######## ifu_fetch_redirect_ysyx23060136_flat ########
ifu_fetch_redirect_ysyx23060136_flat/congestion_map.png
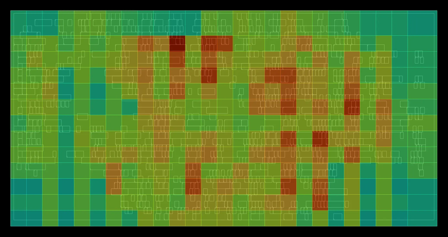

--- src/rtl/ifu_fetch_redirect_ysyx23060136_pkg.sv ---
// Shared types and constants for the IF-stage fetch/redirect block.
package ifu_pkg_ysyx23060136;
  typedef enum logic [1:0] {IDLE, REQ, WAIT, HOLD} ifu_state_t;
  localparam logic [1:0]  RESP_OKAY    = 2'b00;
  localparam logic [31:0] RESET_PC_DEF = 32'h8000_0000;
endpackage

--- src/rtl/ifu_fetch_redirect_ysyx23060136_if.sv ---
// Fetch bus: AR/R channel to instruction memory plus the valid/ready hand-off to ID.
interface ifu_fetch_redirect_ysyx23060136_if;
  logic [31:0] IFU_araddr;
  logic        IFU_arvalid;
  logic        IFU_arready;
  logic [31:0] IFU_rdata;
  logic [1:0]  IFU_rresp;
  logic        IFU_rvalid;
  logic        IFU_rready;
  logic        IFU_valid;
  logic        IFU_ready;
  logic [31:0] IFU_pc;
  logic [31:0] IFU_inst;
  logic        IFU_fault;

  modport master (
    output IFU_araddr, IFU_arvalid, IFU_rready, IFU_valid, IFU_pc, IFU_inst, IFU_fault,
    input  IFU_arready, IFU_rdata, IFU_rresp, IFU_rvalid, IFU_ready
  );
  modport slave (
    input  IFU_araddr, IFU_arvalid, IFU_rready, IFU_valid, IFU_pc, IFU_inst, IFU_fault,
    output IFU_arready, IFU_rdata, IFU_rresp, IFU_rvalid, IFU_ready
  );
endinterface

--- src/rtl/ifu_fetch_redirect_ysyx23060136_pc_reg.sv ---
// Architectural PC register; redirect target beats the sequential +4 step.
module ifu_pc_reg_ysyx23060136
  import ifu_pkg_ysyx23060136::*;
#(
  parameter logic [31:0] RESET_PC = RESET_PC_DEF,
  parameter int          ILEN     = 32
) (
  input  logic            clk,
  input  logic            rst_n,
  input  logic            redirect,
  input  logic [ILEN-1:0] target,
  input  logic            advance,
  output logic [ILEN-1:0] pc_q,
  output logic [ILEN-1:0] pc_d
);
  always_comb begin
    pc_d = pc_q;
    if (redirect)     pc_d = target;
    else if (advance) pc_d = pc_q + ILEN'(4);
  end

  always_ff @(posedge clk) begin
    if (!rst_n) pc_q <= RESET_PC;
    else        pc_q <= pc_d;
  end
endmodule

--- src/rtl/ifu_fetch_redirect_ysyx23060136.sv ---
// IF-stage fetch master: issues one read at a time, hands instructions to ID,
// and squashes wrong-path fetches (including an in-flight response) on redirect.
module ifu_fetch_redirect_ysyx23060136
  import ifu_pkg_ysyx23060136::*;
#(
  parameter logic [31:0] RESET_PC = RESET_PC_DEF,
  parameter int          ILEN     = 32
) (
  input  logic                                  clk,
  input  logic                                  rst_n,
  input  logic                                  BRANCH_PCSrc,
  input  logic [ILEN-1:0]                       BRANCH_target,
  ifu_fetch_redirect_ysyx23060136_if.master     bus
);
  ifu_state_t      state_q, state_d;
  logic            kill_q, kill_d;
  logic [ILEN-1:0] req_addr_q, req_addr_d;
  logic [ILEN-1:0] inst_q, inst_d;
  logic            fault_q, fault_d;
  logic [ILEN-1:0] pc_q, pc_d;
  logic            advance;

  ifu_pc_reg_ysyx23060136 #(.RESET_PC(RESET_PC), .ILEN(ILEN)) u_pc (
    .clk      (clk),
    .rst_n    (rst_n),
    .redirect (BRANCH_PCSrc),
    .target   (BRANCH_target),
    .advance  (advance),
    .pc_q     (pc_q),
    .pc_d     (pc_d)
  );

  always_comb begin
    state_d    = state_q;
    kill_d     = kill_q;
    req_addr_d = req_addr_q;
    inst_d     = inst_q;
    fault_d    = fault_q;
    advance    = 1'b0;
    case (state_q)
      IDLE: state_d = REQ;
      REQ: begin
        // araddr is frozen here; a redirect only arms kill so the reply is dropped
        kill_d = kill_q | BRANCH_PCSrc;
        if (bus.IFU_arready) state_d = WAIT;
      end
      WAIT: begin
        if (bus.IFU_rvalid) begin
          if (kill_q || BRANCH_PCSrc) begin
            kill_d  = 1'b0;
            state_d = REQ;
          end else begin
            inst_d  = bus.IFU_rdata;
            fault_d = (bus.IFU_rresp != RESP_OKAY);
            state_d = HOLD;
          end
        end else begin
          kill_d = kill_q | BRANCH_PCSrc;
        end
      end
      HOLD: begin
        if (BRANCH_PCSrc) begin
          state_d = REQ;
        end else if (bus.IFU_ready) begin
          advance = 1'b1;
          state_d = REQ;
        end
      end
      default: state_d = IDLE;
    endcase
    // the request address is captured once, on entry to REQ, from the next PC
    if (state_d == REQ && state_q != REQ) req_addr_d = pc_d;
  end

  always_ff @(posedge clk) begin
    if (!rst_n) begin
      state_q    <= IDLE;
      kill_q     <= 1'b0;
      req_addr_q <= RESET_PC;
      inst_q     <= '0;
      fault_q    <= 1'b0;
    end else begin
      state_q    <= state_d;
      kill_q     <= kill_d;
      req_addr_q <= req_addr_d;
      inst_q     <= inst_d;
      fault_q    <= fault_d;
    end
  end

  assign bus.IFU_arvalid = (state_q == REQ);
  assign bus.IFU_araddr  = (state_q == REQ)  ? req_addr_q : '0;
  assign bus.IFU_rready  = (state_q == WAIT);
  assign bus.IFU_valid   = (state_q == HOLD) & ~BRANCH_PCSrc;
  assign bus.IFU_pc      = (state_q == HOLD) ? req_addr_q : '0;
  assign bus.IFU_inst    = (state_q == HOLD) ? inst_q     : '0;
  assign bus.IFU_fault   = (state_q == HOLD) & fault_q;
endmodule

--- src/flat_wrapper.sv ---
// flat-port wrapper written by rule: the top's interface ports become plain ports
module ifu_fetch_redirect_ysyx23060136_flat import ifu_pkg_ysyx23060136::*;
#(
  parameter logic [31:0] RESET_PC = RESET_PC_DEF,
  parameter int          ILEN     = 32
)
  (clk, rst_n, BRANCH_PCSrc, BRANCH_target, bus_IFU_araddr, bus_IFU_arvalid, bus_IFU_rready, bus_IFU_valid, bus_IFU_pc, bus_IFU_inst, bus_IFU_fault, bus_IFU_arready, bus_IFU_rdata, bus_IFU_rresp, bus_IFU_rvalid, bus_IFU_ready);
  ifu_fetch_redirect_ysyx23060136_if bus_i ();
  input  logic clk;
  input  logic rst_n;
  input  logic BRANCH_PCSrc;
  input  logic [ILEN-1:0] BRANCH_target;
  output wire logic [$bits(bus_i.IFU_araddr)-1:0] bus_IFU_araddr;
  output wire logic [$bits(bus_i.IFU_arvalid)-1:0] bus_IFU_arvalid;
  output wire logic [$bits(bus_i.IFU_rready)-1:0] bus_IFU_rready;
  output wire logic [$bits(bus_i.IFU_valid)-1:0] bus_IFU_valid;
  output wire logic [$bits(bus_i.IFU_pc)-1:0] bus_IFU_pc;
  output wire logic [$bits(bus_i.IFU_inst)-1:0] bus_IFU_inst;
  output wire logic [$bits(bus_i.IFU_fault)-1:0] bus_IFU_fault;
  input wire logic [$bits(bus_i.IFU_arready)-1:0] bus_IFU_arready;
  input wire logic [$bits(bus_i.IFU_rdata)-1:0] bus_IFU_rdata;
  input wire logic [$bits(bus_i.IFU_rresp)-1:0] bus_IFU_rresp;
  input wire logic [$bits(bus_i.IFU_rvalid)-1:0] bus_IFU_rvalid;
  input wire logic [$bits(bus_i.IFU_ready)-1:0] bus_IFU_ready;
  assign bus_IFU_araddr = bus_i.IFU_araddr;
  assign bus_IFU_arvalid = bus_i.IFU_arvalid;
  assign bus_IFU_rready = bus_i.IFU_rready;
  assign bus_IFU_valid = bus_i.IFU_valid;
  assign bus_IFU_pc = bus_i.IFU_pc;
  assign bus_IFU_inst = bus_i.IFU_inst;
  assign bus_IFU_fault = bus_i.IFU_fault;
  assign bus_i.IFU_arready = bus_IFU_arready;
  assign bus_i.IFU_rdata = bus_IFU_rdata;
  assign bus_i.IFU_rresp = bus_IFU_rresp;
  assign bus_i.IFU_rvalid = bus_IFU_rvalid;
  assign bus_i.IFU_ready = bus_IFU_ready;
  ifu_fetch_redirect_ysyx23060136 #(.RESET_PC(RESET_PC), .ILEN(ILEN)) u_core (.clk(clk), .rst_n(rst_n), .BRANCH_PCSrc(BRANCH_PCSrc), .BRANCH_target(BRANCH_target), .bus(bus_i));
endmodule
--- config.mk ---
export PLATFORM = sky130hd
export DESIGN_NAME = ifu_fetch_redirect_ysyx23060136_flat
export DESIGN_NICKNAME = d
export VERILOG_FILES = /design/src/rtl/ifu_fetch_redirect_ysyx23060136_pkg.sv /design/src/rtl/ifu_fetch_redirect_ysyx23060136_if.sv /design/src/rtl/ifu_fetch_redirect_ysyx23060136_pc_reg.sv /design/src/rtl/ifu_fetch_redirect_ysyx23060136.sv /design/src/flat_wrapper.sv
export SDC_FILE = /design/constraint.sdc
export NUM_CORES = 1
export LEC_CHECK = 0
export ABC_AREA = 1
export CORE_ASPECT_RATIO = 0.5
export CORE_UTILIZATION = 30
export CTS_BUF_LIST = sky130_fd_sc_hd__clkbuf_4 sky130_fd_sc_hd__clkbuf_8 sky130_fd_sc_hd__clkbuf_16
export DETAILED_ROUTE_END_ITERATION = 12
export RECOVER_POWER = 100
export SYNTH_ARGS = -nofsm -noshare
export SYNTH_HDL_FRONTEND = slang
export SYNTH_SLANG_ARGS = --single-unit
--- constraint.sdc ---
create_clock -name clk -period 1.99 [get_ports clk]
set_input_delay 0.4975 -clock clk [delete_from_list [all_inputs] [get_ports clk]]
set_output_delay 0.4975 -clock clk [all_outputs]
set_load 0.02 [all_outputs]
######## simplebus_arbiter ########
$ cat src/rtl/simplebus_pkg.sv
// Shared SimpleBus definitions: command codes, field widths and the arbiter state encoding.
package simplebus_pkg;

    localparam int ADDR_W = 32;
    localparam int DATA_W = 64;
    localparam int MASK_W = 8;
    localparam int USER_W = 16;
    localparam int SIZE_W = 3;
    localparam int CMD_W  = 4;

    typedef enum logic [3:0] {
        CMD_READ        = 4'b0000,
        CMD_WRITE       = 4'b0001,
        CMD_READ_BURST  = 4'b0010,
        CMD_WRITE_BURST = 4'b0011,
        CMD_PREFETCH    = 4'b0100,
        CMD_WRITE_LAST  = 4'b0111
    } sb_cmd_e;

    localparam logic [3:0] RESP_READ_LAST  = 4'b0110;
    localparam logic [3:0] RESP_WRITE_RESP = 4'b0101;

    typedef enum logic [1:0] {
        ST_IDLE = 2'd0,
        ST_REQ  = 2'd1,
        ST_RESP = 2'd2
    } arb_state_e;

endpackage

$ cat src/rtl/simplebus_arbiter_rr_pick.sv
// Combinational round-robin pick: first valid bit at or above ptr, wrapping around.
module rr_pick #(
    parameter int N = 2,
    parameter int W = 1
) (
    input  logic [N-1:0] valid,
    input  logic [W-1:0] ptr,
    output logic [W-1:0] winner,
    output logic         any_valid
);

    logic [2*N-1:0] rot_s;
    logic [W:0]     sum_s;

    // Rotate so bit k is master (ptr+k) mod N; scan downward so the smallest offset wins.
    always_comb begin
        rot_s     = {valid, valid} >> ptr;
        sum_s     = '0;
        winner    = '0;
        any_valid = 1'b0;
        for (int k = N - 1; k >= 0; k--) begin
            if (rot_s[k]) begin
                sum_s     = {1'b0, ptr} + (W+1)'(k);
                any_valid = 1'b1;
                if (sum_s >= (W+1)'(N)) begin
                    winner = W'(sum_s - (W+1)'(N));
                end else begin
                    winner = sum_s[W-1:0];
                end
            end else begin
                any_valid = any_valid;
            end
        end
    end

endmodule

$ cat src/rtl/simplebus_arbiter.sv
// Round-robin arbiter sharing one SimpleBus slave between NUM_REQ masters, one transaction at a time.
module simplebus_arbiter
    import simplebus_pkg::*;
#(
    parameter  int NUM_REQ = 2,
    localparam int GNT_W   = (NUM_REQ > 1) ? $clog2(NUM_REQ) : 1
) (
    input  logic                    clk,
    input  logic                    rst,
    input  logic [NUM_REQ-1:0]      m_req_valid,
    output logic [NUM_REQ-1:0]      m_req_ready,
    input  logic [NUM_REQ*32-1:0]   m_req_addr,
    input  logic [NUM_REQ*3-1:0]    m_req_size,
    input  logic [NUM_REQ*4-1:0]    m_req_cmd,
    input  logic [NUM_REQ*8-1:0]    m_req_wmask,
    input  logic [NUM_REQ*64-1:0]   m_req_wdata,
    input  logic [NUM_REQ*16-1:0]   m_req_user,
    output logic [NUM_REQ-1:0]      m_resp_valid,
    input  logic [NUM_REQ-1:0]      m_resp_ready,
    output logic [3:0]              m_resp_cmd,
    output logic [63:0]             m_resp_rdata,
    output logic [15:0]             m_resp_user,
    output logic                    s_req_valid,
    input  logic                    s_req_ready,
    output logic [31:0]             s_req_addr,
    output logic [2:0]              s_req_size,
    output logic [3:0]              s_req_cmd,
    output logic [7:0]              s_req_wmask,
    output logic [63:0]             s_req_wdata,
    output logic [15:0]             s_req_user,
    input  logic                    s_resp_valid,
    output logic                    s_resp_ready,
    input  logic [3:0]              s_resp_cmd,
    input  logic [63:0]             s_resp_rdata,
    input  logic [15:0]             s_resp_user,
    output logic                    busy,
    output logic [GNT_W-1:0]        gnt_idx
);

    arb_state_e       state_r, state_next_s;
    logic [GNT_W-1:0] gnt_idx_r, gnt_next_s;
    logic [GNT_W-1:0] rr_ptr_r, rr_ptr_next_s;
    logic [GNT_W-1:0] winner_s;
    logic             any_valid_s;
    logic             is_rburst_r, is_rburst_next_s;

    rr_pick #(.N(NUM_REQ), .W(GNT_W)) u_pick (
        .valid     (m_req_valid),
        .ptr       (rr_ptr_r),
        .winner    (winner_s),
        .any_valid (any_valid_s)
    );

    // State, grant, pointer and burst-flag registers.
    always_ff @(posedge clk or negedge rst) begin
        if (!rst) begin
            state_r     <= ST_IDLE;
            gnt_idx_r   <= '0;
            rr_ptr_r    <= '0;
            is_rburst_r <= 1'b0;
        end else begin
            state_r     <= state_next_s;
            gnt_idx_r   <= gnt_next_s;
            rr_ptr_r    <= rr_ptr_next_s;
            is_rburst_r <= is_rburst_next_s;
        end
    end

    // Next-state logic and handshake routing; everything is zero outside the owning state.
    always_comb begin
        state_next_s     = state_r;
        gnt_next_s       = gnt_idx_r;
        rr_ptr_next_s    = rr_ptr_r;
        is_rburst_next_s = is_rburst_r;
        m_req_ready      = '0;
        m_resp_valid     = '0;
        m_resp_cmd       = 4'b0000;
        m_resp_rdata     = 64'h0;
        m_resp_user      = 16'h0;
        s_req_valid      = 1'b0;
        s_req_addr       = 32'h0;
        s_req_size       = 3'b000;
        s_req_cmd        = 4'b0000;
        s_req_wmask      = 8'h00;
        s_req_wdata      = 64'h0;
        s_req_user       = 16'h0;
        s_resp_ready     = 1'b0;
        case (state_r)
            ST_IDLE: begin
                if (any_valid_s) begin
                    gnt_next_s    = winner_s;
                    rr_ptr_next_s = (winner_s == GNT_W'(NUM_REQ - 1)) ? '0 : winner_s + GNT_W'(1);
                    state_next_s  = ST_REQ;
                end else begin
                    state_next_s  = ST_IDLE;
                end
            end
            ST_REQ: begin
                s_req_valid              = m_req_valid[gnt_idx_r];
                s_req_addr               = m_req_addr[gnt_idx_r*ADDR_W +: ADDR_W];
                s_req_size               = m_req_size[gnt_idx_r*SIZE_W +: SIZE_W];
                s_req_cmd                = m_req_cmd[gnt_idx_r*CMD_W +: CMD_W];
                s_req_wmask              = m_req_wmask[gnt_idx_r*MASK_W +: MASK_W];
                s_req_wdata              = m_req_wdata[gnt_idx_r*DATA_W +: DATA_W];
                s_req_user               = m_req_user[gnt_idx_r*USER_W +: USER_W];
                m_req_ready[gnt_idx_r]   = s_req_ready;
                if (s_req_valid && s_req_ready) begin
                    is_rburst_next_s = (s_req_cmd == CMD_READ_BURST);
                    if (s_req_cmd == CMD_WRITE_BURST) begin
                        state_next_s = ST_REQ;
                    end else if (s_req_cmd == CMD_PREFETCH) begin
                        state_next_s = ST_IDLE;
                    end else begin
                        state_next_s = ST_RESP;
                    end
                end else begin
                    state_next_s = ST_REQ;
                end
            end
            ST_RESP: begin
                m_resp_valid[gnt_idx_r] = s_resp_valid;
                s_resp_ready            = m_resp_ready[gnt_idx_r];
                m_resp_cmd              = s_resp_cmd;
                m_resp_rdata            = s_resp_rdata;
                m_resp_user             = s_resp_user;
                if (s_resp_valid && s_resp_ready) begin
                    // Read bursts hold the grant until the slave marks the last beat.
                    if (is_rburst_r && (s_resp_cmd != RESP_READ_LAST)) begin
                        state_next_s = ST_RESP;
                    end else begin
                        state_next_s = ST_IDLE;
                    end
                end else begin
                    state_next_s = ST_RESP;
                end
            end
            default: begin
                state_next_s = ST_IDLE;
            end
        endcase
    end

    assign busy    = (state_r != ST_IDLE);
    assign gnt_idx = gnt_idx_r;

endmodule

$ cat config.mk
export PLATFORM = sky130hd
export DESIGN_NAME = simplebus_arbiter
export DESIGN_NICKNAME = d
export VERILOG_FILES = /design/src/rtl/simplebus_pkg.sv /design/src/rtl/simplebus_arbiter_rr_pick.sv /design/src/rtl/simplebus_arbiter.sv
export SDC_FILE = /design/constraint.sdc
export NUM_CORES = 1
export LEC_CHECK = 0
export CAP_MARGIN = 20
export CORE_AREA = 2 2 218 220
export DETAILED_ROUTE_END_ITERATION = 12
export DIE_AREA = 0 0 220 222
export HOLD_SLACK_MARGIN = 0.1
export PLACE_DENSITY = 0.44
export REMOVE_ABC_BUFFERS = 1
export SYNTH_ARGS = -nofsm -noshare
export SYNTH_HDL_FRONTEND = slang
export SYNTH_SLANG_ARGS = --single-unit
$ cat constraint.sdc
create_clock -name clk -period 1.5 [get_ports clk]
set_input_delay 0.3 -clock clk [delete_from_list [all_inputs] [get_ports clk]]
set_output_delay 0.3 -clock clk [all_outputs]
set_load 0.1 [all_outputs]
######## single_arb ########
===== src/rtl/single_arb.sv =====
// Round-robin stub arbiter over NCH chamber inputs, with per-orbit rate masking
// of noisy chambers and a bc0-driven orbit synchroniser.
module single_arb #(
  parameter int NCH       = 45,
  parameter int BW_PH     = 13,
  parameter int BW_TH     = 7,
  parameter int ORBIT_LEN = 3564,
  parameter int RATE_MAX  = 16,
  parameter int CNT_W     = 12
) (
  input  logic                        clk,
  input  logic                        rst,
  input  logic                        en,
  input  logic                        bc0,
  input  logic [NCH-1:0]              vl,
  input  logic [NCH-1:0][BW_PH-1:0]   ph,
  input  logic [NCH-1:0][BW_TH-1:0]   th,
  output logic                        vl_out,
  output logic [BW_PH-1:0]            ph_out,
  output logic [BW_TH-1:0]            th_out,
  output logic [5:0]                  ch_out,
  output logic [NCH-1:0]              link_good,
  output logic [5:0]                  n_masked,
  output logic                        synced,
  output logic                        sync_err
);

  localparam int OW = (ORBIT_LEN > 1) ? $clog2(ORBIT_LEN) : 1;
  localparam int PW = (NCH > 1) ? $clog2(NCH) : 1;
  localparam logic [OW-1:0]    ORBIT_LAST = OW'(ORBIT_LEN - 1);
  localparam logic [PW-1:0]    PTR_LAST   = PW'(NCH - 1);
  localparam logic [CNT_W:0]   RATE_LIM   = (CNT_W + 1)'(RATE_MAX);

  typedef enum logic {SYNC, RUN} state_t;

  state_t            state_q, state_d;
  logic [OW-1:0]     orbit_q;
  logic [CNT_W-1:0]  rate_q [NCH];
  logic [PW-1:0]     ptr_q;
  logic              orbit_last;
  logic              oe;
  logic [NCH-1:0]    hit;
  logic [NCH-1:0]    keep;
  logic [NCH-1:0]    elig;
  logic [NCH-1:0]    above;
  logic [NCH-1:0]    pick;
  logic              found;
  logic [PW-1:0]     grant;
  logic [5:0]        zeros;

  // ---------------------------------------------------------------- sync FSM
  // NOTE: every sequential block uses non-blocking assignments so all
  // registers sample pre-edge values regardless of evaluation order.
  always_ff @(posedge clk or posedge rst) begin
    if (rst) state_q <= SYNC;
    else     state_q <= state_d;
  end

  // NOTE: each always_comb assigns its outputs a default first, so no path
  // leaves a signal unassigned and no latch is inferred.
  always_comb begin
    state_d = state_q;
    case (state_q)
      SYNC:    if (bc0) state_d = RUN;
      RUN:     state_d = RUN;
      default: state_d = SYNC;
    endcase
  end

  assign synced     = (state_q == RUN);
  assign orbit_last = (orbit_q == ORBIT_LAST);
  assign oe         = synced && (orbit_last || bc0);

  always_ff @(posedge clk or posedge rst) begin
    if (rst)                     orbit_q <= '0;
    else if (bc0 || orbit_last)  orbit_q <= '0;
    else                         orbit_q <= orbit_q + OW'(1);
  end

  // A bc0 that does not land on the last BX means the orbit count drifted.
  always_ff @(posedge clk or posedge rst) begin
    if (rst)                              sync_err <= 1'b0;
    else if (synced && bc0 && !orbit_last) sync_err <= 1'b1;
  end

  // ---------------------------------------------------------------- rate mask
  assign hit = en ? vl : '0;

  always_comb begin
    keep = '0;
    for (int c = 0; c < NCH; c++)
      keep[c] = ({1'b0, rate_q[c]} + (CNT_W + 1)'(hit[c])) < RATE_LIM;
  end

  // NOTE: the rate array is reset explicitly because a mid-orbit reset must
  // discard partial counts; it is a register bank, not a RAM.
  always_ff @(posedge clk or posedge rst) begin
    if (rst) begin
      for (int c = 0; c < NCH; c++) rate_q[c] <= '0;
    end else begin
      for (int c = 0; c < NCH; c++) begin
        if (!synced || oe)                 rate_q[c] <= '0;
        else if (hit[c] && rate_q[c] != '1) rate_q[c] <= rate_q[c] + CNT_W'(1);
      end
    end
  end

  always_ff @(posedge clk or posedge rst) begin
    if (rst)     link_good <= '1;
    else if (oe) link_good <= keep;
  end

  always_comb begin
    zeros = '0;
    for (int c = 0; c < NCH; c++) zeros = zeros + 6'(!link_good[c]);
  end

  always_ff @(posedge clk or posedge rst) begin
    if (rst) n_masked <= '0;
    else     n_masked <= zeros;
  end

  // ---------------------------------------------------------------- round robin
  assign elig  = hit & link_good;
  assign found = |elig;

  // Prefer the lowest eligible index at or above ptr, else wrap to the lowest overall.
  always_comb begin
    above = '0;
    for (int i = 0; i < NCH; i++) above[i] = elig[i] && (i >= int'(ptr_q));
    pick  = (|above) ? above : elig;
    grant = '0;
    for (int i = NCH - 1; i >= 0; i--)
      if (pick[i]) grant = PW'(i);
  end

  always_ff @(posedge clk or posedge rst) begin
    if (rst)        ptr_q <= '0;
    else if (found) ptr_q <= (grant == PTR_LAST) ? '0 : grant + PW'(1);
  end

  always_ff @(posedge clk or posedge rst) begin
    if (rst) begin
      vl_out <= 1'b0;
      ph_out <= '0;
      th_out <= '0;
      ch_out <= '0;
    end else if (found) begin
      vl_out <= 1'b1;
      ph_out <= ph[grant];
      th_out <= th[grant];
      ch_out <= 6'(grant);
    end else begin
      vl_out <= 1'b0;
      ph_out <= '0;
      th_out <= '0;
      ch_out <= '0;
    end
  end

endmodule

===== config.mk =====
export PLATFORM = sky130hd
export DESIGN_NAME = single_arb
export DESIGN_NICKNAME = d
export VERILOG_FILES = /design/src/rtl/single_arb.sv
export SDC_FILE = /design/constraint.sdc
export NUM_CORES = 2
export LEC_CHECK = 0
export ABC_AREA = 1
export CORE_AREA = 2 2 395 397
export DETAILED_ROUTE_END_ITERATION = 16
export DIE_AREA = 0 0 397 399
export RECOVER_POWER = 25
export SLEW_MARGIN = 20
export SYNTH_ARGS = -nofsm -noshare
export SYNTH_HDL_FRONTEND = slang
export SYNTH_SLANG_ARGS = --single-unit

===== constraint.sdc =====
create_clock -name clk -period 25.2 [get_ports clk]
set_input_delay 5.04 -clock clk [delete_from_list [all_inputs] [get_ports clk]]
set_output_delay 5.04 -clock clk [all_outputs]
set_load 0.05 [all_outputs]

######## seg7_scan_driver ########
<file path="config.mk">
export PLATFORM = sky130hd
export DESIGN_NAME = seg7_scan_driver
export DESIGN_NICKNAME = d
export VERILOG_FILES = /design/src/rtl/seg7_scan_driver.sv
export SDC_FILE = /design/constraint.sdc
export NUM_CORES = 1
export LEC_CHECK = 0
export CAP_MARGIN = 20
export CORE_ASPECT_RATIO = 0.8
export CORE_MARGIN = 4
export CORE_UTILIZATION = 50
export CTS_CLUSTER_DIAMETER = 60
export DETAILED_ROUTE_END_ITERATION = 7
export PLACE_DENSITY = 0.74
export SYNTH_ARGS = -nofsm -noshare
export SYNTH_HDL_FRONTEND = slang
export SYNTH_SLANG_ARGS = --single-unit
</file>
<file path="constraint.sdc">
create_clock -name clk -period 5.95 [get_ports clk]
set_input_delay 1.19 -clock clk [delete_from_list [all_inputs] [get_ports clk]]
set_output_delay 1.19 -clock clk [all_outputs]
set_load 0.005 [all_outputs]
</file>
<file path="src/rtl/seg7_scan_driver.sv">
// Multiplexed N-digit common-anode seven-segment scanner: prescaled digit scan,
// double-buffered display data committed at frame end, ripple blanking, lamp test.
module seg7_scan_driver #(
    parameter int N_DIGITS    = 4,
    parameter int SCAN_DIV    = 1000,
    parameter int DEAD_CYCLES = 1,
    parameter int HEX_MODE    = 0,
    parameter int LSD_BLANK   = 0
) (
    input  logic                  clk,
    input  logic                  rst,
    input  logic [4*N_DIGITS-1:0] digits_i,
    input  logic [N_DIGITS-1:0]   dp_i,
    input  logic                  load_i,
    input  logic                  lt_n,
    input  logic                  bi_n,
    input  logic                  rbi_n,
    output logic [6:0]            seg_n,
    output logic                  dp_n,
    output logic [N_DIGITS-1:0]   an_n,
    output logic                  rbo_n,
    output logic                  frame_o
);
    localparam int CW = (SCAN_DIV > 1) ? $clog2(SCAN_DIV) : 1;
    localparam int IW = $clog2(N_DIGITS);
    localparam logic [CW-1:0] CNT_LAST = CW'(SCAN_DIV - 1);
    localparam logic [CW-1:0] DEAD_LIM = CW'(DEAD_CYCLES);
    localparam logic [IW-1:0] IDX_LAST = IW'(N_DIGITS - 1);

    logic [CW-1:0]         cnt;
    logic [IW-1:0]         idx;
    logic [4*N_DIGITS-1:0] pend_dig, shadow_dig;
    logic [N_DIGITS-1:0]   pend_dp, shadow_dp;
    logic                  pend_valid;
    logic                  tick;

    logic [N_DIGITS-1:0]   blank;
    logic                  all_blank_req;
    logic [3:0]            nib;
    logic                  dp_cur, blank_cur;
    logic [6:0]            seg_nx;
    logic                  dp_nx, rbo_nx;
    logic [N_DIGITS-1:0]   an_nx, an_scan;

    function automatic logic [6:0] glyph(input logic [3:0] v);
        logic [6:0] g;
        case (v)
            4'h0: g = 7'b0000001;
            4'h1: g = 7'b1001111;
            4'h2: g = 7'b0010010;
            4'h3: g = 7'b0000110;
            4'h4: g = 7'b1001100;
            4'h5: g = 7'b0100100;
            4'h6: g = 7'b1100000;
            4'h7: g = 7'b0001111;
            4'h8: g = 7'b0000000;
            4'h9: g = 7'b0001100;
            4'ha: g = (HEX_MODE != 0) ? 7'b0001000 : 7'b1110010;
            4'hb: g = (HEX_MODE != 0) ? 7'b1100000 : 7'b1100110;
            4'hc: g = (HEX_MODE != 0) ? 7'b0110001 : 7'b1011100;
            4'hd: g = (HEX_MODE != 0) ? 7'b1000010 : 7'b0110100;
            4'he: g = (HEX_MODE != 0) ? 7'b0110000 : 7'b1110000;
            default: g = (HEX_MODE != 0) ? 7'b0111000 : 7'b1111111;
        endcase
        return g;
    endfunction

    assign tick = (cnt == CNT_LAST);

    // Blank request ripples from the MSD down while digits stay zero.
    always_comb begin
        logic rip;
        blank = '0;
        rip   = ~rbi_n;
        for (int i = N_DIGITS - 1; i >= 1; i--) begin
            blank[i] = rip & (shadow_dig[4*i +: 4] == 4'h0);
            rip      = blank[i];
        end
        all_blank_req = rip & (shadow_dig[3:0] == 4'h0);
        blank[0]      = (LSD_BLANK != 0) && all_blank_req;
    end

    always_comb begin
        nib       = 4'h0;
        dp_cur    = 1'b0;
        blank_cur = 1'b0;
        for (int i = 0; i < N_DIGITS; i++) begin
            if (idx == IW'(i)) begin
                nib       = shadow_dig[4*i +: 4];
                dp_cur    = shadow_dp[i];
                blank_cur = blank[i];
            end
        end
    end

    always_comb begin
        an_scan = (cnt < DEAD_LIM) ? '1 : ~(N_DIGITS'(1) << idx);
        seg_nx  = blank_cur ? 7'h7F : glyph(nib);
        dp_nx   = ~dp_cur;
        an_nx   = an_scan;
        rbo_nx  = ~all_blank_req;
        if (!bi_n) begin
            seg_nx = 7'h7F;
            dp_nx  = 1'b1;
            an_nx  = '1;
            rbo_nx = 1'b0;
        end else if (!lt_n) begin
            seg_nx = 7'h00;
            dp_nx  = 1'b0;
            rbo_nx = 1'b1;
        end
    end

    always_ff @(posedge clk) begin
        if (rst) begin
            cnt        <= '0;
            idx        <= '0;
            pend_dig   <= '0;
            pend_dp    <= '0;
            pend_valid <= 1'b0;
            shadow_dig <= '0;
            shadow_dp  <= '0;
            seg_n      <= 7'h7F;
            dp_n       <= 1'b1;
            an_n       <= '1;
            rbo_n      <= 1'b1;
            frame_o    <= 1'b0;
        end else begin
            frame_o <= 1'b0;
            if (tick) begin
                cnt <= '0;
                idx <= (idx == IDX_LAST) ? '0 : idx + IW'(1);
            end else begin
                cnt <= cnt + CW'(1);
            end
            if (tick && (idx == IDX_LAST) && pend_valid) begin
                shadow_dig <= pend_dig;
                shadow_dp  <= pend_dp;
                pend_valid <= 1'b0;
                frame_o    <= 1'b1;
            end
            // A load on the commit edge lands after the old data moved to shadow.
            if (load_i) begin
                pend_dig   <= digits_i;
                pend_dp    <= dp_i;
                pend_valid <= 1'b1;
            end
            seg_n <= seg_nx;
            dp_n  <= dp_nx;
            an_n  <= an_nx;
            rbo_n <= rbo_nx;
        end
    end
endmodule

</file>
single_arb/closeup.png
Region (184, 105) to (214, 135) microns. Cells in grey, sequential cells in the stronger grey; small squares are vias.
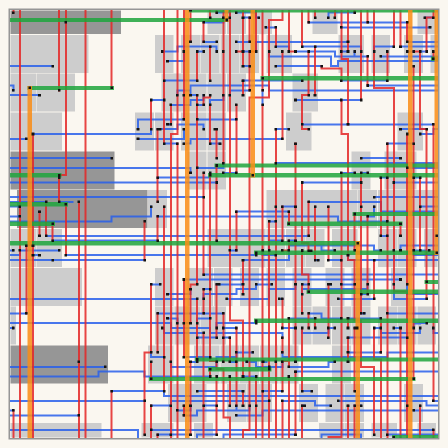
layer	colour
M3	green
M1	blue
M4	orange
M2	red
sequential cells in the window	4
netlist names of flops here include	rate_q (4)
most frequent	nand2_1 (30), inv_1 (16), nor2_1 (10)
cells with their middle in the window	84

==> impl_metrics.tcl, single_arb <==
# implementation run metrics
set metrics [dict create \
    grt_max_degree 184 \
    grt_use_met1_pct 35.02 \
    use_met3_pct 7.021 \
    crit_path_top_delay_cell "clkbuf_1" \
    path_cells "dlygate4sd3_1 > clkinvlp_2 > clkbuf_1" \
    holdPathStages 1 \
    ys.flops 638 \
    vias_per_cell 5.275 \
    mostFrequentLayoutCells "nand2_1, clkdlybuf4s50_1, nand3_1" \
    drv_slew 504 \
    io_pins 1029 \
    wl_met2_microns 96620 \
    hold_viol_final 0 \
    grt.total_usage_pct 26.63 \
    yosysTopAreaCell "dfrtp_1" \
    wl_met3_microns 20180 \
    status "complete, but fails checks" \
    yosysSeqAreaShare_pct 33.55 \
    layout_top_cell "nand2_1" \
    gr-max-usage-layer "met2" \
    dp_hpwl_microns 169500 \
    layoutNonFillerInstCount 10460 \
    cp.depth 3 \
    hold_slack_ns 0.4617 \
    met1Wirelength_microns 93770 \
    yosysUniqueCellTypes 61 \
    clock.fmax_ghz 0.06142 \
    initCoreUtil_pct 31.08 \
    r2r-start "ptr_q[2]" \
    grt_first_pass_wirelength_microns 321000 \
    maxCapViolCount 6 \
    dieWidth_microns 397 \
    fp_nets 8504 \
    violations "capacitance limit, slew limit" \
    buffers 1079 \
    clockBufferCount 117 \
    antenna_cells 20 \
    required_ns 23.80 \
    cp-start-kind "input pin" \
    gr-total-overflow 0 \
    htreeDepth 3 \
    flops 638 \
    ys_cells 7462 \
    hold_class "reg2reg" \
    area_growth_pct 31.32 \
]
-- single_arb: flip-flops by register name, summed over array words and instances, names as in the netlist --
| name | cells |
|---|---|
| ch_out | 6 |
| link_good | 45 |
| n_masked | 6 |
| orbit_q | 12 |
| ph_out | 13 |
| ptr_q | 6 |
| rate_q | 540 |
| sync_err | 1 |
| synced | 1 |
| th_out | 7 |
| vl_out | 1 |
-- single_arb: where the power goes --
part           switching, mW  internal (mW)  leakage, nW
combinational           3.30           1.22         16.8
sequential            0.0790           1.09         8.63
clock                  0.497          0.745         1.38
total                   3.87           3.06         26.8
-- single_arb: cell families after synthesis --
group | count (synthesis) | share of synthesized area (%)
AOI/OAI and AO/OA | 1257 | 14.80
xor gates and xnor gates | 69 | 1.265
adders and majority gates | 93 | 3.002
buffers and inverters | 1218 | 9.916
DFF | 638 | 33.55
muxes | 1 | 0.02358
and+or+nand+nor | 4186 | 37.45
-- single_arb: metrics by stage --
stage	setup slack [ns]	util (%)	area (sq um)
after global routing	6.694	40.79	62690
after global placement	11.40	38.97	59890
after CTS	12.34	40.81	62710
after floorplan	2.362	-	47760
final	8.919	40.81	62720
after detailed placement	11.61	38.97	59890
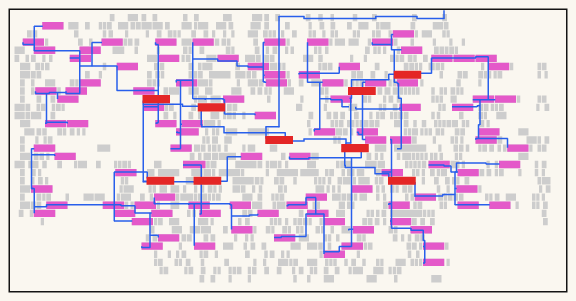
ifu_fetch_redirect_ysyx23060136_flat/clock_wires.png
Drawn at 3 px/micron.
[clock-net drivers] red | count: 9
[flip-flops] magenta | count: 100
[clock wires] blue | length: 1330 microns
routed clock nets	10
flops lie	all over the die
Clk pwr share: 38.4%
Clock Skew: 0.007023 ns
Clk. pwr: 1.94 mW
Clock Latency Late Sink: 0.34 ns

About ifu_fetch_redirect_ysyx23060136_flat/congestion_map.png:
Final Util: 42.52%
GR met2 Demand/Resource: 27.22%

==> impl_metrics.tcl, ifu_fetch_redirect_ysyx23060136_flat <==
# implementation run metrics
set metrics [dict create \
    status "finished, final reports clean" \
    buffer_area_share_pct 21.06 \
    drt-wirelength-per-cell_microns 12.27 \
    rr_endpoint "u_core.req_addr_q[19]" \
    gr-total-overflow 0 \
    cp-start-kind "flop" \
    ys_sh_simple_pct 30.44 \
    io_pins 172 \
    antenna_cells 1 \
    largest_cell_class "logic gates" \
    yosys.area_share.xor_xnor_pct 1.390 \
    grt_first_pass_wirelength_microns 23300 \
    required_ns 1.49 \
    fill_cells 1754 \
    fin_tns_setup_ns 0 \
    layout_top_cell "nor2_1" \
    dieWidth_microns 185.3 \
    clockBufferCount 9 \
    clockBufferDepth 2 \
]
## ifu_fetch_redirect_ysyx23060136_flat: report_power, final
| group | switching [mW] | internal, mW | leakage [nW] |
|---|---|---|---|
| logic | 0.529 | 0.389 | 2.19 |
| registers | 0.0679 | 2.14 | 0.821 |
| clock network | 0.822 | 1.12 | 0.159 |
## ifu_fetch_redirect_ysyx23060136_flat: cell usage after synthesis (all sizes together)
master | number | area, sq um
a211oi | 1 | 7.510
a21oi | 86 | 430.4
a2bb2oi | 1 | 8.760
a31oi | 1 | 6.260
buf | 10 | 51.29
clkbuf | 30 | 112.6
dfxtp | 100 | 2002
ha | 1 | 12.51
inv | 134 | 503.0
mux2i | 4 | 40.04
nand2 | 137 | 524.3
nand3 | 61 | 322.8
nand4 | 11 | 68.82
nor2 | 141 | 575.6
nor3 | 5 | 30.03
o21ai | 46 | 230.2
o21bai | 3 | 22.52
o311ai | 1 | 8.760
or2 | 2 | 12.52
xnor2 | 2 | 17.52
xor2 | 6 | 52.55
## ifu_fetch_redirect_ysyx23060136_flat: worst max-delay path: stages (launching register included)
cell and delay (ns):
dfxtp_2 0.34, inv_1 0.09, nand2_4 0.09, buf_12 0.16
nor2_1 0.07, dlygate4sd2_1 0.33
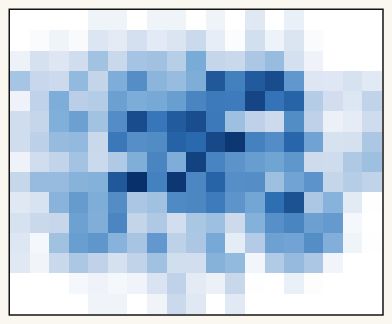
seg7_scan_driver/route_heat.png
Drawn at 4 px/micron. The die is cut into 19 by 15 equal tiles; white is low, dark blue is high, scaled to the fullest tile. Values are wire area over tile area, all layers added.
nearly empty tiles	17%
mean over tiles	0.12
tiles over half the peak	26%
densest ninth of the die	middle
overall routing resource usage: 16.66%
Wirelength per Cell: 12.56 microns
vias post-DR: 2253
DRT Wirelength: 5513 microns

seg7_scan_driver/closeup.png
Region (32, 8) to (62, 38) microns. Cells in grey, sequential cells in the stronger grey; small squares are vias.
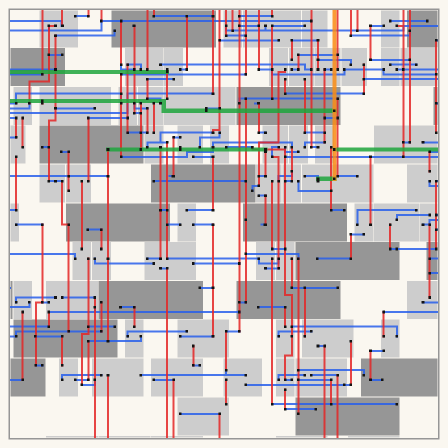
layer	colour
M3	green
M2	red
M1	blue
M4	orange
sequential cells in the window	13
netlist names of flops here include	pend_dp (4), shadow_dp (4), cnt (2)
cells with their middle in the window	68
most frequent	nand2_1 (14), dfxtp_1 (13), nor2_1 (10)

==> impl_metrics.tcl, seg7_scan_driver <==
# implementation run metrics
set metrics [dict create \
    yosysSeqAreaShare_pct 46.35 \
    path_clk_slew_ns 0.07 \
    cp-start-kind "flop" \
    dr.first_iter.drc_count 95 \
    inverters 14 \
    initCoreUtil_pct 52.38 \
    pg_clk_uw 358 \
    warning_count 34 \
    rows 24 \
    drc 0 \
    combPwrFrac_pct 6.7 \
    edf_count 0 \
    status "finished, final reports clean" \
    comb-power_uw 59.1 \
    cts_tree "done" \
    drtPass1Iterations 4 \
    clockBufferDepth 2 \
    mostFrequentLayoutCells "dfxtp_1, nand2_1, nor2_1" \
    r2r_setup_slack_ns 3.24 \
    ys_sh_aoi_pct 11.67 \
    buffers 41 \
    cp_max_fo 22 \
    place_area_sq_mm 0.003302 \
]
-- seg7_scan_driver: metal layers --
metal	up-vias	track usage [%]	share of wire [%]
li1	1167	-	-
met1	1028	21.35	48
met2	48	25.38	45
met3	10	5.232	5.5
met4	0	7.906	1.6
met5	-	0	0
-- seg7_scan_driver: worst max-delay path, delay by kind of cell (launching register included) --
family / cells / cell delay (ns)
AOI/OAI and AO/OA: 4 / 1.14
buffers and inverters: 2 / 0.19
adders and majority gates: 2 / 0.83
DFF: 1 / 0.41
-- seg7_scan_driver: worst max path at each step --
stage	endpoint	slack, ns	depth (start not counted)
floorplan	pend_dig[10]	3.80	4
global placement	seg_n[6]	3.16	5
detailed placement	seg_n[6]	3.12	5
CTS	seg_n[6]	3.27	8
global route	seg_n[6]	2.98	8
finish	seg_n[6]	3.24	8
-- seg7_scan_driver: flip-flops by register name (all words and copies together) (netlist names) --
register and count:
an_n 4, idx 2, shadow_dig 16, pend_dp 4
pend_valid 1, rbo_n 1, seg_n 7, frame_o 1
pend_dig 16, shadow_dp 4, dp_n 1, cnt 10
simplebus_arbiter/route_heat.png
Drawn at 1.5 px/micron. The die is cut into 22 by 22 equal tiles; white is low, dark blue is high, scaled to the fullest tile. Values are wire area over tile area, all layers added.
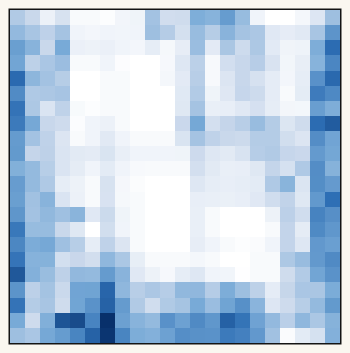
densest ninth of the die	bottom left
mean over tiles	0.11
tiles over half the peak	18%
nearly empty tiles	10%
emptiest ninth of the die	middle
DRT Wirelength: 33710 microns
overall routing resource usage: 12.81%
Wirelength per Cell: 19.98 microns
vias post-DR: 5779

==> impl_metrics.tcl, simplebus_arbiter <==
# implementation run metrics
set metrics [dict create \
    status "complete, but fails checks" \
    violations "setup timing" \
    setup_ws_ns -0.5485 \
    largest_cell_class "non-clock buffers" \
    synth_warnings 0 \
    clock.fmax_ghz 0.4882 \
    cp-start-kind "flop" \
    comb-power_mw 38.6 \
    vias_per_cell 3.426 \
    nMultiInputCombCells 379 \
    antenna_found_initial 6 \
    finalSetupViolCount 222 \
    dieWidth_microns 220 \
    warning_count 27 \
    hold_class "in2async" \
    vdd_drop_max_uv 1445 \
    fin_tns_setup_ns -90.16 \
    die_area_sq_mm 0.04884 \
    path_clk_slew_ns 0.03 \
    top_area_share_pct 44.35 \
    cpPeakStageDelay_ns 0.51 \
    combPwrFrac_pct 98.2 \
    seq-cell-share_pct 0.8955 \
    syn_area_sq_mm 0.002866 \
    numCtsBuffers 3 \
]
-- simplebus_arbiter: repair_timing --
| action | CTS | global route |
|---|---|---|
| pin swaps | 98 | 66 |
| buffers inserted | 27 | 16 |
| gates cloned | 17 | 6 |
| endpoints found under the hold margin | 0 | 0 |
| setup endpoints to repair | 222 | 222 |
| gates resized | 322 | 150 |
-- simplebus_arbiter: state kept, by name (all words and copies together) (netlist names) --
signal,flops
is_rburst_r,1
state_r,2
rr_ptr_r,1
gnt_idx,1
-- simplebus_arbiter: synth_stat cells, drive strengths merged (2+ instances only) --
master and n:
nand2 3, buf 22, mux2 2, inv 2
and2 85, mux2i 127, nand3b 2, nor3b 3
a21oi 2, o21ai 3, clkbuf 16, dfrtp 5
nor2 137
-- simplebus_arbiter: layer usage --
metal	part of all wire, %	vias up	GRT usage [%]	wire length, microns
li1	-	2732	-	-
met1	34	2667	12.57	11310
met2	55	351	25.77	18600
met3	9.2	25	3.772	3110
met4	2.0	4	2.771	661
met5	0.071	-	0	24
-- simplebus_arbiter: critical path, delay by kind of cell, from the launching register on --
family / cells / cell delay [ns]
muxes: 1 / 0.15
buffers and inverters: 4 / 0.66
and+or+nand+nor: 1 / 0.19
DFF: 1 / 0.51

######## instruction_fetch_unit ########
instruction_fetch_unit/gates.png
Drawn at 8 px/micron.
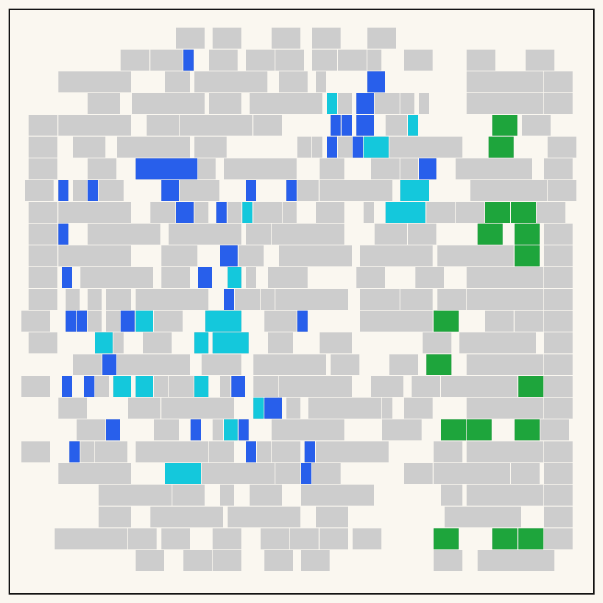

`src/rtl/instruction_fetch_unit_pkg.sv`:
```
// Shared fetch-stage definitions: fetch state encoding and the filler words
// also used by the decoder and control unit.
// No logic; types and constants only.
package instruction_fetch_unit_pkg;

  // Fetch sequencer states, 2-bit encoding.
  typedef enum logic [1:0] {
    FETCH  = 2'd0,  // mem_addr = pc, memory read in flight
    LATCH  = 2'd1,  // mem_data valid this cycle, captured at the edge
    VALID  = 2'd2,  // word presented to the decoder, waiting for ack
    HALTED = 2'd3   // fetch stopped by HLT, waiting for resume
  } fetch_state_t;

  // Word shown to the decoder out of reset, before anything is fetched.
  localparam logic [15:0] RESET_WORD = 16'hFFFF;
  // Opcode-safe filler shown after a redirect and while halted.
  localparam logic [15:0] NOP_WORD   = 16'hE000;

endpackage

```
`src/rtl/instruction_fetch_unit_program_counter.sv`:
```
// Program counter register: load target, increment (modulo 2^ADDR_WIDTH) or hold.
// Latency: 1 cycle from i_load/i_inc to o_pc; load has priority over increment.
// Ports: i_clock, i_reset (async, active-high), i_load, i_inc, i_target -> o_pc.
module program_counter #(
  parameter int                    ADDR_WIDTH   = 16,
  parameter logic [ADDR_WIDTH-1:0] RESET_VECTOR = '0
) (
  input  logic                  i_clock,
  input  logic                  i_reset,
  input  logic                  i_load,
  input  logic                  i_inc,
  input  logic [ADDR_WIDTH-1:0] i_target,
  output logic [ADDR_WIDTH-1:0] o_pc
);

  logic [ADDR_WIDTH-1:0] r_pc;

  always_ff @(posedge i_clock or posedge i_reset) begin
    if (i_reset) begin
      r_pc <= RESET_VECTOR;
    end else if (i_load) begin
      r_pc <= i_target;
    end else if (i_inc) begin
      // All-ones wraps to zero silently.
      r_pc <= r_pc + ADDR_WIDTH'(1);
    end
  end

  assign o_pc = r_pc;

endmodule

```
`src/rtl/instruction_fetch_unit.sv`:
```
// Fetch stage: owns the PC, addresses instruction memory, presents one word to the decoder.
// Latency: 2 cycles from FETCH (or redirect) to instr_valid; 3 cycles/instruction with immediate ack.
// Backpressure: presented word held until instr_ack; branch_taken overrides everything but reset.
// Ports: clock, reset; mem_addr/mem_data (1-cycle read); instr_ack, halt_req, resume,
//        branch_taken/branch_target from control; Instruction, instr_valid, instr_pc, halted out.
module instruction_fetch_unit
  import instruction_fetch_unit_pkg::*;
#(
  parameter int                    INSTRUCTION_WIDTH = 16,
  parameter int                    ADDR_WIDTH        = 16,
  parameter logic [ADDR_WIDTH-1:0] RESET_VECTOR      = '0
) (
  input  logic                         clock,
  input  logic                         reset,
  output logic [ADDR_WIDTH-1:0]        mem_addr,
  input  logic [INSTRUCTION_WIDTH-1:0] mem_data,
  input  logic                         instr_ack,
  input  logic                         branch_taken,
  input  logic [ADDR_WIDTH-1:0]        branch_target,
  input  logic                         halt_req,
  input  logic                         resume,
  output logic [INSTRUCTION_WIDTH-1:0] Instruction,
  output logic                         instr_valid,
  output logic [ADDR_WIDTH-1:0]        instr_pc,
  output logic                         halted
);

  localparam logic [INSTRUCTION_WIDTH-1:0] W_RESET = INSTRUCTION_WIDTH'(RESET_WORD);
  localparam logic [INSTRUCTION_WIDTH-1:0] W_NOP   = INSTRUCTION_WIDTH'(NOP_WORD);

  fetch_state_t r_state;
  fetch_state_t w_next;

  logic w_pc_load;
  logic w_pc_inc;
  logic w_capture;    // LATCH -> VALID: take mem_data
  logic w_retire;     // ack without halt: word consumed
  logic w_halt_go;    // ack with halt: enter HALTED
  logic w_resume_go;  // leave HALTED

  logic [ADDR_WIDTH-1:0]        w_pc;
  logic [INSTRUCTION_WIDTH-1:0] r_instr;
  logic                         r_valid;
  logic                         r_halted;
  logic [ADDR_WIDTH-1:0]        r_instr_pc;

  program_counter #(
    .ADDR_WIDTH   (ADDR_WIDTH),
    .RESET_VECTOR (RESET_VECTOR)
  ) u_pc (
    .i_clock  (clock),
    .i_reset  (reset),
    .i_load   (w_pc_load),
    .i_inc    (w_pc_inc),
    .i_target (branch_target),
    .o_pc     (w_pc)
  );

  always_ff @(posedge clock or posedge reset) begin
    if (reset) begin
      r_state <= FETCH;
    end else begin
      r_state <= w_next;
    end
  end

  always_comb begin
    w_next      = r_state;
    w_pc_load   = 1'b0;
    w_pc_inc    = 1'b0;
    w_capture   = 1'b0;
    w_retire    = 1'b0;
    w_halt_go   = 1'b0;
    w_resume_go = 1'b0;
    if (branch_taken) begin
      // Redirect from any state; returning to FETCH also drops any word that
      // was in flight, since LATCH is where mem_data gets captured.
      w_next    = FETCH;
      w_pc_load = 1'b1;
    end else begin
      unique case (r_state)
        FETCH: w_next = LATCH;
        LATCH: begin
          w_next    = VALID;
          w_capture = 1'b1;
        end
        VALID: begin
          if (instr_ack) begin
            if (halt_req) begin
              w_next    = HALTED;
              w_halt_go = 1'b1;
            end else begin
              w_next   = FETCH;
              w_pc_inc = 1'b1;
              w_retire = 1'b1;
            end
          end
        end
        HALTED: begin
          if (resume) begin
            w_next      = FETCH;
            w_pc_inc    = 1'b1;
            w_resume_go = 1'b1;
          end
        end
        default: w_next = FETCH;
      endcase
    end
  end

  // Decoder-facing registers. Instruction only changes on capture or when it
  // is replaced by the NOP filler, so it is stable throughout VALID.
  always_ff @(posedge clock or posedge reset) begin
    if (reset) begin
      r_instr    <= W_RESET;
      r_valid    <= 1'b0;
      r_halted   <= 1'b0;
      r_instr_pc <= RESET_VECTOR;
    end else if (branch_taken) begin
      r_instr  <= W_NOP;
      r_valid  <= 1'b0;
      r_halted <= 1'b0;
    end else if (w_capture) begin
      r_instr    <= mem_data;
      r_instr_pc <= w_pc;
      r_valid    <= 1'b1;
    end else if (w_retire) begin
      r_instr <= W_NOP;
      r_valid <= 1'b0;
    end else if (w_halt_go) begin
      r_instr  <= W_NOP;
      r_valid  <= 1'b0;
      r_halted <= 1'b1;
    end else if (w_resume_go) begin
      r_halted <= 1'b0;
    end
  end

  // The PC is itself a register, so the memory address is registered too.
  assign mem_addr    = w_pc;
  assign Instruction = r_instr;
  assign instr_valid = r_valid;
  assign instr_pc    = r_instr_pc;
  assign halted      = r_halted;

endmodule

```
`config.mk`:
```
export PLATFORM = sky130hd
export DESIGN_NAME = instruction_fetch_unit
export DESIGN_NICKNAME = d
export VERILOG_FILES = /design/src/rtl/instruction_fetch_unit_pkg.sv /design/src/rtl/instruction_fetch_unit_program_counter.sv /design/src/rtl/instruction_fetch_unit.sv
export SDC_FILE = /design/constraint.sdc
export NUM_CORES = 1
export LEC_CHECK = 0
export CAP_MARGIN = 5
export CORE_UTILIZATION = 47
export CTS_CLUSTER_SIZE = 12
export DETAILED_ROUTE_END_ITERATION = 10
export GPL_ROUTABILITY_DRIVEN = 1
export PLACE_DENSITY = 0.84
export SLEW_MARGIN = 0
export SYNTH_ARGS = -nofsm -noshare
export SYNTH_HDL_FRONTEND = slang
export SYNTH_HIERARCHICAL = 1
export SYNTH_SLANG_ARGS = --single-unit
```
`constraint.sdc`:
```
create_clock -name clock -period 3.45 [get_ports clock]
set_input_delay 0.69 -clock clock [delete_from_list [all_inputs] [get_ports clock]]
set_output_delay 0.69 -clock clock [all_outputs]
set_load 0.01 [all_outputs]
```
######## mips_fetch_unit ########
==> config.mk <==
export PLATFORM = sky130hd
export DESIGN_NAME = mips_fetch_unit
export DESIGN_NICKNAME = d
export VERILOG_FILES = /design/src/rtl/mips_fetch_pkg.sv /design/src/rtl/mips_pc_register.sv /design/src/rtl/mips_fetch_unit.sv
export SDC_FILE = /design/constraint.sdc
export NUM_CORES = 1
export LEC_CHECK = 0
export CORE_MARGIN = 5
export CORE_UTILIZATION = 30
export CTS_BUF_LIST = sky130_fd_sc_hd__clkbuf_2
export CTS_CLUSTER_DIAMETER = 50
export DETAILED_ROUTE_END_ITERATION = 16
export GPL_TIMING_DRIVEN = 1
export SLEW_MARGIN = 40
export SYNTH_ARGS = -nofsm -noshare
export SYNTH_HDL_FRONTEND = slang
export SYNTH_SLANG_ARGS = --single-unit
==> constraint.sdc <==
create_clock -name clk -period 5.9 [get_ports clk]
set_input_delay 1.18 -clock clk [delete_from_list [all_inputs] [get_ports clk]]
set_output_delay 1.18 -clock clk [all_outputs]
set_load 0.05 [all_outputs]
==> src/rtl/mips_fetch_pkg.sv <==
// Shared definitions for the MiniMIPS instruction-fetch sequencer.
package mips_fetch_pkg;

  localparam int unsigned PcWidthDefault    = 32;
  localparam int unsigned InstrWidthDefault = 16;
  localparam logic [3:0]  HaltOpcodeDefault = 4'b1111;
  localparam int unsigned OpcodeMsb         = 15;
  localparam int unsigned OpcodeLsb         = 12;

  typedef enum logic [1:0] {
    StIdle  = 2'd0,
    StFetch = 2'd1,
    StHalt  = 2'd2
  } fetch_state_e;

endpackage

==> src/rtl/mips_pc_register.sv <==
// Program counter: synchronous reset, redirect load and wrap-around increment.
module mips_pc_register #(
  parameter int unsigned           PC_WIDTH = 32,
  parameter logic [PC_WIDTH-1:0]   RESET_PC = '0
) (
  input  logic                clk,
  input  logic                reset,
  input  logic                load_i,
  input  logic [PC_WIDTH-1:0] load_pc_i,
  input  logic                incr_i,
  output logic [PC_WIDTH-1:0] pc_o
);

  logic [PC_WIDTH-1:0] pc_d, pc_q;

  always_comb begin
    pc_d = pc_q;
    if (load_i) begin
      pc_d = load_pc_i;
    end else if (incr_i) begin
      pc_d = pc_q + {{(PC_WIDTH-1){1'b0}}, 1'b1};
    end
  end

  always_ff @(posedge clk) begin
    if (reset) begin
      pc_q <= RESET_PC;
    end else begin
      pc_q <= pc_d;
    end
  end

  assign pc_o = pc_q;

endmodule

==> src/rtl/mips_fetch_unit.sv <==
// Fetch sequencer: drives imem address from the PC and registers words into a
// valid/ready stage for decode, with redirect flush and halt detection.
module mips_fetch_unit
  import mips_fetch_pkg::*;
#(
  parameter int unsigned         PC_WIDTH    = PcWidthDefault,
  parameter int unsigned         INSTR_WIDTH = InstrWidthDefault,
  parameter logic [PC_WIDTH-1:0] RESET_PC    = '0,
  parameter logic [3:0]          HALT_OPCODE = HaltOpcodeDefault,
  parameter int unsigned         CNT_WIDTH   = 16
) (
  input  logic                   clk,
  input  logic                   reset,
  input  logic                   start,
  output logic [PC_WIDTH-1:0]    imem_addr,
  input  logic [INSTR_WIDTH-1:0] imem_data,
  input  logic                   redirect_valid,
  input  logic [PC_WIDTH-1:0]    redirect_pc,
  output logic                   out_valid,
  input  logic                   out_ready,
  output logic [INSTR_WIDTH-1:0] out_instr,
  output logic [PC_WIDTH-1:0]    out_pc,
  output logic                   halted,
  output logic [CNT_WIDTH-1:0]   fetch_count
);

  fetch_state_e            state_d, state_q;
  logic                    valid_d, valid_q;
  logic [INSTR_WIDTH-1:0]  instr_d, instr_q;
  logic [PC_WIDTH-1:0]     opc_d, opc_q;
  logic                    halted_d, halted_q;
  logic [CNT_WIDTH-1:0]    cnt_d, cnt_q;
  logic [PC_WIDTH-1:0]     pc;
  logic                    pc_load, pc_incr;
  logic                    load, is_halt;

  assign load    = !valid_q || out_ready;
  assign is_halt = (imem_data[OpcodeMsb:OpcodeLsb] == HALT_OPCODE);

  mips_pc_register #(
    .PC_WIDTH (PC_WIDTH),
    .RESET_PC (RESET_PC)
  ) u_pc (
    .clk       (clk),
    .reset     (reset),
    .load_i    (pc_load),
    .load_pc_i (redirect_pc),
    .incr_i    (pc_incr),
    .pc_o      (pc)
  );

  always_comb begin
    state_d  = state_q;
    valid_d  = valid_q;
    instr_d  = instr_q;
    opc_d    = opc_q;
    halted_d = halted_q;
    pc_load  = 1'b0;
    pc_incr  = 1'b0;
    cnt_d    = cnt_q;
    if (valid_q && out_ready) begin
      cnt_d = cnt_q + {{(CNT_WIDTH-1){1'b0}}, 1'b1};
    end
    unique case (state_q)
      StIdle: begin
        pc_load = redirect_valid;
        if (start) begin
          state_d = StFetch;
        end
      end
      StFetch: begin
        if (redirect_valid) begin
          pc_load = 1'b1;
          valid_d = 1'b0;
        end else if (load) begin
          instr_d = imem_data;
          opc_d   = pc;
          valid_d = 1'b1;
          if (is_halt) begin
            // PC stays on the halt word so imem_addr freezes there.
            state_d  = StHalt;
            halted_d = 1'b1;
          end else begin
            pc_incr = 1'b1;
          end
        end
      end
      StHalt: begin
        if (out_ready) begin
          valid_d = 1'b0;
        end
      end
      default: state_d = StIdle;
    endcase
  end

  always_ff @(posedge clk) begin
    if (reset) begin
      state_q  <= StIdle;
      valid_q  <= 1'b0;
      instr_q  <= '0;
      opc_q    <= '0;
      halted_q <= 1'b0;
      cnt_q    <= '0;
    end else begin
      state_q  <= state_d;
      valid_q  <= valid_d;
      instr_q  <= instr_d;
      opc_q    <= opc_d;
      halted_q <= halted_d;
      cnt_q    <= cnt_d;
    end
  end

  assign imem_addr   = pc;
  assign out_valid   = valid_q;
  assign out_instr   = instr_q;
  assign out_pc      = opc_q;
  assign halted      = halted_q;
  assign fetch_count = cnt_q;

endmodule
######## fwd_ctrl ########
--- src/rtl/fwd_ctrl.sv ---
// fwd_ctrl: operand-forwarding and load-use hazard controller for TinyV.
// A shadow pipeline tracks the destinations of the EX/MEM/WB instructions.
// From it the block drives the ALU operand mux selects and raises a one-cycle
// stall when a load result is needed by the very next instruction.
module fwd_ctrl #(
  parameter int REG_ADDR_WIDTH = 5,
  parameter int CNT_WIDTH      = 16
) (
  input  logic                      clk,
  input  logic                      rst_n,
  input  logic                      id_valid,
  input  logic [REG_ADDR_WIDTH-1:0] id_rs1,
  input  logic [REG_ADDR_WIDTH-1:0] id_rs2,
  input  logic                      id_use_rs1,
  input  logic                      id_use_rs2,
  input  logic [REG_ADDR_WIDTH-1:0] id_rd,
  input  logic                      id_reg_write,
  input  logic                      id_is_load,
  input  logic                      flush,
  output logic [1:0]                fwd_a_sel,
  output logic [1:0]                fwd_b_sel,
  output logic                      stall,
  output logic [CNT_WIDTH-1:0]      stall_count
);

  localparam logic [1:0] SEL_RF  = 2'b00;
  localparam logic [1:0] SEL_MEM = 2'b01;
  localparam logic [1:0] SEL_WB  = 2'b10;

  localparam logic [REG_ADDR_WIDTH-1:0] REG_ZERO = {REG_ADDR_WIDTH{1'b0}};
  localparam logic [CNT_WIDTH-1:0]      CNT_ZERO = {CNT_WIDTH{1'b0}};
  localparam logic [CNT_WIDTH-1:0]      CNT_ONE  = {{(CNT_WIDTH-1){1'b0}}, 1'b1};

  // EX stage shadow
  logic                      ex_valid_r;
  logic [REG_ADDR_WIDTH-1:0] ex_rs1_r;
  logic [REG_ADDR_WIDTH-1:0] ex_rs2_r;
  logic                      ex_use_rs1_r;
  logic                      ex_use_rs2_r;
  logic [REG_ADDR_WIDTH-1:0] ex_rd_r;
  logic                      ex_reg_write_r;
  logic                      ex_is_load_r;
  // MEM stage shadow; the load flag is not kept here because the stall
  // already keeps every load consumer at least two stages behind it.
  logic                      mem_valid_r;
  logic [REG_ADDR_WIDTH-1:0] mem_rd_r;
  logic                      mem_reg_write_r;
  // WB stage shadow
  logic                      wb_valid_r;
  logic [REG_ADDR_WIDTH-1:0] wb_rd_r;
  logic                      wb_reg_write_r;

  logic                      stall_s;
  logic                      ex_load_s;
  logic [1:0]                fwd_a_s;
  logic [1:0]                fwd_b_s;
  logic [CNT_WIDTH-1:0]      stall_count_r;

  // A stage can supply register r when it is live, writes, and r is not x0.
  function automatic logic is_source(
    input logic                      valid,
    input logic                      reg_write,
    input logic [REG_ADDR_WIDTH-1:0] rd,
    input logic [REG_ADDR_WIDTH-1:0] r
  );
    return valid && reg_write && (rd == r) && (rd != REG_ZERO);
  endfunction

  // Pick the mux select for one operand; MEM is younger, so it wins over WB.
  function automatic logic [1:0] pick_sel(
    input logic                      use_r,
    input logic [REG_ADDR_WIDTH-1:0] r,
    input logic                      ex_valid,
    input logic                      mem_valid,
    input logic                      mem_wr,
    input logic [REG_ADDR_WIDTH-1:0] mem_rd,
    input logic                      wb_valid,
    input logic                      wb_wr,
    input logic [REG_ADDR_WIDTH-1:0] wb_rd
  );
    logic [1:0] sel;
    sel = SEL_RF;
    if (!(ex_valid && use_r)) begin
      sel = SEL_RF;
    end else if (is_source(mem_valid, mem_wr, mem_rd, r)) begin
      sel = SEL_MEM;
    end else if (is_source(wb_valid, wb_wr, wb_rd, r)) begin
      sel = SEL_WB;
    end else begin
      sel = SEL_RF;
    end
    return sel;
  endfunction

  // Load-use detection against the load currently in EX, and the EX load enable.
  always_comb begin
    stall_s   = 1'b0;
    ex_load_s = 1'b0;
    if (id_valid && ex_valid_r && ex_is_load_r && ex_reg_write_r && (ex_rd_r != REG_ZERO)) begin
      stall_s = (id_use_rs1 && (id_rs1 == ex_rd_r)) || (id_use_rs2 && (id_rs2 == ex_rd_r));
    end else begin
      stall_s = 1'b0;
    end
    ex_load_s = id_valid && !stall_s && !flush;
  end

  // Operand mux selects from registered stage state only.
  always_comb begin
    fwd_a_s = pick_sel(ex_use_rs1_r, ex_rs1_r, ex_valid_r,
                       mem_valid_r, mem_reg_write_r, mem_rd_r,
                       wb_valid_r, wb_reg_write_r, wb_rd_r);
    fwd_b_s = pick_sel(ex_use_rs2_r, ex_rs2_r, ex_valid_r,
                       mem_valid_r, mem_reg_write_r, mem_rd_r,
                       wb_valid_r, wb_reg_write_r, wb_rd_r);
  end

  // Shadow pipeline: EX takes ID or a bubble, MEM and WB always advance.
  always_ff @(posedge clk or negedge rst_n) begin
    if (!rst_n) begin
      ex_valid_r      <= 1'b0;
      ex_rs1_r        <= REG_ZERO;
      ex_rs2_r        <= REG_ZERO;
      ex_use_rs1_r    <= 1'b0;
      ex_use_rs2_r    <= 1'b0;
      ex_rd_r         <= REG_ZERO;
      ex_reg_write_r  <= 1'b0;
      ex_is_load_r    <= 1'b0;
      mem_valid_r     <= 1'b0;
      mem_rd_r        <= REG_ZERO;
      mem_reg_write_r <= 1'b0;
      wb_valid_r      <= 1'b0;
      wb_rd_r         <= REG_ZERO;
      wb_reg_write_r  <= 1'b0;
    end else begin
      if (ex_load_s) begin
        ex_valid_r     <= 1'b1;
        ex_rs1_r       <= id_rs1;
        ex_rs2_r       <= id_rs2;
        ex_use_rs1_r   <= id_use_rs1;
        ex_use_rs2_r   <= id_use_rs2;
        ex_rd_r        <= id_rd;
        ex_reg_write_r <= id_reg_write;
        ex_is_load_r   <= id_is_load;
      end else begin
        ex_valid_r     <= 1'b0;
      end
      mem_valid_r     <= ex_valid_r;
      mem_rd_r        <= ex_rd_r;
      mem_reg_write_r <= ex_reg_write_r;
      wb_valid_r      <= mem_valid_r;
      wb_rd_r         <= mem_rd_r;
      wb_reg_write_r  <= mem_reg_write_r;
    end
  end

  // Saturating count of stall cycles the pipeline actually honours.
  always_ff @(posedge clk or negedge rst_n) begin
    if (!rst_n) begin
      stall_count_r <= CNT_ZERO;
    end else if (stall_s && !flush && !(&stall_count_r)) begin
      stall_count_r <= stall_count_r + CNT_ONE;
    end else begin
      stall_count_r <= stall_count_r;
    end
  end

  assign fwd_a_sel   = fwd_a_s;
  assign fwd_b_sel   = fwd_b_s;
  assign stall       = stall_s;
  assign stall_count = stall_count_r;

endmodule
--- config.mk ---
export PLATFORM = sky130hd
export DESIGN_NAME = fwd_ctrl
export DESIGN_NICKNAME = d
export VERILOG_FILES = /design/src/rtl/fwd_ctrl.sv
export SDC_FILE = /design/constraint.sdc
export NUM_CORES = 1
export LEC_CHECK = 0
export CORE_MARGIN = 3
export CORE_UTILIZATION = 45
export DETAILED_ROUTE_END_ITERATION = 16
export GPL_ROUTABILITY_DRIVEN = 1
export PLACE_DENSITY = 0.78
export SYNTH_ARGS = -nofsm -noshare
export SYNTH_HDL_FRONTEND = slang
export SYNTH_SLANG_ARGS = --single-unit
--- constraint.sdc ---
create_clock -name clk -period 1.7 [get_ports clk]
set_input_delay 0.34 -clock clk [delete_from_list [all_inputs] [get_ports clk]]
set_output_delay 0.34 -clock clk [all_outputs]
set_load 0.01 [all_outputs]
######## serial_twos_complement_framed_flat ########
[config.mk]
export PLATFORM = sky130hd
export DESIGN_NAME = serial_twos_complement_framed_flat
export DESIGN_NICKNAME = d
export VERILOG_FILES = /design/src/rtl/serial_twos_complement_framed_if.sv /design/src/rtl/serial_twos_complement_framed.sv /design/src/flat_wrapper.sv
export SDC_FILE = /design/constraint.sdc
export NUM_CORES = 1
export LEC_CHECK = 0
export CELL_PAD_IN_SITES_DETAIL_PLACEMENT = 0
export CELL_PAD_IN_SITES_GLOBAL_PLACEMENT = 2
export CORE_MARGIN = 2
export CORE_UTILIZATION = 33
export DETAILED_ROUTE_END_ITERATION = 6
export PLACE_DENSITY_LB_ADDON = 0.1
export SETUP_SLACK_MARGIN = 0.15
export SYNTH_ARGS = -nofsm -noshare
export SYNTH_HDL_FRONTEND = slang
export SYNTH_SLANG_ARGS = --single-unit
[constraint.sdc]
create_clock -name clk -period 2.39 [get_ports clk]
set_clock_uncertainty 0.2 [all_clocks]
set_input_delay 0.478 -clock clk [delete_from_list [all_inputs] [get_ports clk]]
set_output_delay 0.478 -clock clk [all_outputs]
set_load 0.02 [all_outputs]
[src/rtl/serial_twos_complement_framed_if.sv]
// Serial word link into the framed two's-complement negator: per-bit inputs,
// Mealy serial result and the assembled parallel word.
interface serial_twos_complement_framed_if #(
  parameter int WIDTH = 8
);
  logic             valid_i;
  logic             x_i;
  logic             neg_i;
  logic             flush_i;
  logic             y_o;
  logic             y_valid_o;
  logic             last_o;
  logic [WIDTH-1:0] word_o;
  logic             word_valid_o;
  logic             ovf_o;

  modport master (
    output valid_i, x_i, neg_i, flush_i,
    input  y_o, y_valid_o, last_o, word_o, word_valid_o, ovf_o
  );

  modport slave (
    input  valid_i, x_i, neg_i, flush_i,
    output y_o, y_valid_o, last_o, word_o, word_valid_o, ovf_o
  );
endinterface

[src/rtl/serial_twos_complement_framed.sv]
// Bit-serial LSB-first two's-complement negate/pass with word framing; the serial
// result is Mealy, and each completed word is also presented in parallel with an overflow flag.
module serial_twos_complement_framed #(
  parameter int WIDTH = 8
) (
  input logic                           clk,
  input logic                           reset,
  serial_twos_complement_framed_if.slave bus
);

  localparam int CW = (WIDTH > 1) ? $clog2(WIDTH) : 1;
  localparam logic [CW-1:0] LAST_IDX = CW'(WIDTH - 1);

  typedef enum logic {
    ZERO = 1'b0,
    ONE  = 1'b1
  } state_t;

  state_t           state_q, state_d, state_used;
  logic [CW-1:0]    cnt_q, cnt_d;
  logic             mode_q, mode_d, mode_eff;
  logic [WIDTH-1:0] shreg_q, shreg_d;
  logic [WIDTH-1:0] word_q;
  logic             word_valid_q, ovf_q;
  logic             accept, first_bit, last_bit;
  logic             y_bit, word_load, ovf_d;

  // Negation copies bits up to and including the first 1, then inverts the rest.
  always_comb begin
    accept     = bus.valid_i & ~bus.flush_i;
    first_bit  = (cnt_q == '0);
    last_bit   = (cnt_q == LAST_IDX);
    mode_eff   = first_bit ? bus.neg_i : mode_q;
    state_used = first_bit ? ZERO : state_q;
    y_bit      = bus.valid_i & ((mode_eff && (state_used == ONE)) ? ~bus.x_i : bus.x_i);
    ovf_d      = mode_eff & (state_used == ZERO) & bus.x_i;
    word_load  = accept & last_bit;

    state_d = state_q;
    cnt_d   = cnt_q;
    mode_d  = mode_q;
    shreg_d = shreg_q;

    if (bus.flush_i) begin
      state_d = ZERO;
      cnt_d   = '0;
    end else if (bus.valid_i) begin
      state_d = ((state_used == ONE) || bus.x_i) ? ONE : ZERO;
      cnt_d   = last_bit ? '0 : cnt_q + CW'(1);
      if (first_bit) begin
        mode_d = bus.neg_i;
      end
      shreg_d[cnt_q] = y_bit;
    end
  end

  always_ff @(posedge clk or posedge reset) begin
    if (reset) begin
      state_q      <= ZERO;
      cnt_q        <= '0;
      mode_q       <= 1'b0;
      shreg_q      <= '0;
      word_q       <= '0;
      word_valid_q <= 1'b0;
      ovf_q        <= 1'b0;
    end else begin
      state_q      <= state_d;
      cnt_q        <= cnt_d;
      mode_q       <= mode_d;
      shreg_q      <= shreg_d;
      word_valid_q <= word_load;
      if (word_load) begin
        word_q <= shreg_d;
        ovf_q  <= ovf_d;
      end
    end
  end

  // Combinational outputs are forced low while reset is held.
  assign bus.y_o          = ~reset & y_bit;
  assign bus.y_valid_o    = ~reset & accept;
  assign bus.last_o       = ~reset & accept & last_bit;
  assign bus.word_o       = word_q;
  assign bus.word_valid_o = word_valid_q;
  assign bus.ovf_o        = ovf_q;

endmodule

[src/flat_wrapper.sv]
// flat-port wrapper written by rule: the top's interface ports become plain ports
module serial_twos_complement_framed_flat 
#(
  parameter int WIDTH = 8
)
  (clk, reset, bus_valid_i, bus_x_i, bus_neg_i, bus_flush_i, bus_y_o, bus_y_valid_o, bus_last_o, bus_word_o, bus_word_valid_o, bus_ovf_o);
  serial_twos_complement_framed_if #(.WIDTH(WIDTH)) bus_i ();
  input logic clk;
  input logic reset;
  input wire logic [$bits(bus_i.valid_i)-1:0] bus_valid_i;
  input wire logic [$bits(bus_i.x_i)-1:0] bus_x_i;
  input wire logic [$bits(bus_i.neg_i)-1:0] bus_neg_i;
  input wire logic [$bits(bus_i.flush_i)-1:0] bus_flush_i;
  output wire logic [$bits(bus_i.y_o)-1:0] bus_y_o;
  output wire logic [$bits(bus_i.y_valid_o)-1:0] bus_y_valid_o;
  output wire logic [$bits(bus_i.last_o)-1:0] bus_last_o;
  output wire logic [$bits(bus_i.word_o)-1:0] bus_word_o;
  output wire logic [$bits(bus_i.word_valid_o)-1:0] bus_word_valid_o;
  output wire logic [$bits(bus_i.ovf_o)-1:0] bus_ovf_o;
  assign bus_i.valid_i = bus_valid_i;
  assign bus_i.x_i = bus_x_i;
  assign bus_i.neg_i = bus_neg_i;
  assign bus_i.flush_i = bus_flush_i;
  assign bus_y_o = bus_i.y_o;
  assign bus_y_valid_o = bus_i.y_valid_o;
  assign bus_last_o = bus_i.last_o;
  assign bus_word_o = bus_i.word_o;
  assign bus_word_valid_o = bus_i.word_valid_o;
  assign bus_ovf_o = bus_i.ovf_o;
  serial_twos_complement_framed #(.WIDTH(WIDTH)) u_core (.clk(clk), .reset(reset), .bus(bus_i));
endmodule
fwd_ctrl/congestion_map.png
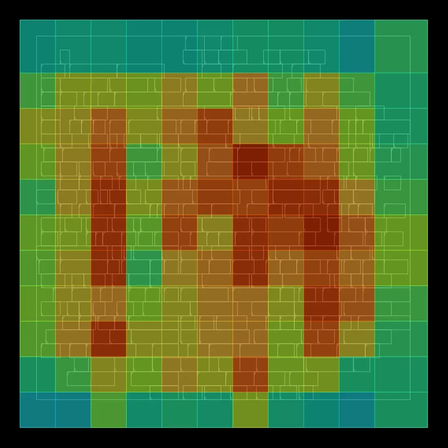
overall routing resource usage: 22.71%
GR met2 Demand/Resource: 40.07%

==> impl_metrics.tcl, fwd_ctrl <==
# implementation run metrics
set metrics [dict create \
    status "complete, but fails checks" \
    violations "setup timing" \
    use_met3_pct 5.669 \
    drv_slew 0 \
    buffer_area_share_pct 26.30 \
    r2r-start "ex_rd_r[1]" \
    ys_cells 190 \
    crit_path_top_delay_cell "or4_4" \
    top_area_share_pct 51.76 \
    htreeDepth 2 \
    wl_met2_microns 3493 \
    place_area_sq_mm 0.003312 \
    gr-total-overflow 0 \
    finalSetupViolCount 34 \
    path_clk_slew_ns 0.08 \
    setup_ws_ns -0.7110 \
    fa_ha_area_share_pct 0.5176 \
    nMultiInputCombCells 134 \
    ys_sh_simple_pct 14.13 \
    cp-start-kind "flop" \
    grt_pass1_vias 2141 \
    slew_headroom_pct 76.68 \
    final_core_util_pct 72.10 \
    inverters 2 \
    dpl.cell_count 347 \
    p_sw_share_pct 28.08 \
    avgSynthCellArea_sq_um 12.72 \
]
-- fwd_ctrl: how the worst max path moves through the flow --
stage	startpoint	to	slack, ns	cells past startpoint
6_report	mem_rd_r[1]	fwd_a_sel[1]	-0.71	7
3_3_place_gp	id_rs1[0]	stall	-0.72	6
5_1_grt	mem_rd_r[1]	fwd_a_sel[0]	-0.80	8
4_1_cts	mem_rd_r[2]	fwd_a_sel[1]	-0.64	7
3_5_place_dp	id_rs1[0]	stall	-0.72	6
2_1_floorplan	mem_rd_r[1]	fwd_a_sel[1]	-0.08	5
-- fwd_ctrl: synth_stat cells, drive strengths merged, types with 4 or more instances --
| cell type | count |
|---|---|
| and2 | 4 |
| and3 | 8 |
| and4 | 4 |
| dfrtp | 50 |
| mux2 | 20 |
| nand2 | 7 |
| nand3 | 8 |
| nand4 | 15 |
| nor2 | 5 |
| xnor2 | 36 |
| xor2 | 9 |
-- fwd_ctrl: power groups by stage --
stage / sequential (mW) / combinational [mW] / clock, mW
finish: 1.42 / 0.779 / 0.666
global route: 1.43 / 0.833 / 0.732
CTS: 1.41 / 0.771 / 0.679
detailed placement: 1.43 / 0.653 / 0
global placement: 1.42 / 0.634 / 0
floorplan: 1.43 / 0.307 / 0
instruction_fetch_unit/route_heat.png
Drawn at 4 px/micron. The die is cut into 15 by 15 equal tiles; white is low, dark blue is high, scaled to the fullest tile. Values are wire area over tile area, all layers added.
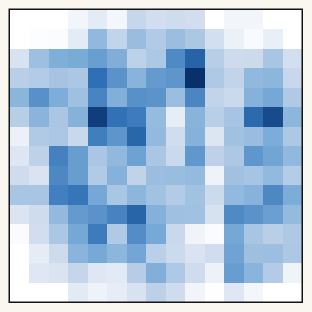
nearly empty tiles	8.0%
mean over tiles	0.15
fullest tile	0.44
tiles over half the peak	22%
Wirelength per Cell: 14.24 microns
overall routing resource usage: 19.94%
vias post-DR: 1873

Notes on instruction_fetch_unit/gates.png above:
family	colour	cells
nand cells	blue	38
nor cells	cyan	18
non-inverting ao/oa cells	green	16
Comb area share: 28.65%
Final Non-Filler Cells: 355
dominant logic cell type in the layout: clkdlybuf4s50_1

==> impl_metrics.tcl, instruction_fetch_unit <==
# implementation run metrics
set metrics [dict create \
    drive_above_1_share_pct 13.19 \
    vdd_drop_max_uv 246.0 \
    p_clk_share_pct 19.2 \
    drv_slew 0 \
    p_seq_share_pct 49.2 \
    reg2reg_depth 7 \
    grt_use_met1_pct 26.21 \
    grt_pass1_vias 1746 \
    r2r-start "r_state[0]" \
    status "finished, final reports clean" \
    yosysUniqueCellTypes 37 \
    numCtsBuffers 5 \
    postCtsSetupBuffers 0 \
    yosysSeqAreaShare_pct 55.93 \
    p_sw_uw 466.4 \
    yosys.area_share.xor_xnor_pct 4.820 \
    p_leak_nw 1.309 \
    seq_power_uw 826 \
    die_h_microns 72.90 \
    crit_top_cell "nand3_1" \
    holdPathStages 1 \
    comb-power_uw 530 \
    drtPass1Iterations 4 \
    clock.fmax_ghz 0.4006 \
    ys_cells 200 \
    vias_per_cell 5.276 \
    rr_endpoint "u_pc/o_pc[13]" \
    met1Wirelength_microns 2277 \
]
[instruction_fetch_unit: cell type report]
type	instances	area (sq um)	area share, %
Multi-Input combinational cell	133	960.9	28.65
Tap cell	67	83.83	2.499
Inverter	6	22.52	0.6714
Sequential cell	52	1321	39.39
Timing Repair Buffer	89	885.9	26.41
Clock buffer	7	76.32	2.275
Clock inverter	1	3.754	0.1119
[instruction_fetch_unit: layout by cell type, fill, tap and decap left out, types with 2 or more instances in the layout]
master	instances
a21oi_1	3
a22o_1	13
and3b_1	2
buf_4	2
clkbuf_1	2
clkbuf_8	5
clkdlybuf4s50_1	87
dfrtp_1	36
dfstp_2	16
inv_1	6
mux2_1	9
mux2_2	8
mux2i_1	3
nand2_1	24
nand2b_1	4
nand3_1	5
nand4_1	4
nor2_1	4
nor2b_1	2
nor3_1	4
nor4_1	2
nor4_2	3
o21ai_0	15
o21ai_1	2
o22a_1	3
xnor2_1	8
xor2_1	5
[instruction_fetch_unit: metrics by stage]
stage               hold slack, ns  worst slack (ns)
detailed placement          0.4741            0.6488
global placement            0.4665            0.6817
global route                0.5116            0.7421
CTS                         0.4941            0.9560
finish                      0.4892            0.9540
floorplan                   0.5102             1.336
serial_twos_complement_framed_flat/closeup.png
Region (18, 5) to (48, 35) microns. Cells in grey, sequential cells in the stronger grey; small squares are vias.
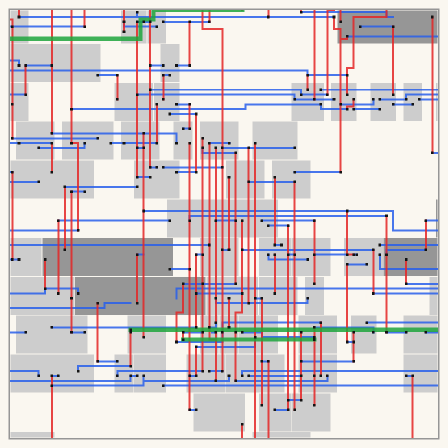
layer	colour
M1	blue
M3	green
M2	red
sequential cells in the window	3
cells with their middle in the window	51
most frequent	buf_4 (15), nand2_1 (5), dfrtp_1 (3)

==> impl_metrics.tcl, serial_twos_complement_framed_flat <==
# implementation run metrics
set metrics [dict create \
    p_int_uw 631.1 \
    p_sw_uw 229.4 \
    cp-start-kind "flop" \
    min_period_ns 2.290 \
    place_area_sq_mm 0.001573 \
    finalCritPeriodShare_pct 95.83 \
    status "finished, final reports clean" \
    fa_ha_area_share_pct 2.976 \
    drt-total-wl_microns 2749 \
    largest_cell_class "logic gates" \
    ys_async_sr_fraction_pct 100.0 \
    clock.fmax_ghz 0.4366 \
    io_buffers 18 \
    cpPeakStageDelay_ns 0.40 \
    hold_class "reg2reg" \
    crit_family "simple AND/OR/NAND/NOR gates" \
    vias_per_cell 4.649 \
    p_leak_nw 0.7767 \
    comb-power_uw 176 \
]
==> serial_twos_complement_framed_flat: worst max-delay path by stage <==
stage,slack (ns),start,endpoint,cells after the start
3_5_place_dp,-0.44,bus_x_i,bus_y_o,6
2_1_floorplan,0.16,u_core.cnt_q[0],bus_y_o,7
6_report,0.1,u_core.cnt_q[0],bus_y_o,7
4_1_cts,0.07,u_core.cnt_q[0],bus_y_o,7
5_1_grt,0.03,u_core.cnt_q[0],bus_y_o,7
3_3_place_gp,-0.41,bus_x_i,bus_y_o,6
==> serial_twos_complement_framed_flat: cell usage in the layout (no fill, tap or decap), types with 3 or more instances in the layout <==
cell,synthesis,final
a21oi_1,4,4
buf_4,1,21
clkbuf_8,0,3
clkdlybuf4s50_1,0,13
dfrtp_1,23,23
inv_2,1,3
nand2_1,22,22
nand3_1,9,9
nor2_1,12,12
o211ai_1,5,5
o21ai_1,5,5
==> serial_twos_complement_framed_flat: layer usage <==
metal  vias up  global-route usage [%]  wire, microns
li1        507                       -              -
met1       449                   19.94           1322
met2        21                   22.73           1259
met3         4                   3.578            137
met4         0                   4.948             31
met5         -                       0              0
mips_fetch_unit/route_heat.png
Drawn at 3 px/micron. The die is cut into 26 by 26 equal tiles; white is low, dark blue is high, scaled to the fullest tile. Values are wire area over tile area, all layers added.
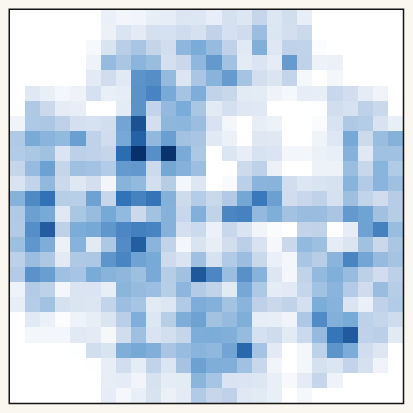
fullest tile	0.52
mean over tiles	0.13
emptiest ninth of the die	top right
tiles over half the peak	11%
densest ninth of the die	left middle
nearly empty tiles	18%
DRT Wirelength: 13750 microns
overall routing resource usage: 15.88%
Wirelength per Cell: 15.88 microns
vias post-DR: 4367

==> impl_metrics.tcl, mips_fetch_unit <==
# implementation run metrics
set metrics [dict create \
    topCellsByArea "dfxtp_1, nand2_1, a21oi_1" \
    holdPathStages 2 \
    p_int_uw 990.5 \
    root_buffer "clkbuf_2" \
    numCtsBuffers 9 \
    required_ns 4.72 \
    drtPass1Iterations 4 \
    flops 100 \
    slew_headroom_pct 48.07 \
    combPwrFrac_pct 19.5 \
    io_buffers 150 \
    cts_tree "done" \
    dieWidth_microns 130.9 \
    dp_hpwl_microns 9752 \
    p_sw_uw 439.9 \
    fa_ha_area_share_pct 0.5708 \
    hold_slack_ns 0.4708 \
    yosysTopAreaCell "dfxtp_1" \
    grt_first_pass_wirelength_microns 21430 \
    p_seq_share_pct 51.9 \
    min_period_ns 3.213 \
    inverters 6 \
    vias_per_cell 5.043 \
    io_pins 151 \
    clock_latency_ns 0.59 \
    ys_area_sq_mm 0.004384 \
    drv_slew 0 \
    ctsHoldBuffers 0 \
    grt_setup_unrepaired "false" \
    ys_sh_aoi_pct 15.50 \
    ys_cells 551 \
    top_cells_by_count "nand2_1, dfxtp_1, a21oi_1" \
    gr-total-overflow 0 \
    pg_clk_uw 408 \
    hold_start "out_pc[14]" \
    cp-start-kind "flop" \
    yosys.area_share.xor_xnor_pct 5.194 \
    status "finished, final reports clean" \
    area_growth_pct 40.84 \
]
==> mips_fetch_unit: worst max-delay path by stage <==
stage,from,end,slack [ns],depth (start not counted)
after floorplan,imem_data[14],u_pc.pc_o[29],2.97,7
final,u_pc.pc_o[2],imem_addr[2],2.69,1
after detailed placement,redirect_valid,u_pc.pc_o[23],2.14,5
after global routing,u_pc.pc_o[2],imem_addr[2],2.56,1
after global placement,imem_data[14],u_pc.pc_o[29],2.27,6
after CTS,u_pc.pc_o[8],imem_addr[8],2.61,1
==> mips_fetch_unit: layer usage <==
metal	GRT usage [%]	vias to the layer above	part of all wire (%)
met5	0	-	0
met4	4.295	0	1.2
met3	5.122	12	7.2
met2	26.45	129	48
met1	19.83	2039	44
li1	-	2187	-
==> mips_fetch_unit: stage by stage <==
| stage | worst slack [ns] | power [mW] | area [sq um] | instances |
|---|---|---|---|---|
| finish | 2.687 | 1.430 | 6175 | 866 |
| global route | 2.555 | 1.499 | 6175 | 866 |
| CTS | 2.612 | 1.452 | 6170 | 865 |
| detailed placement | 2.139 | 1.036 | 6018 | 850 |
| global placement | 2.270 | 1.031 | 5989 | 850 |
| floorplan | 2.975 | 0.9165 | 4384 | 551 |

==> screenshots <==
Gate families picked out.
shot_01.png
Drawn at 4 px/micron.
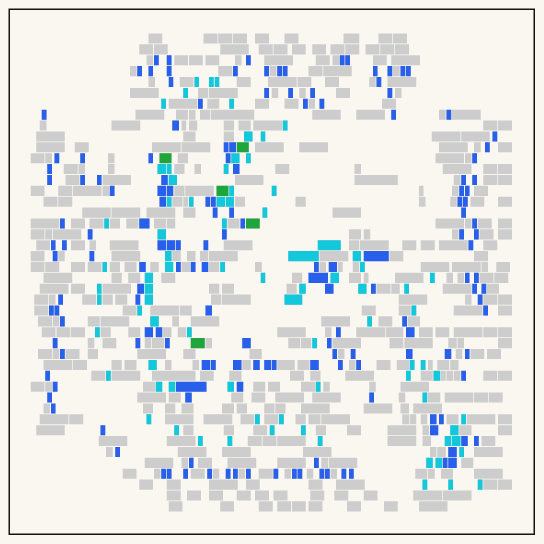
shot_02.png
Drawn at 8 px/micron.
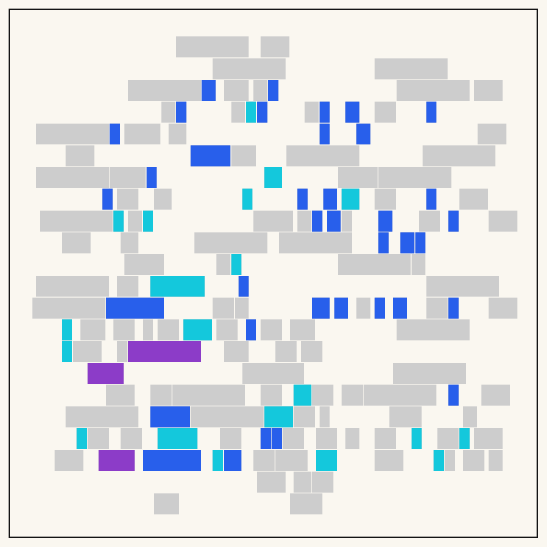
shot_03.png
Drawn at 8 px/micron.
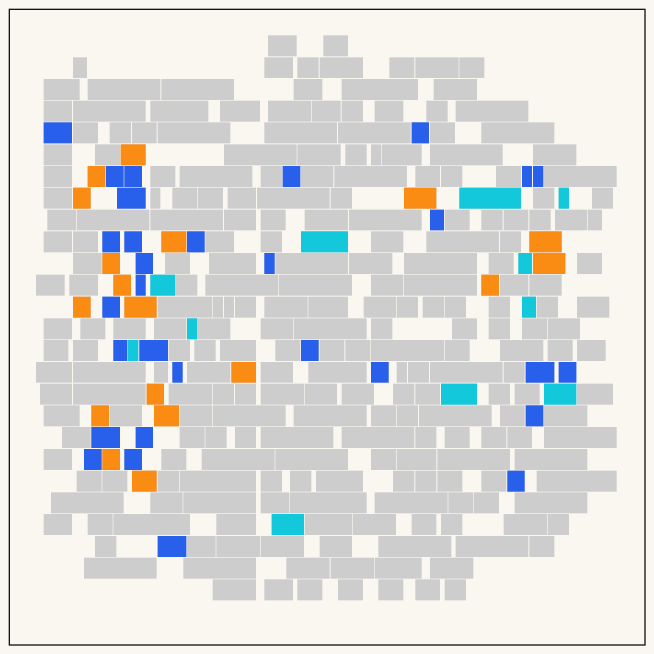
For serial_twos_complement_framed_flat, see shot_02.png.
For fwd_ctrl, see shot_03.png.
For mips_fetch_unit, see shot_01.png.



==> gallery <==
Routing congestion map.
picture 1
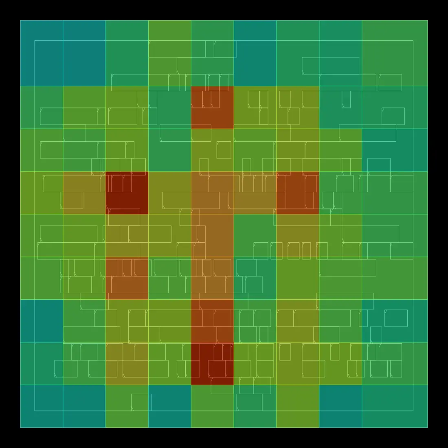
picture 2
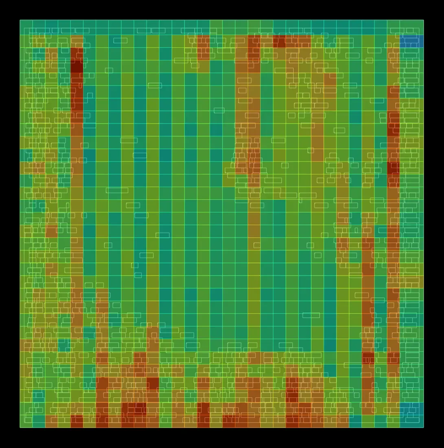
picture 3
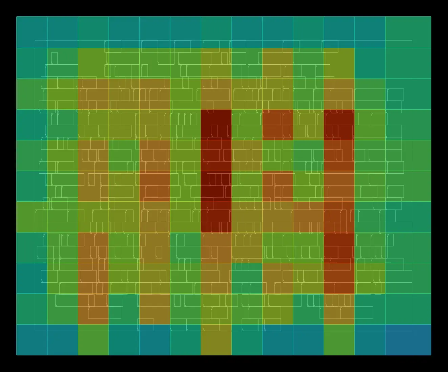
picture 4
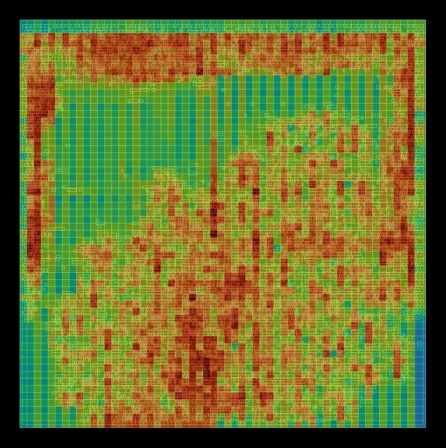
picture 5
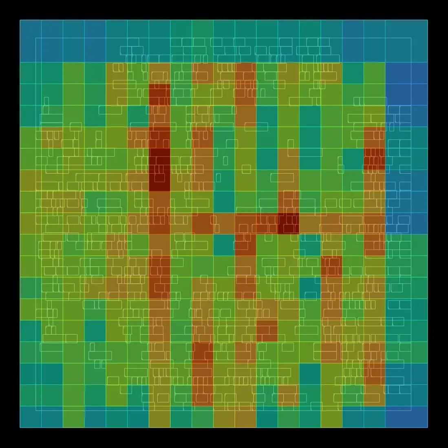
picture 6
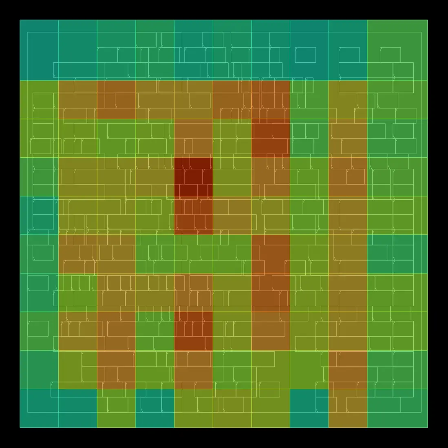
Picture 1 comes from serial_twos_complement_framed_flat.
Picture 3 comes from seg7_scan_driver.
Picture 2 comes from simplebus_arbiter.
Picture 5 comes from mips_fetch_unit.
Picture 4 comes from single_arb.
Picture 6 comes from instruction_fetch_unit.
- highest track usage: picture 4


## Gallery

Routed clock nets over the placement.
(a)
Drawn at 4 px/micron.
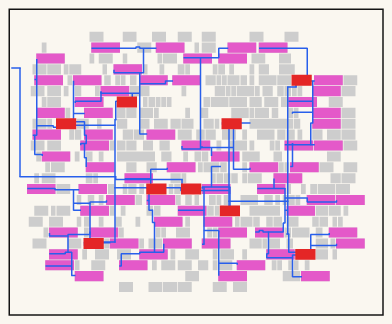
(b)
Drawn at 6 px/micron.
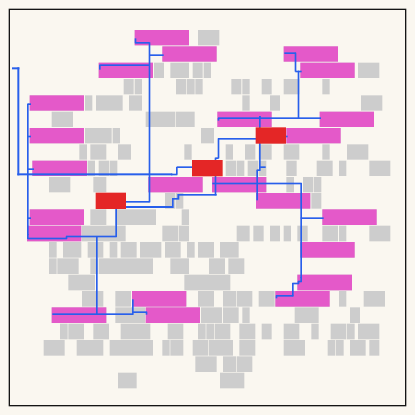
(c)
Drawn at 4 px/micron.
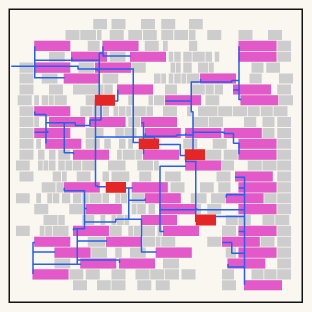
(d)
Drawn at 1.5 px/micron.
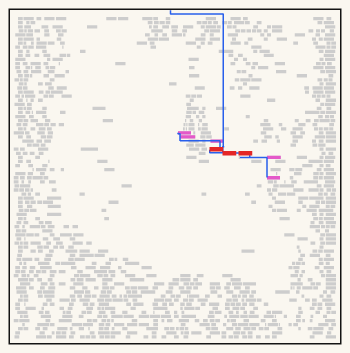
(a) -> seg7_scan_driver
(d) -> simplebus_arbiter
(c) -> instruction_fetch_unit
(b) -> serial_twos_complement_framed_flat
- fewest sequential cells: (d)
- smallest die: (b)

Key to (a):
[clock wires] blue | length: 811 microns
[flip-flops] magenta | count: 67
[clock-net drivers] red | count: 9
routed clock nets	10

No activity file was given, so power comes from the tool's default toggle rates.
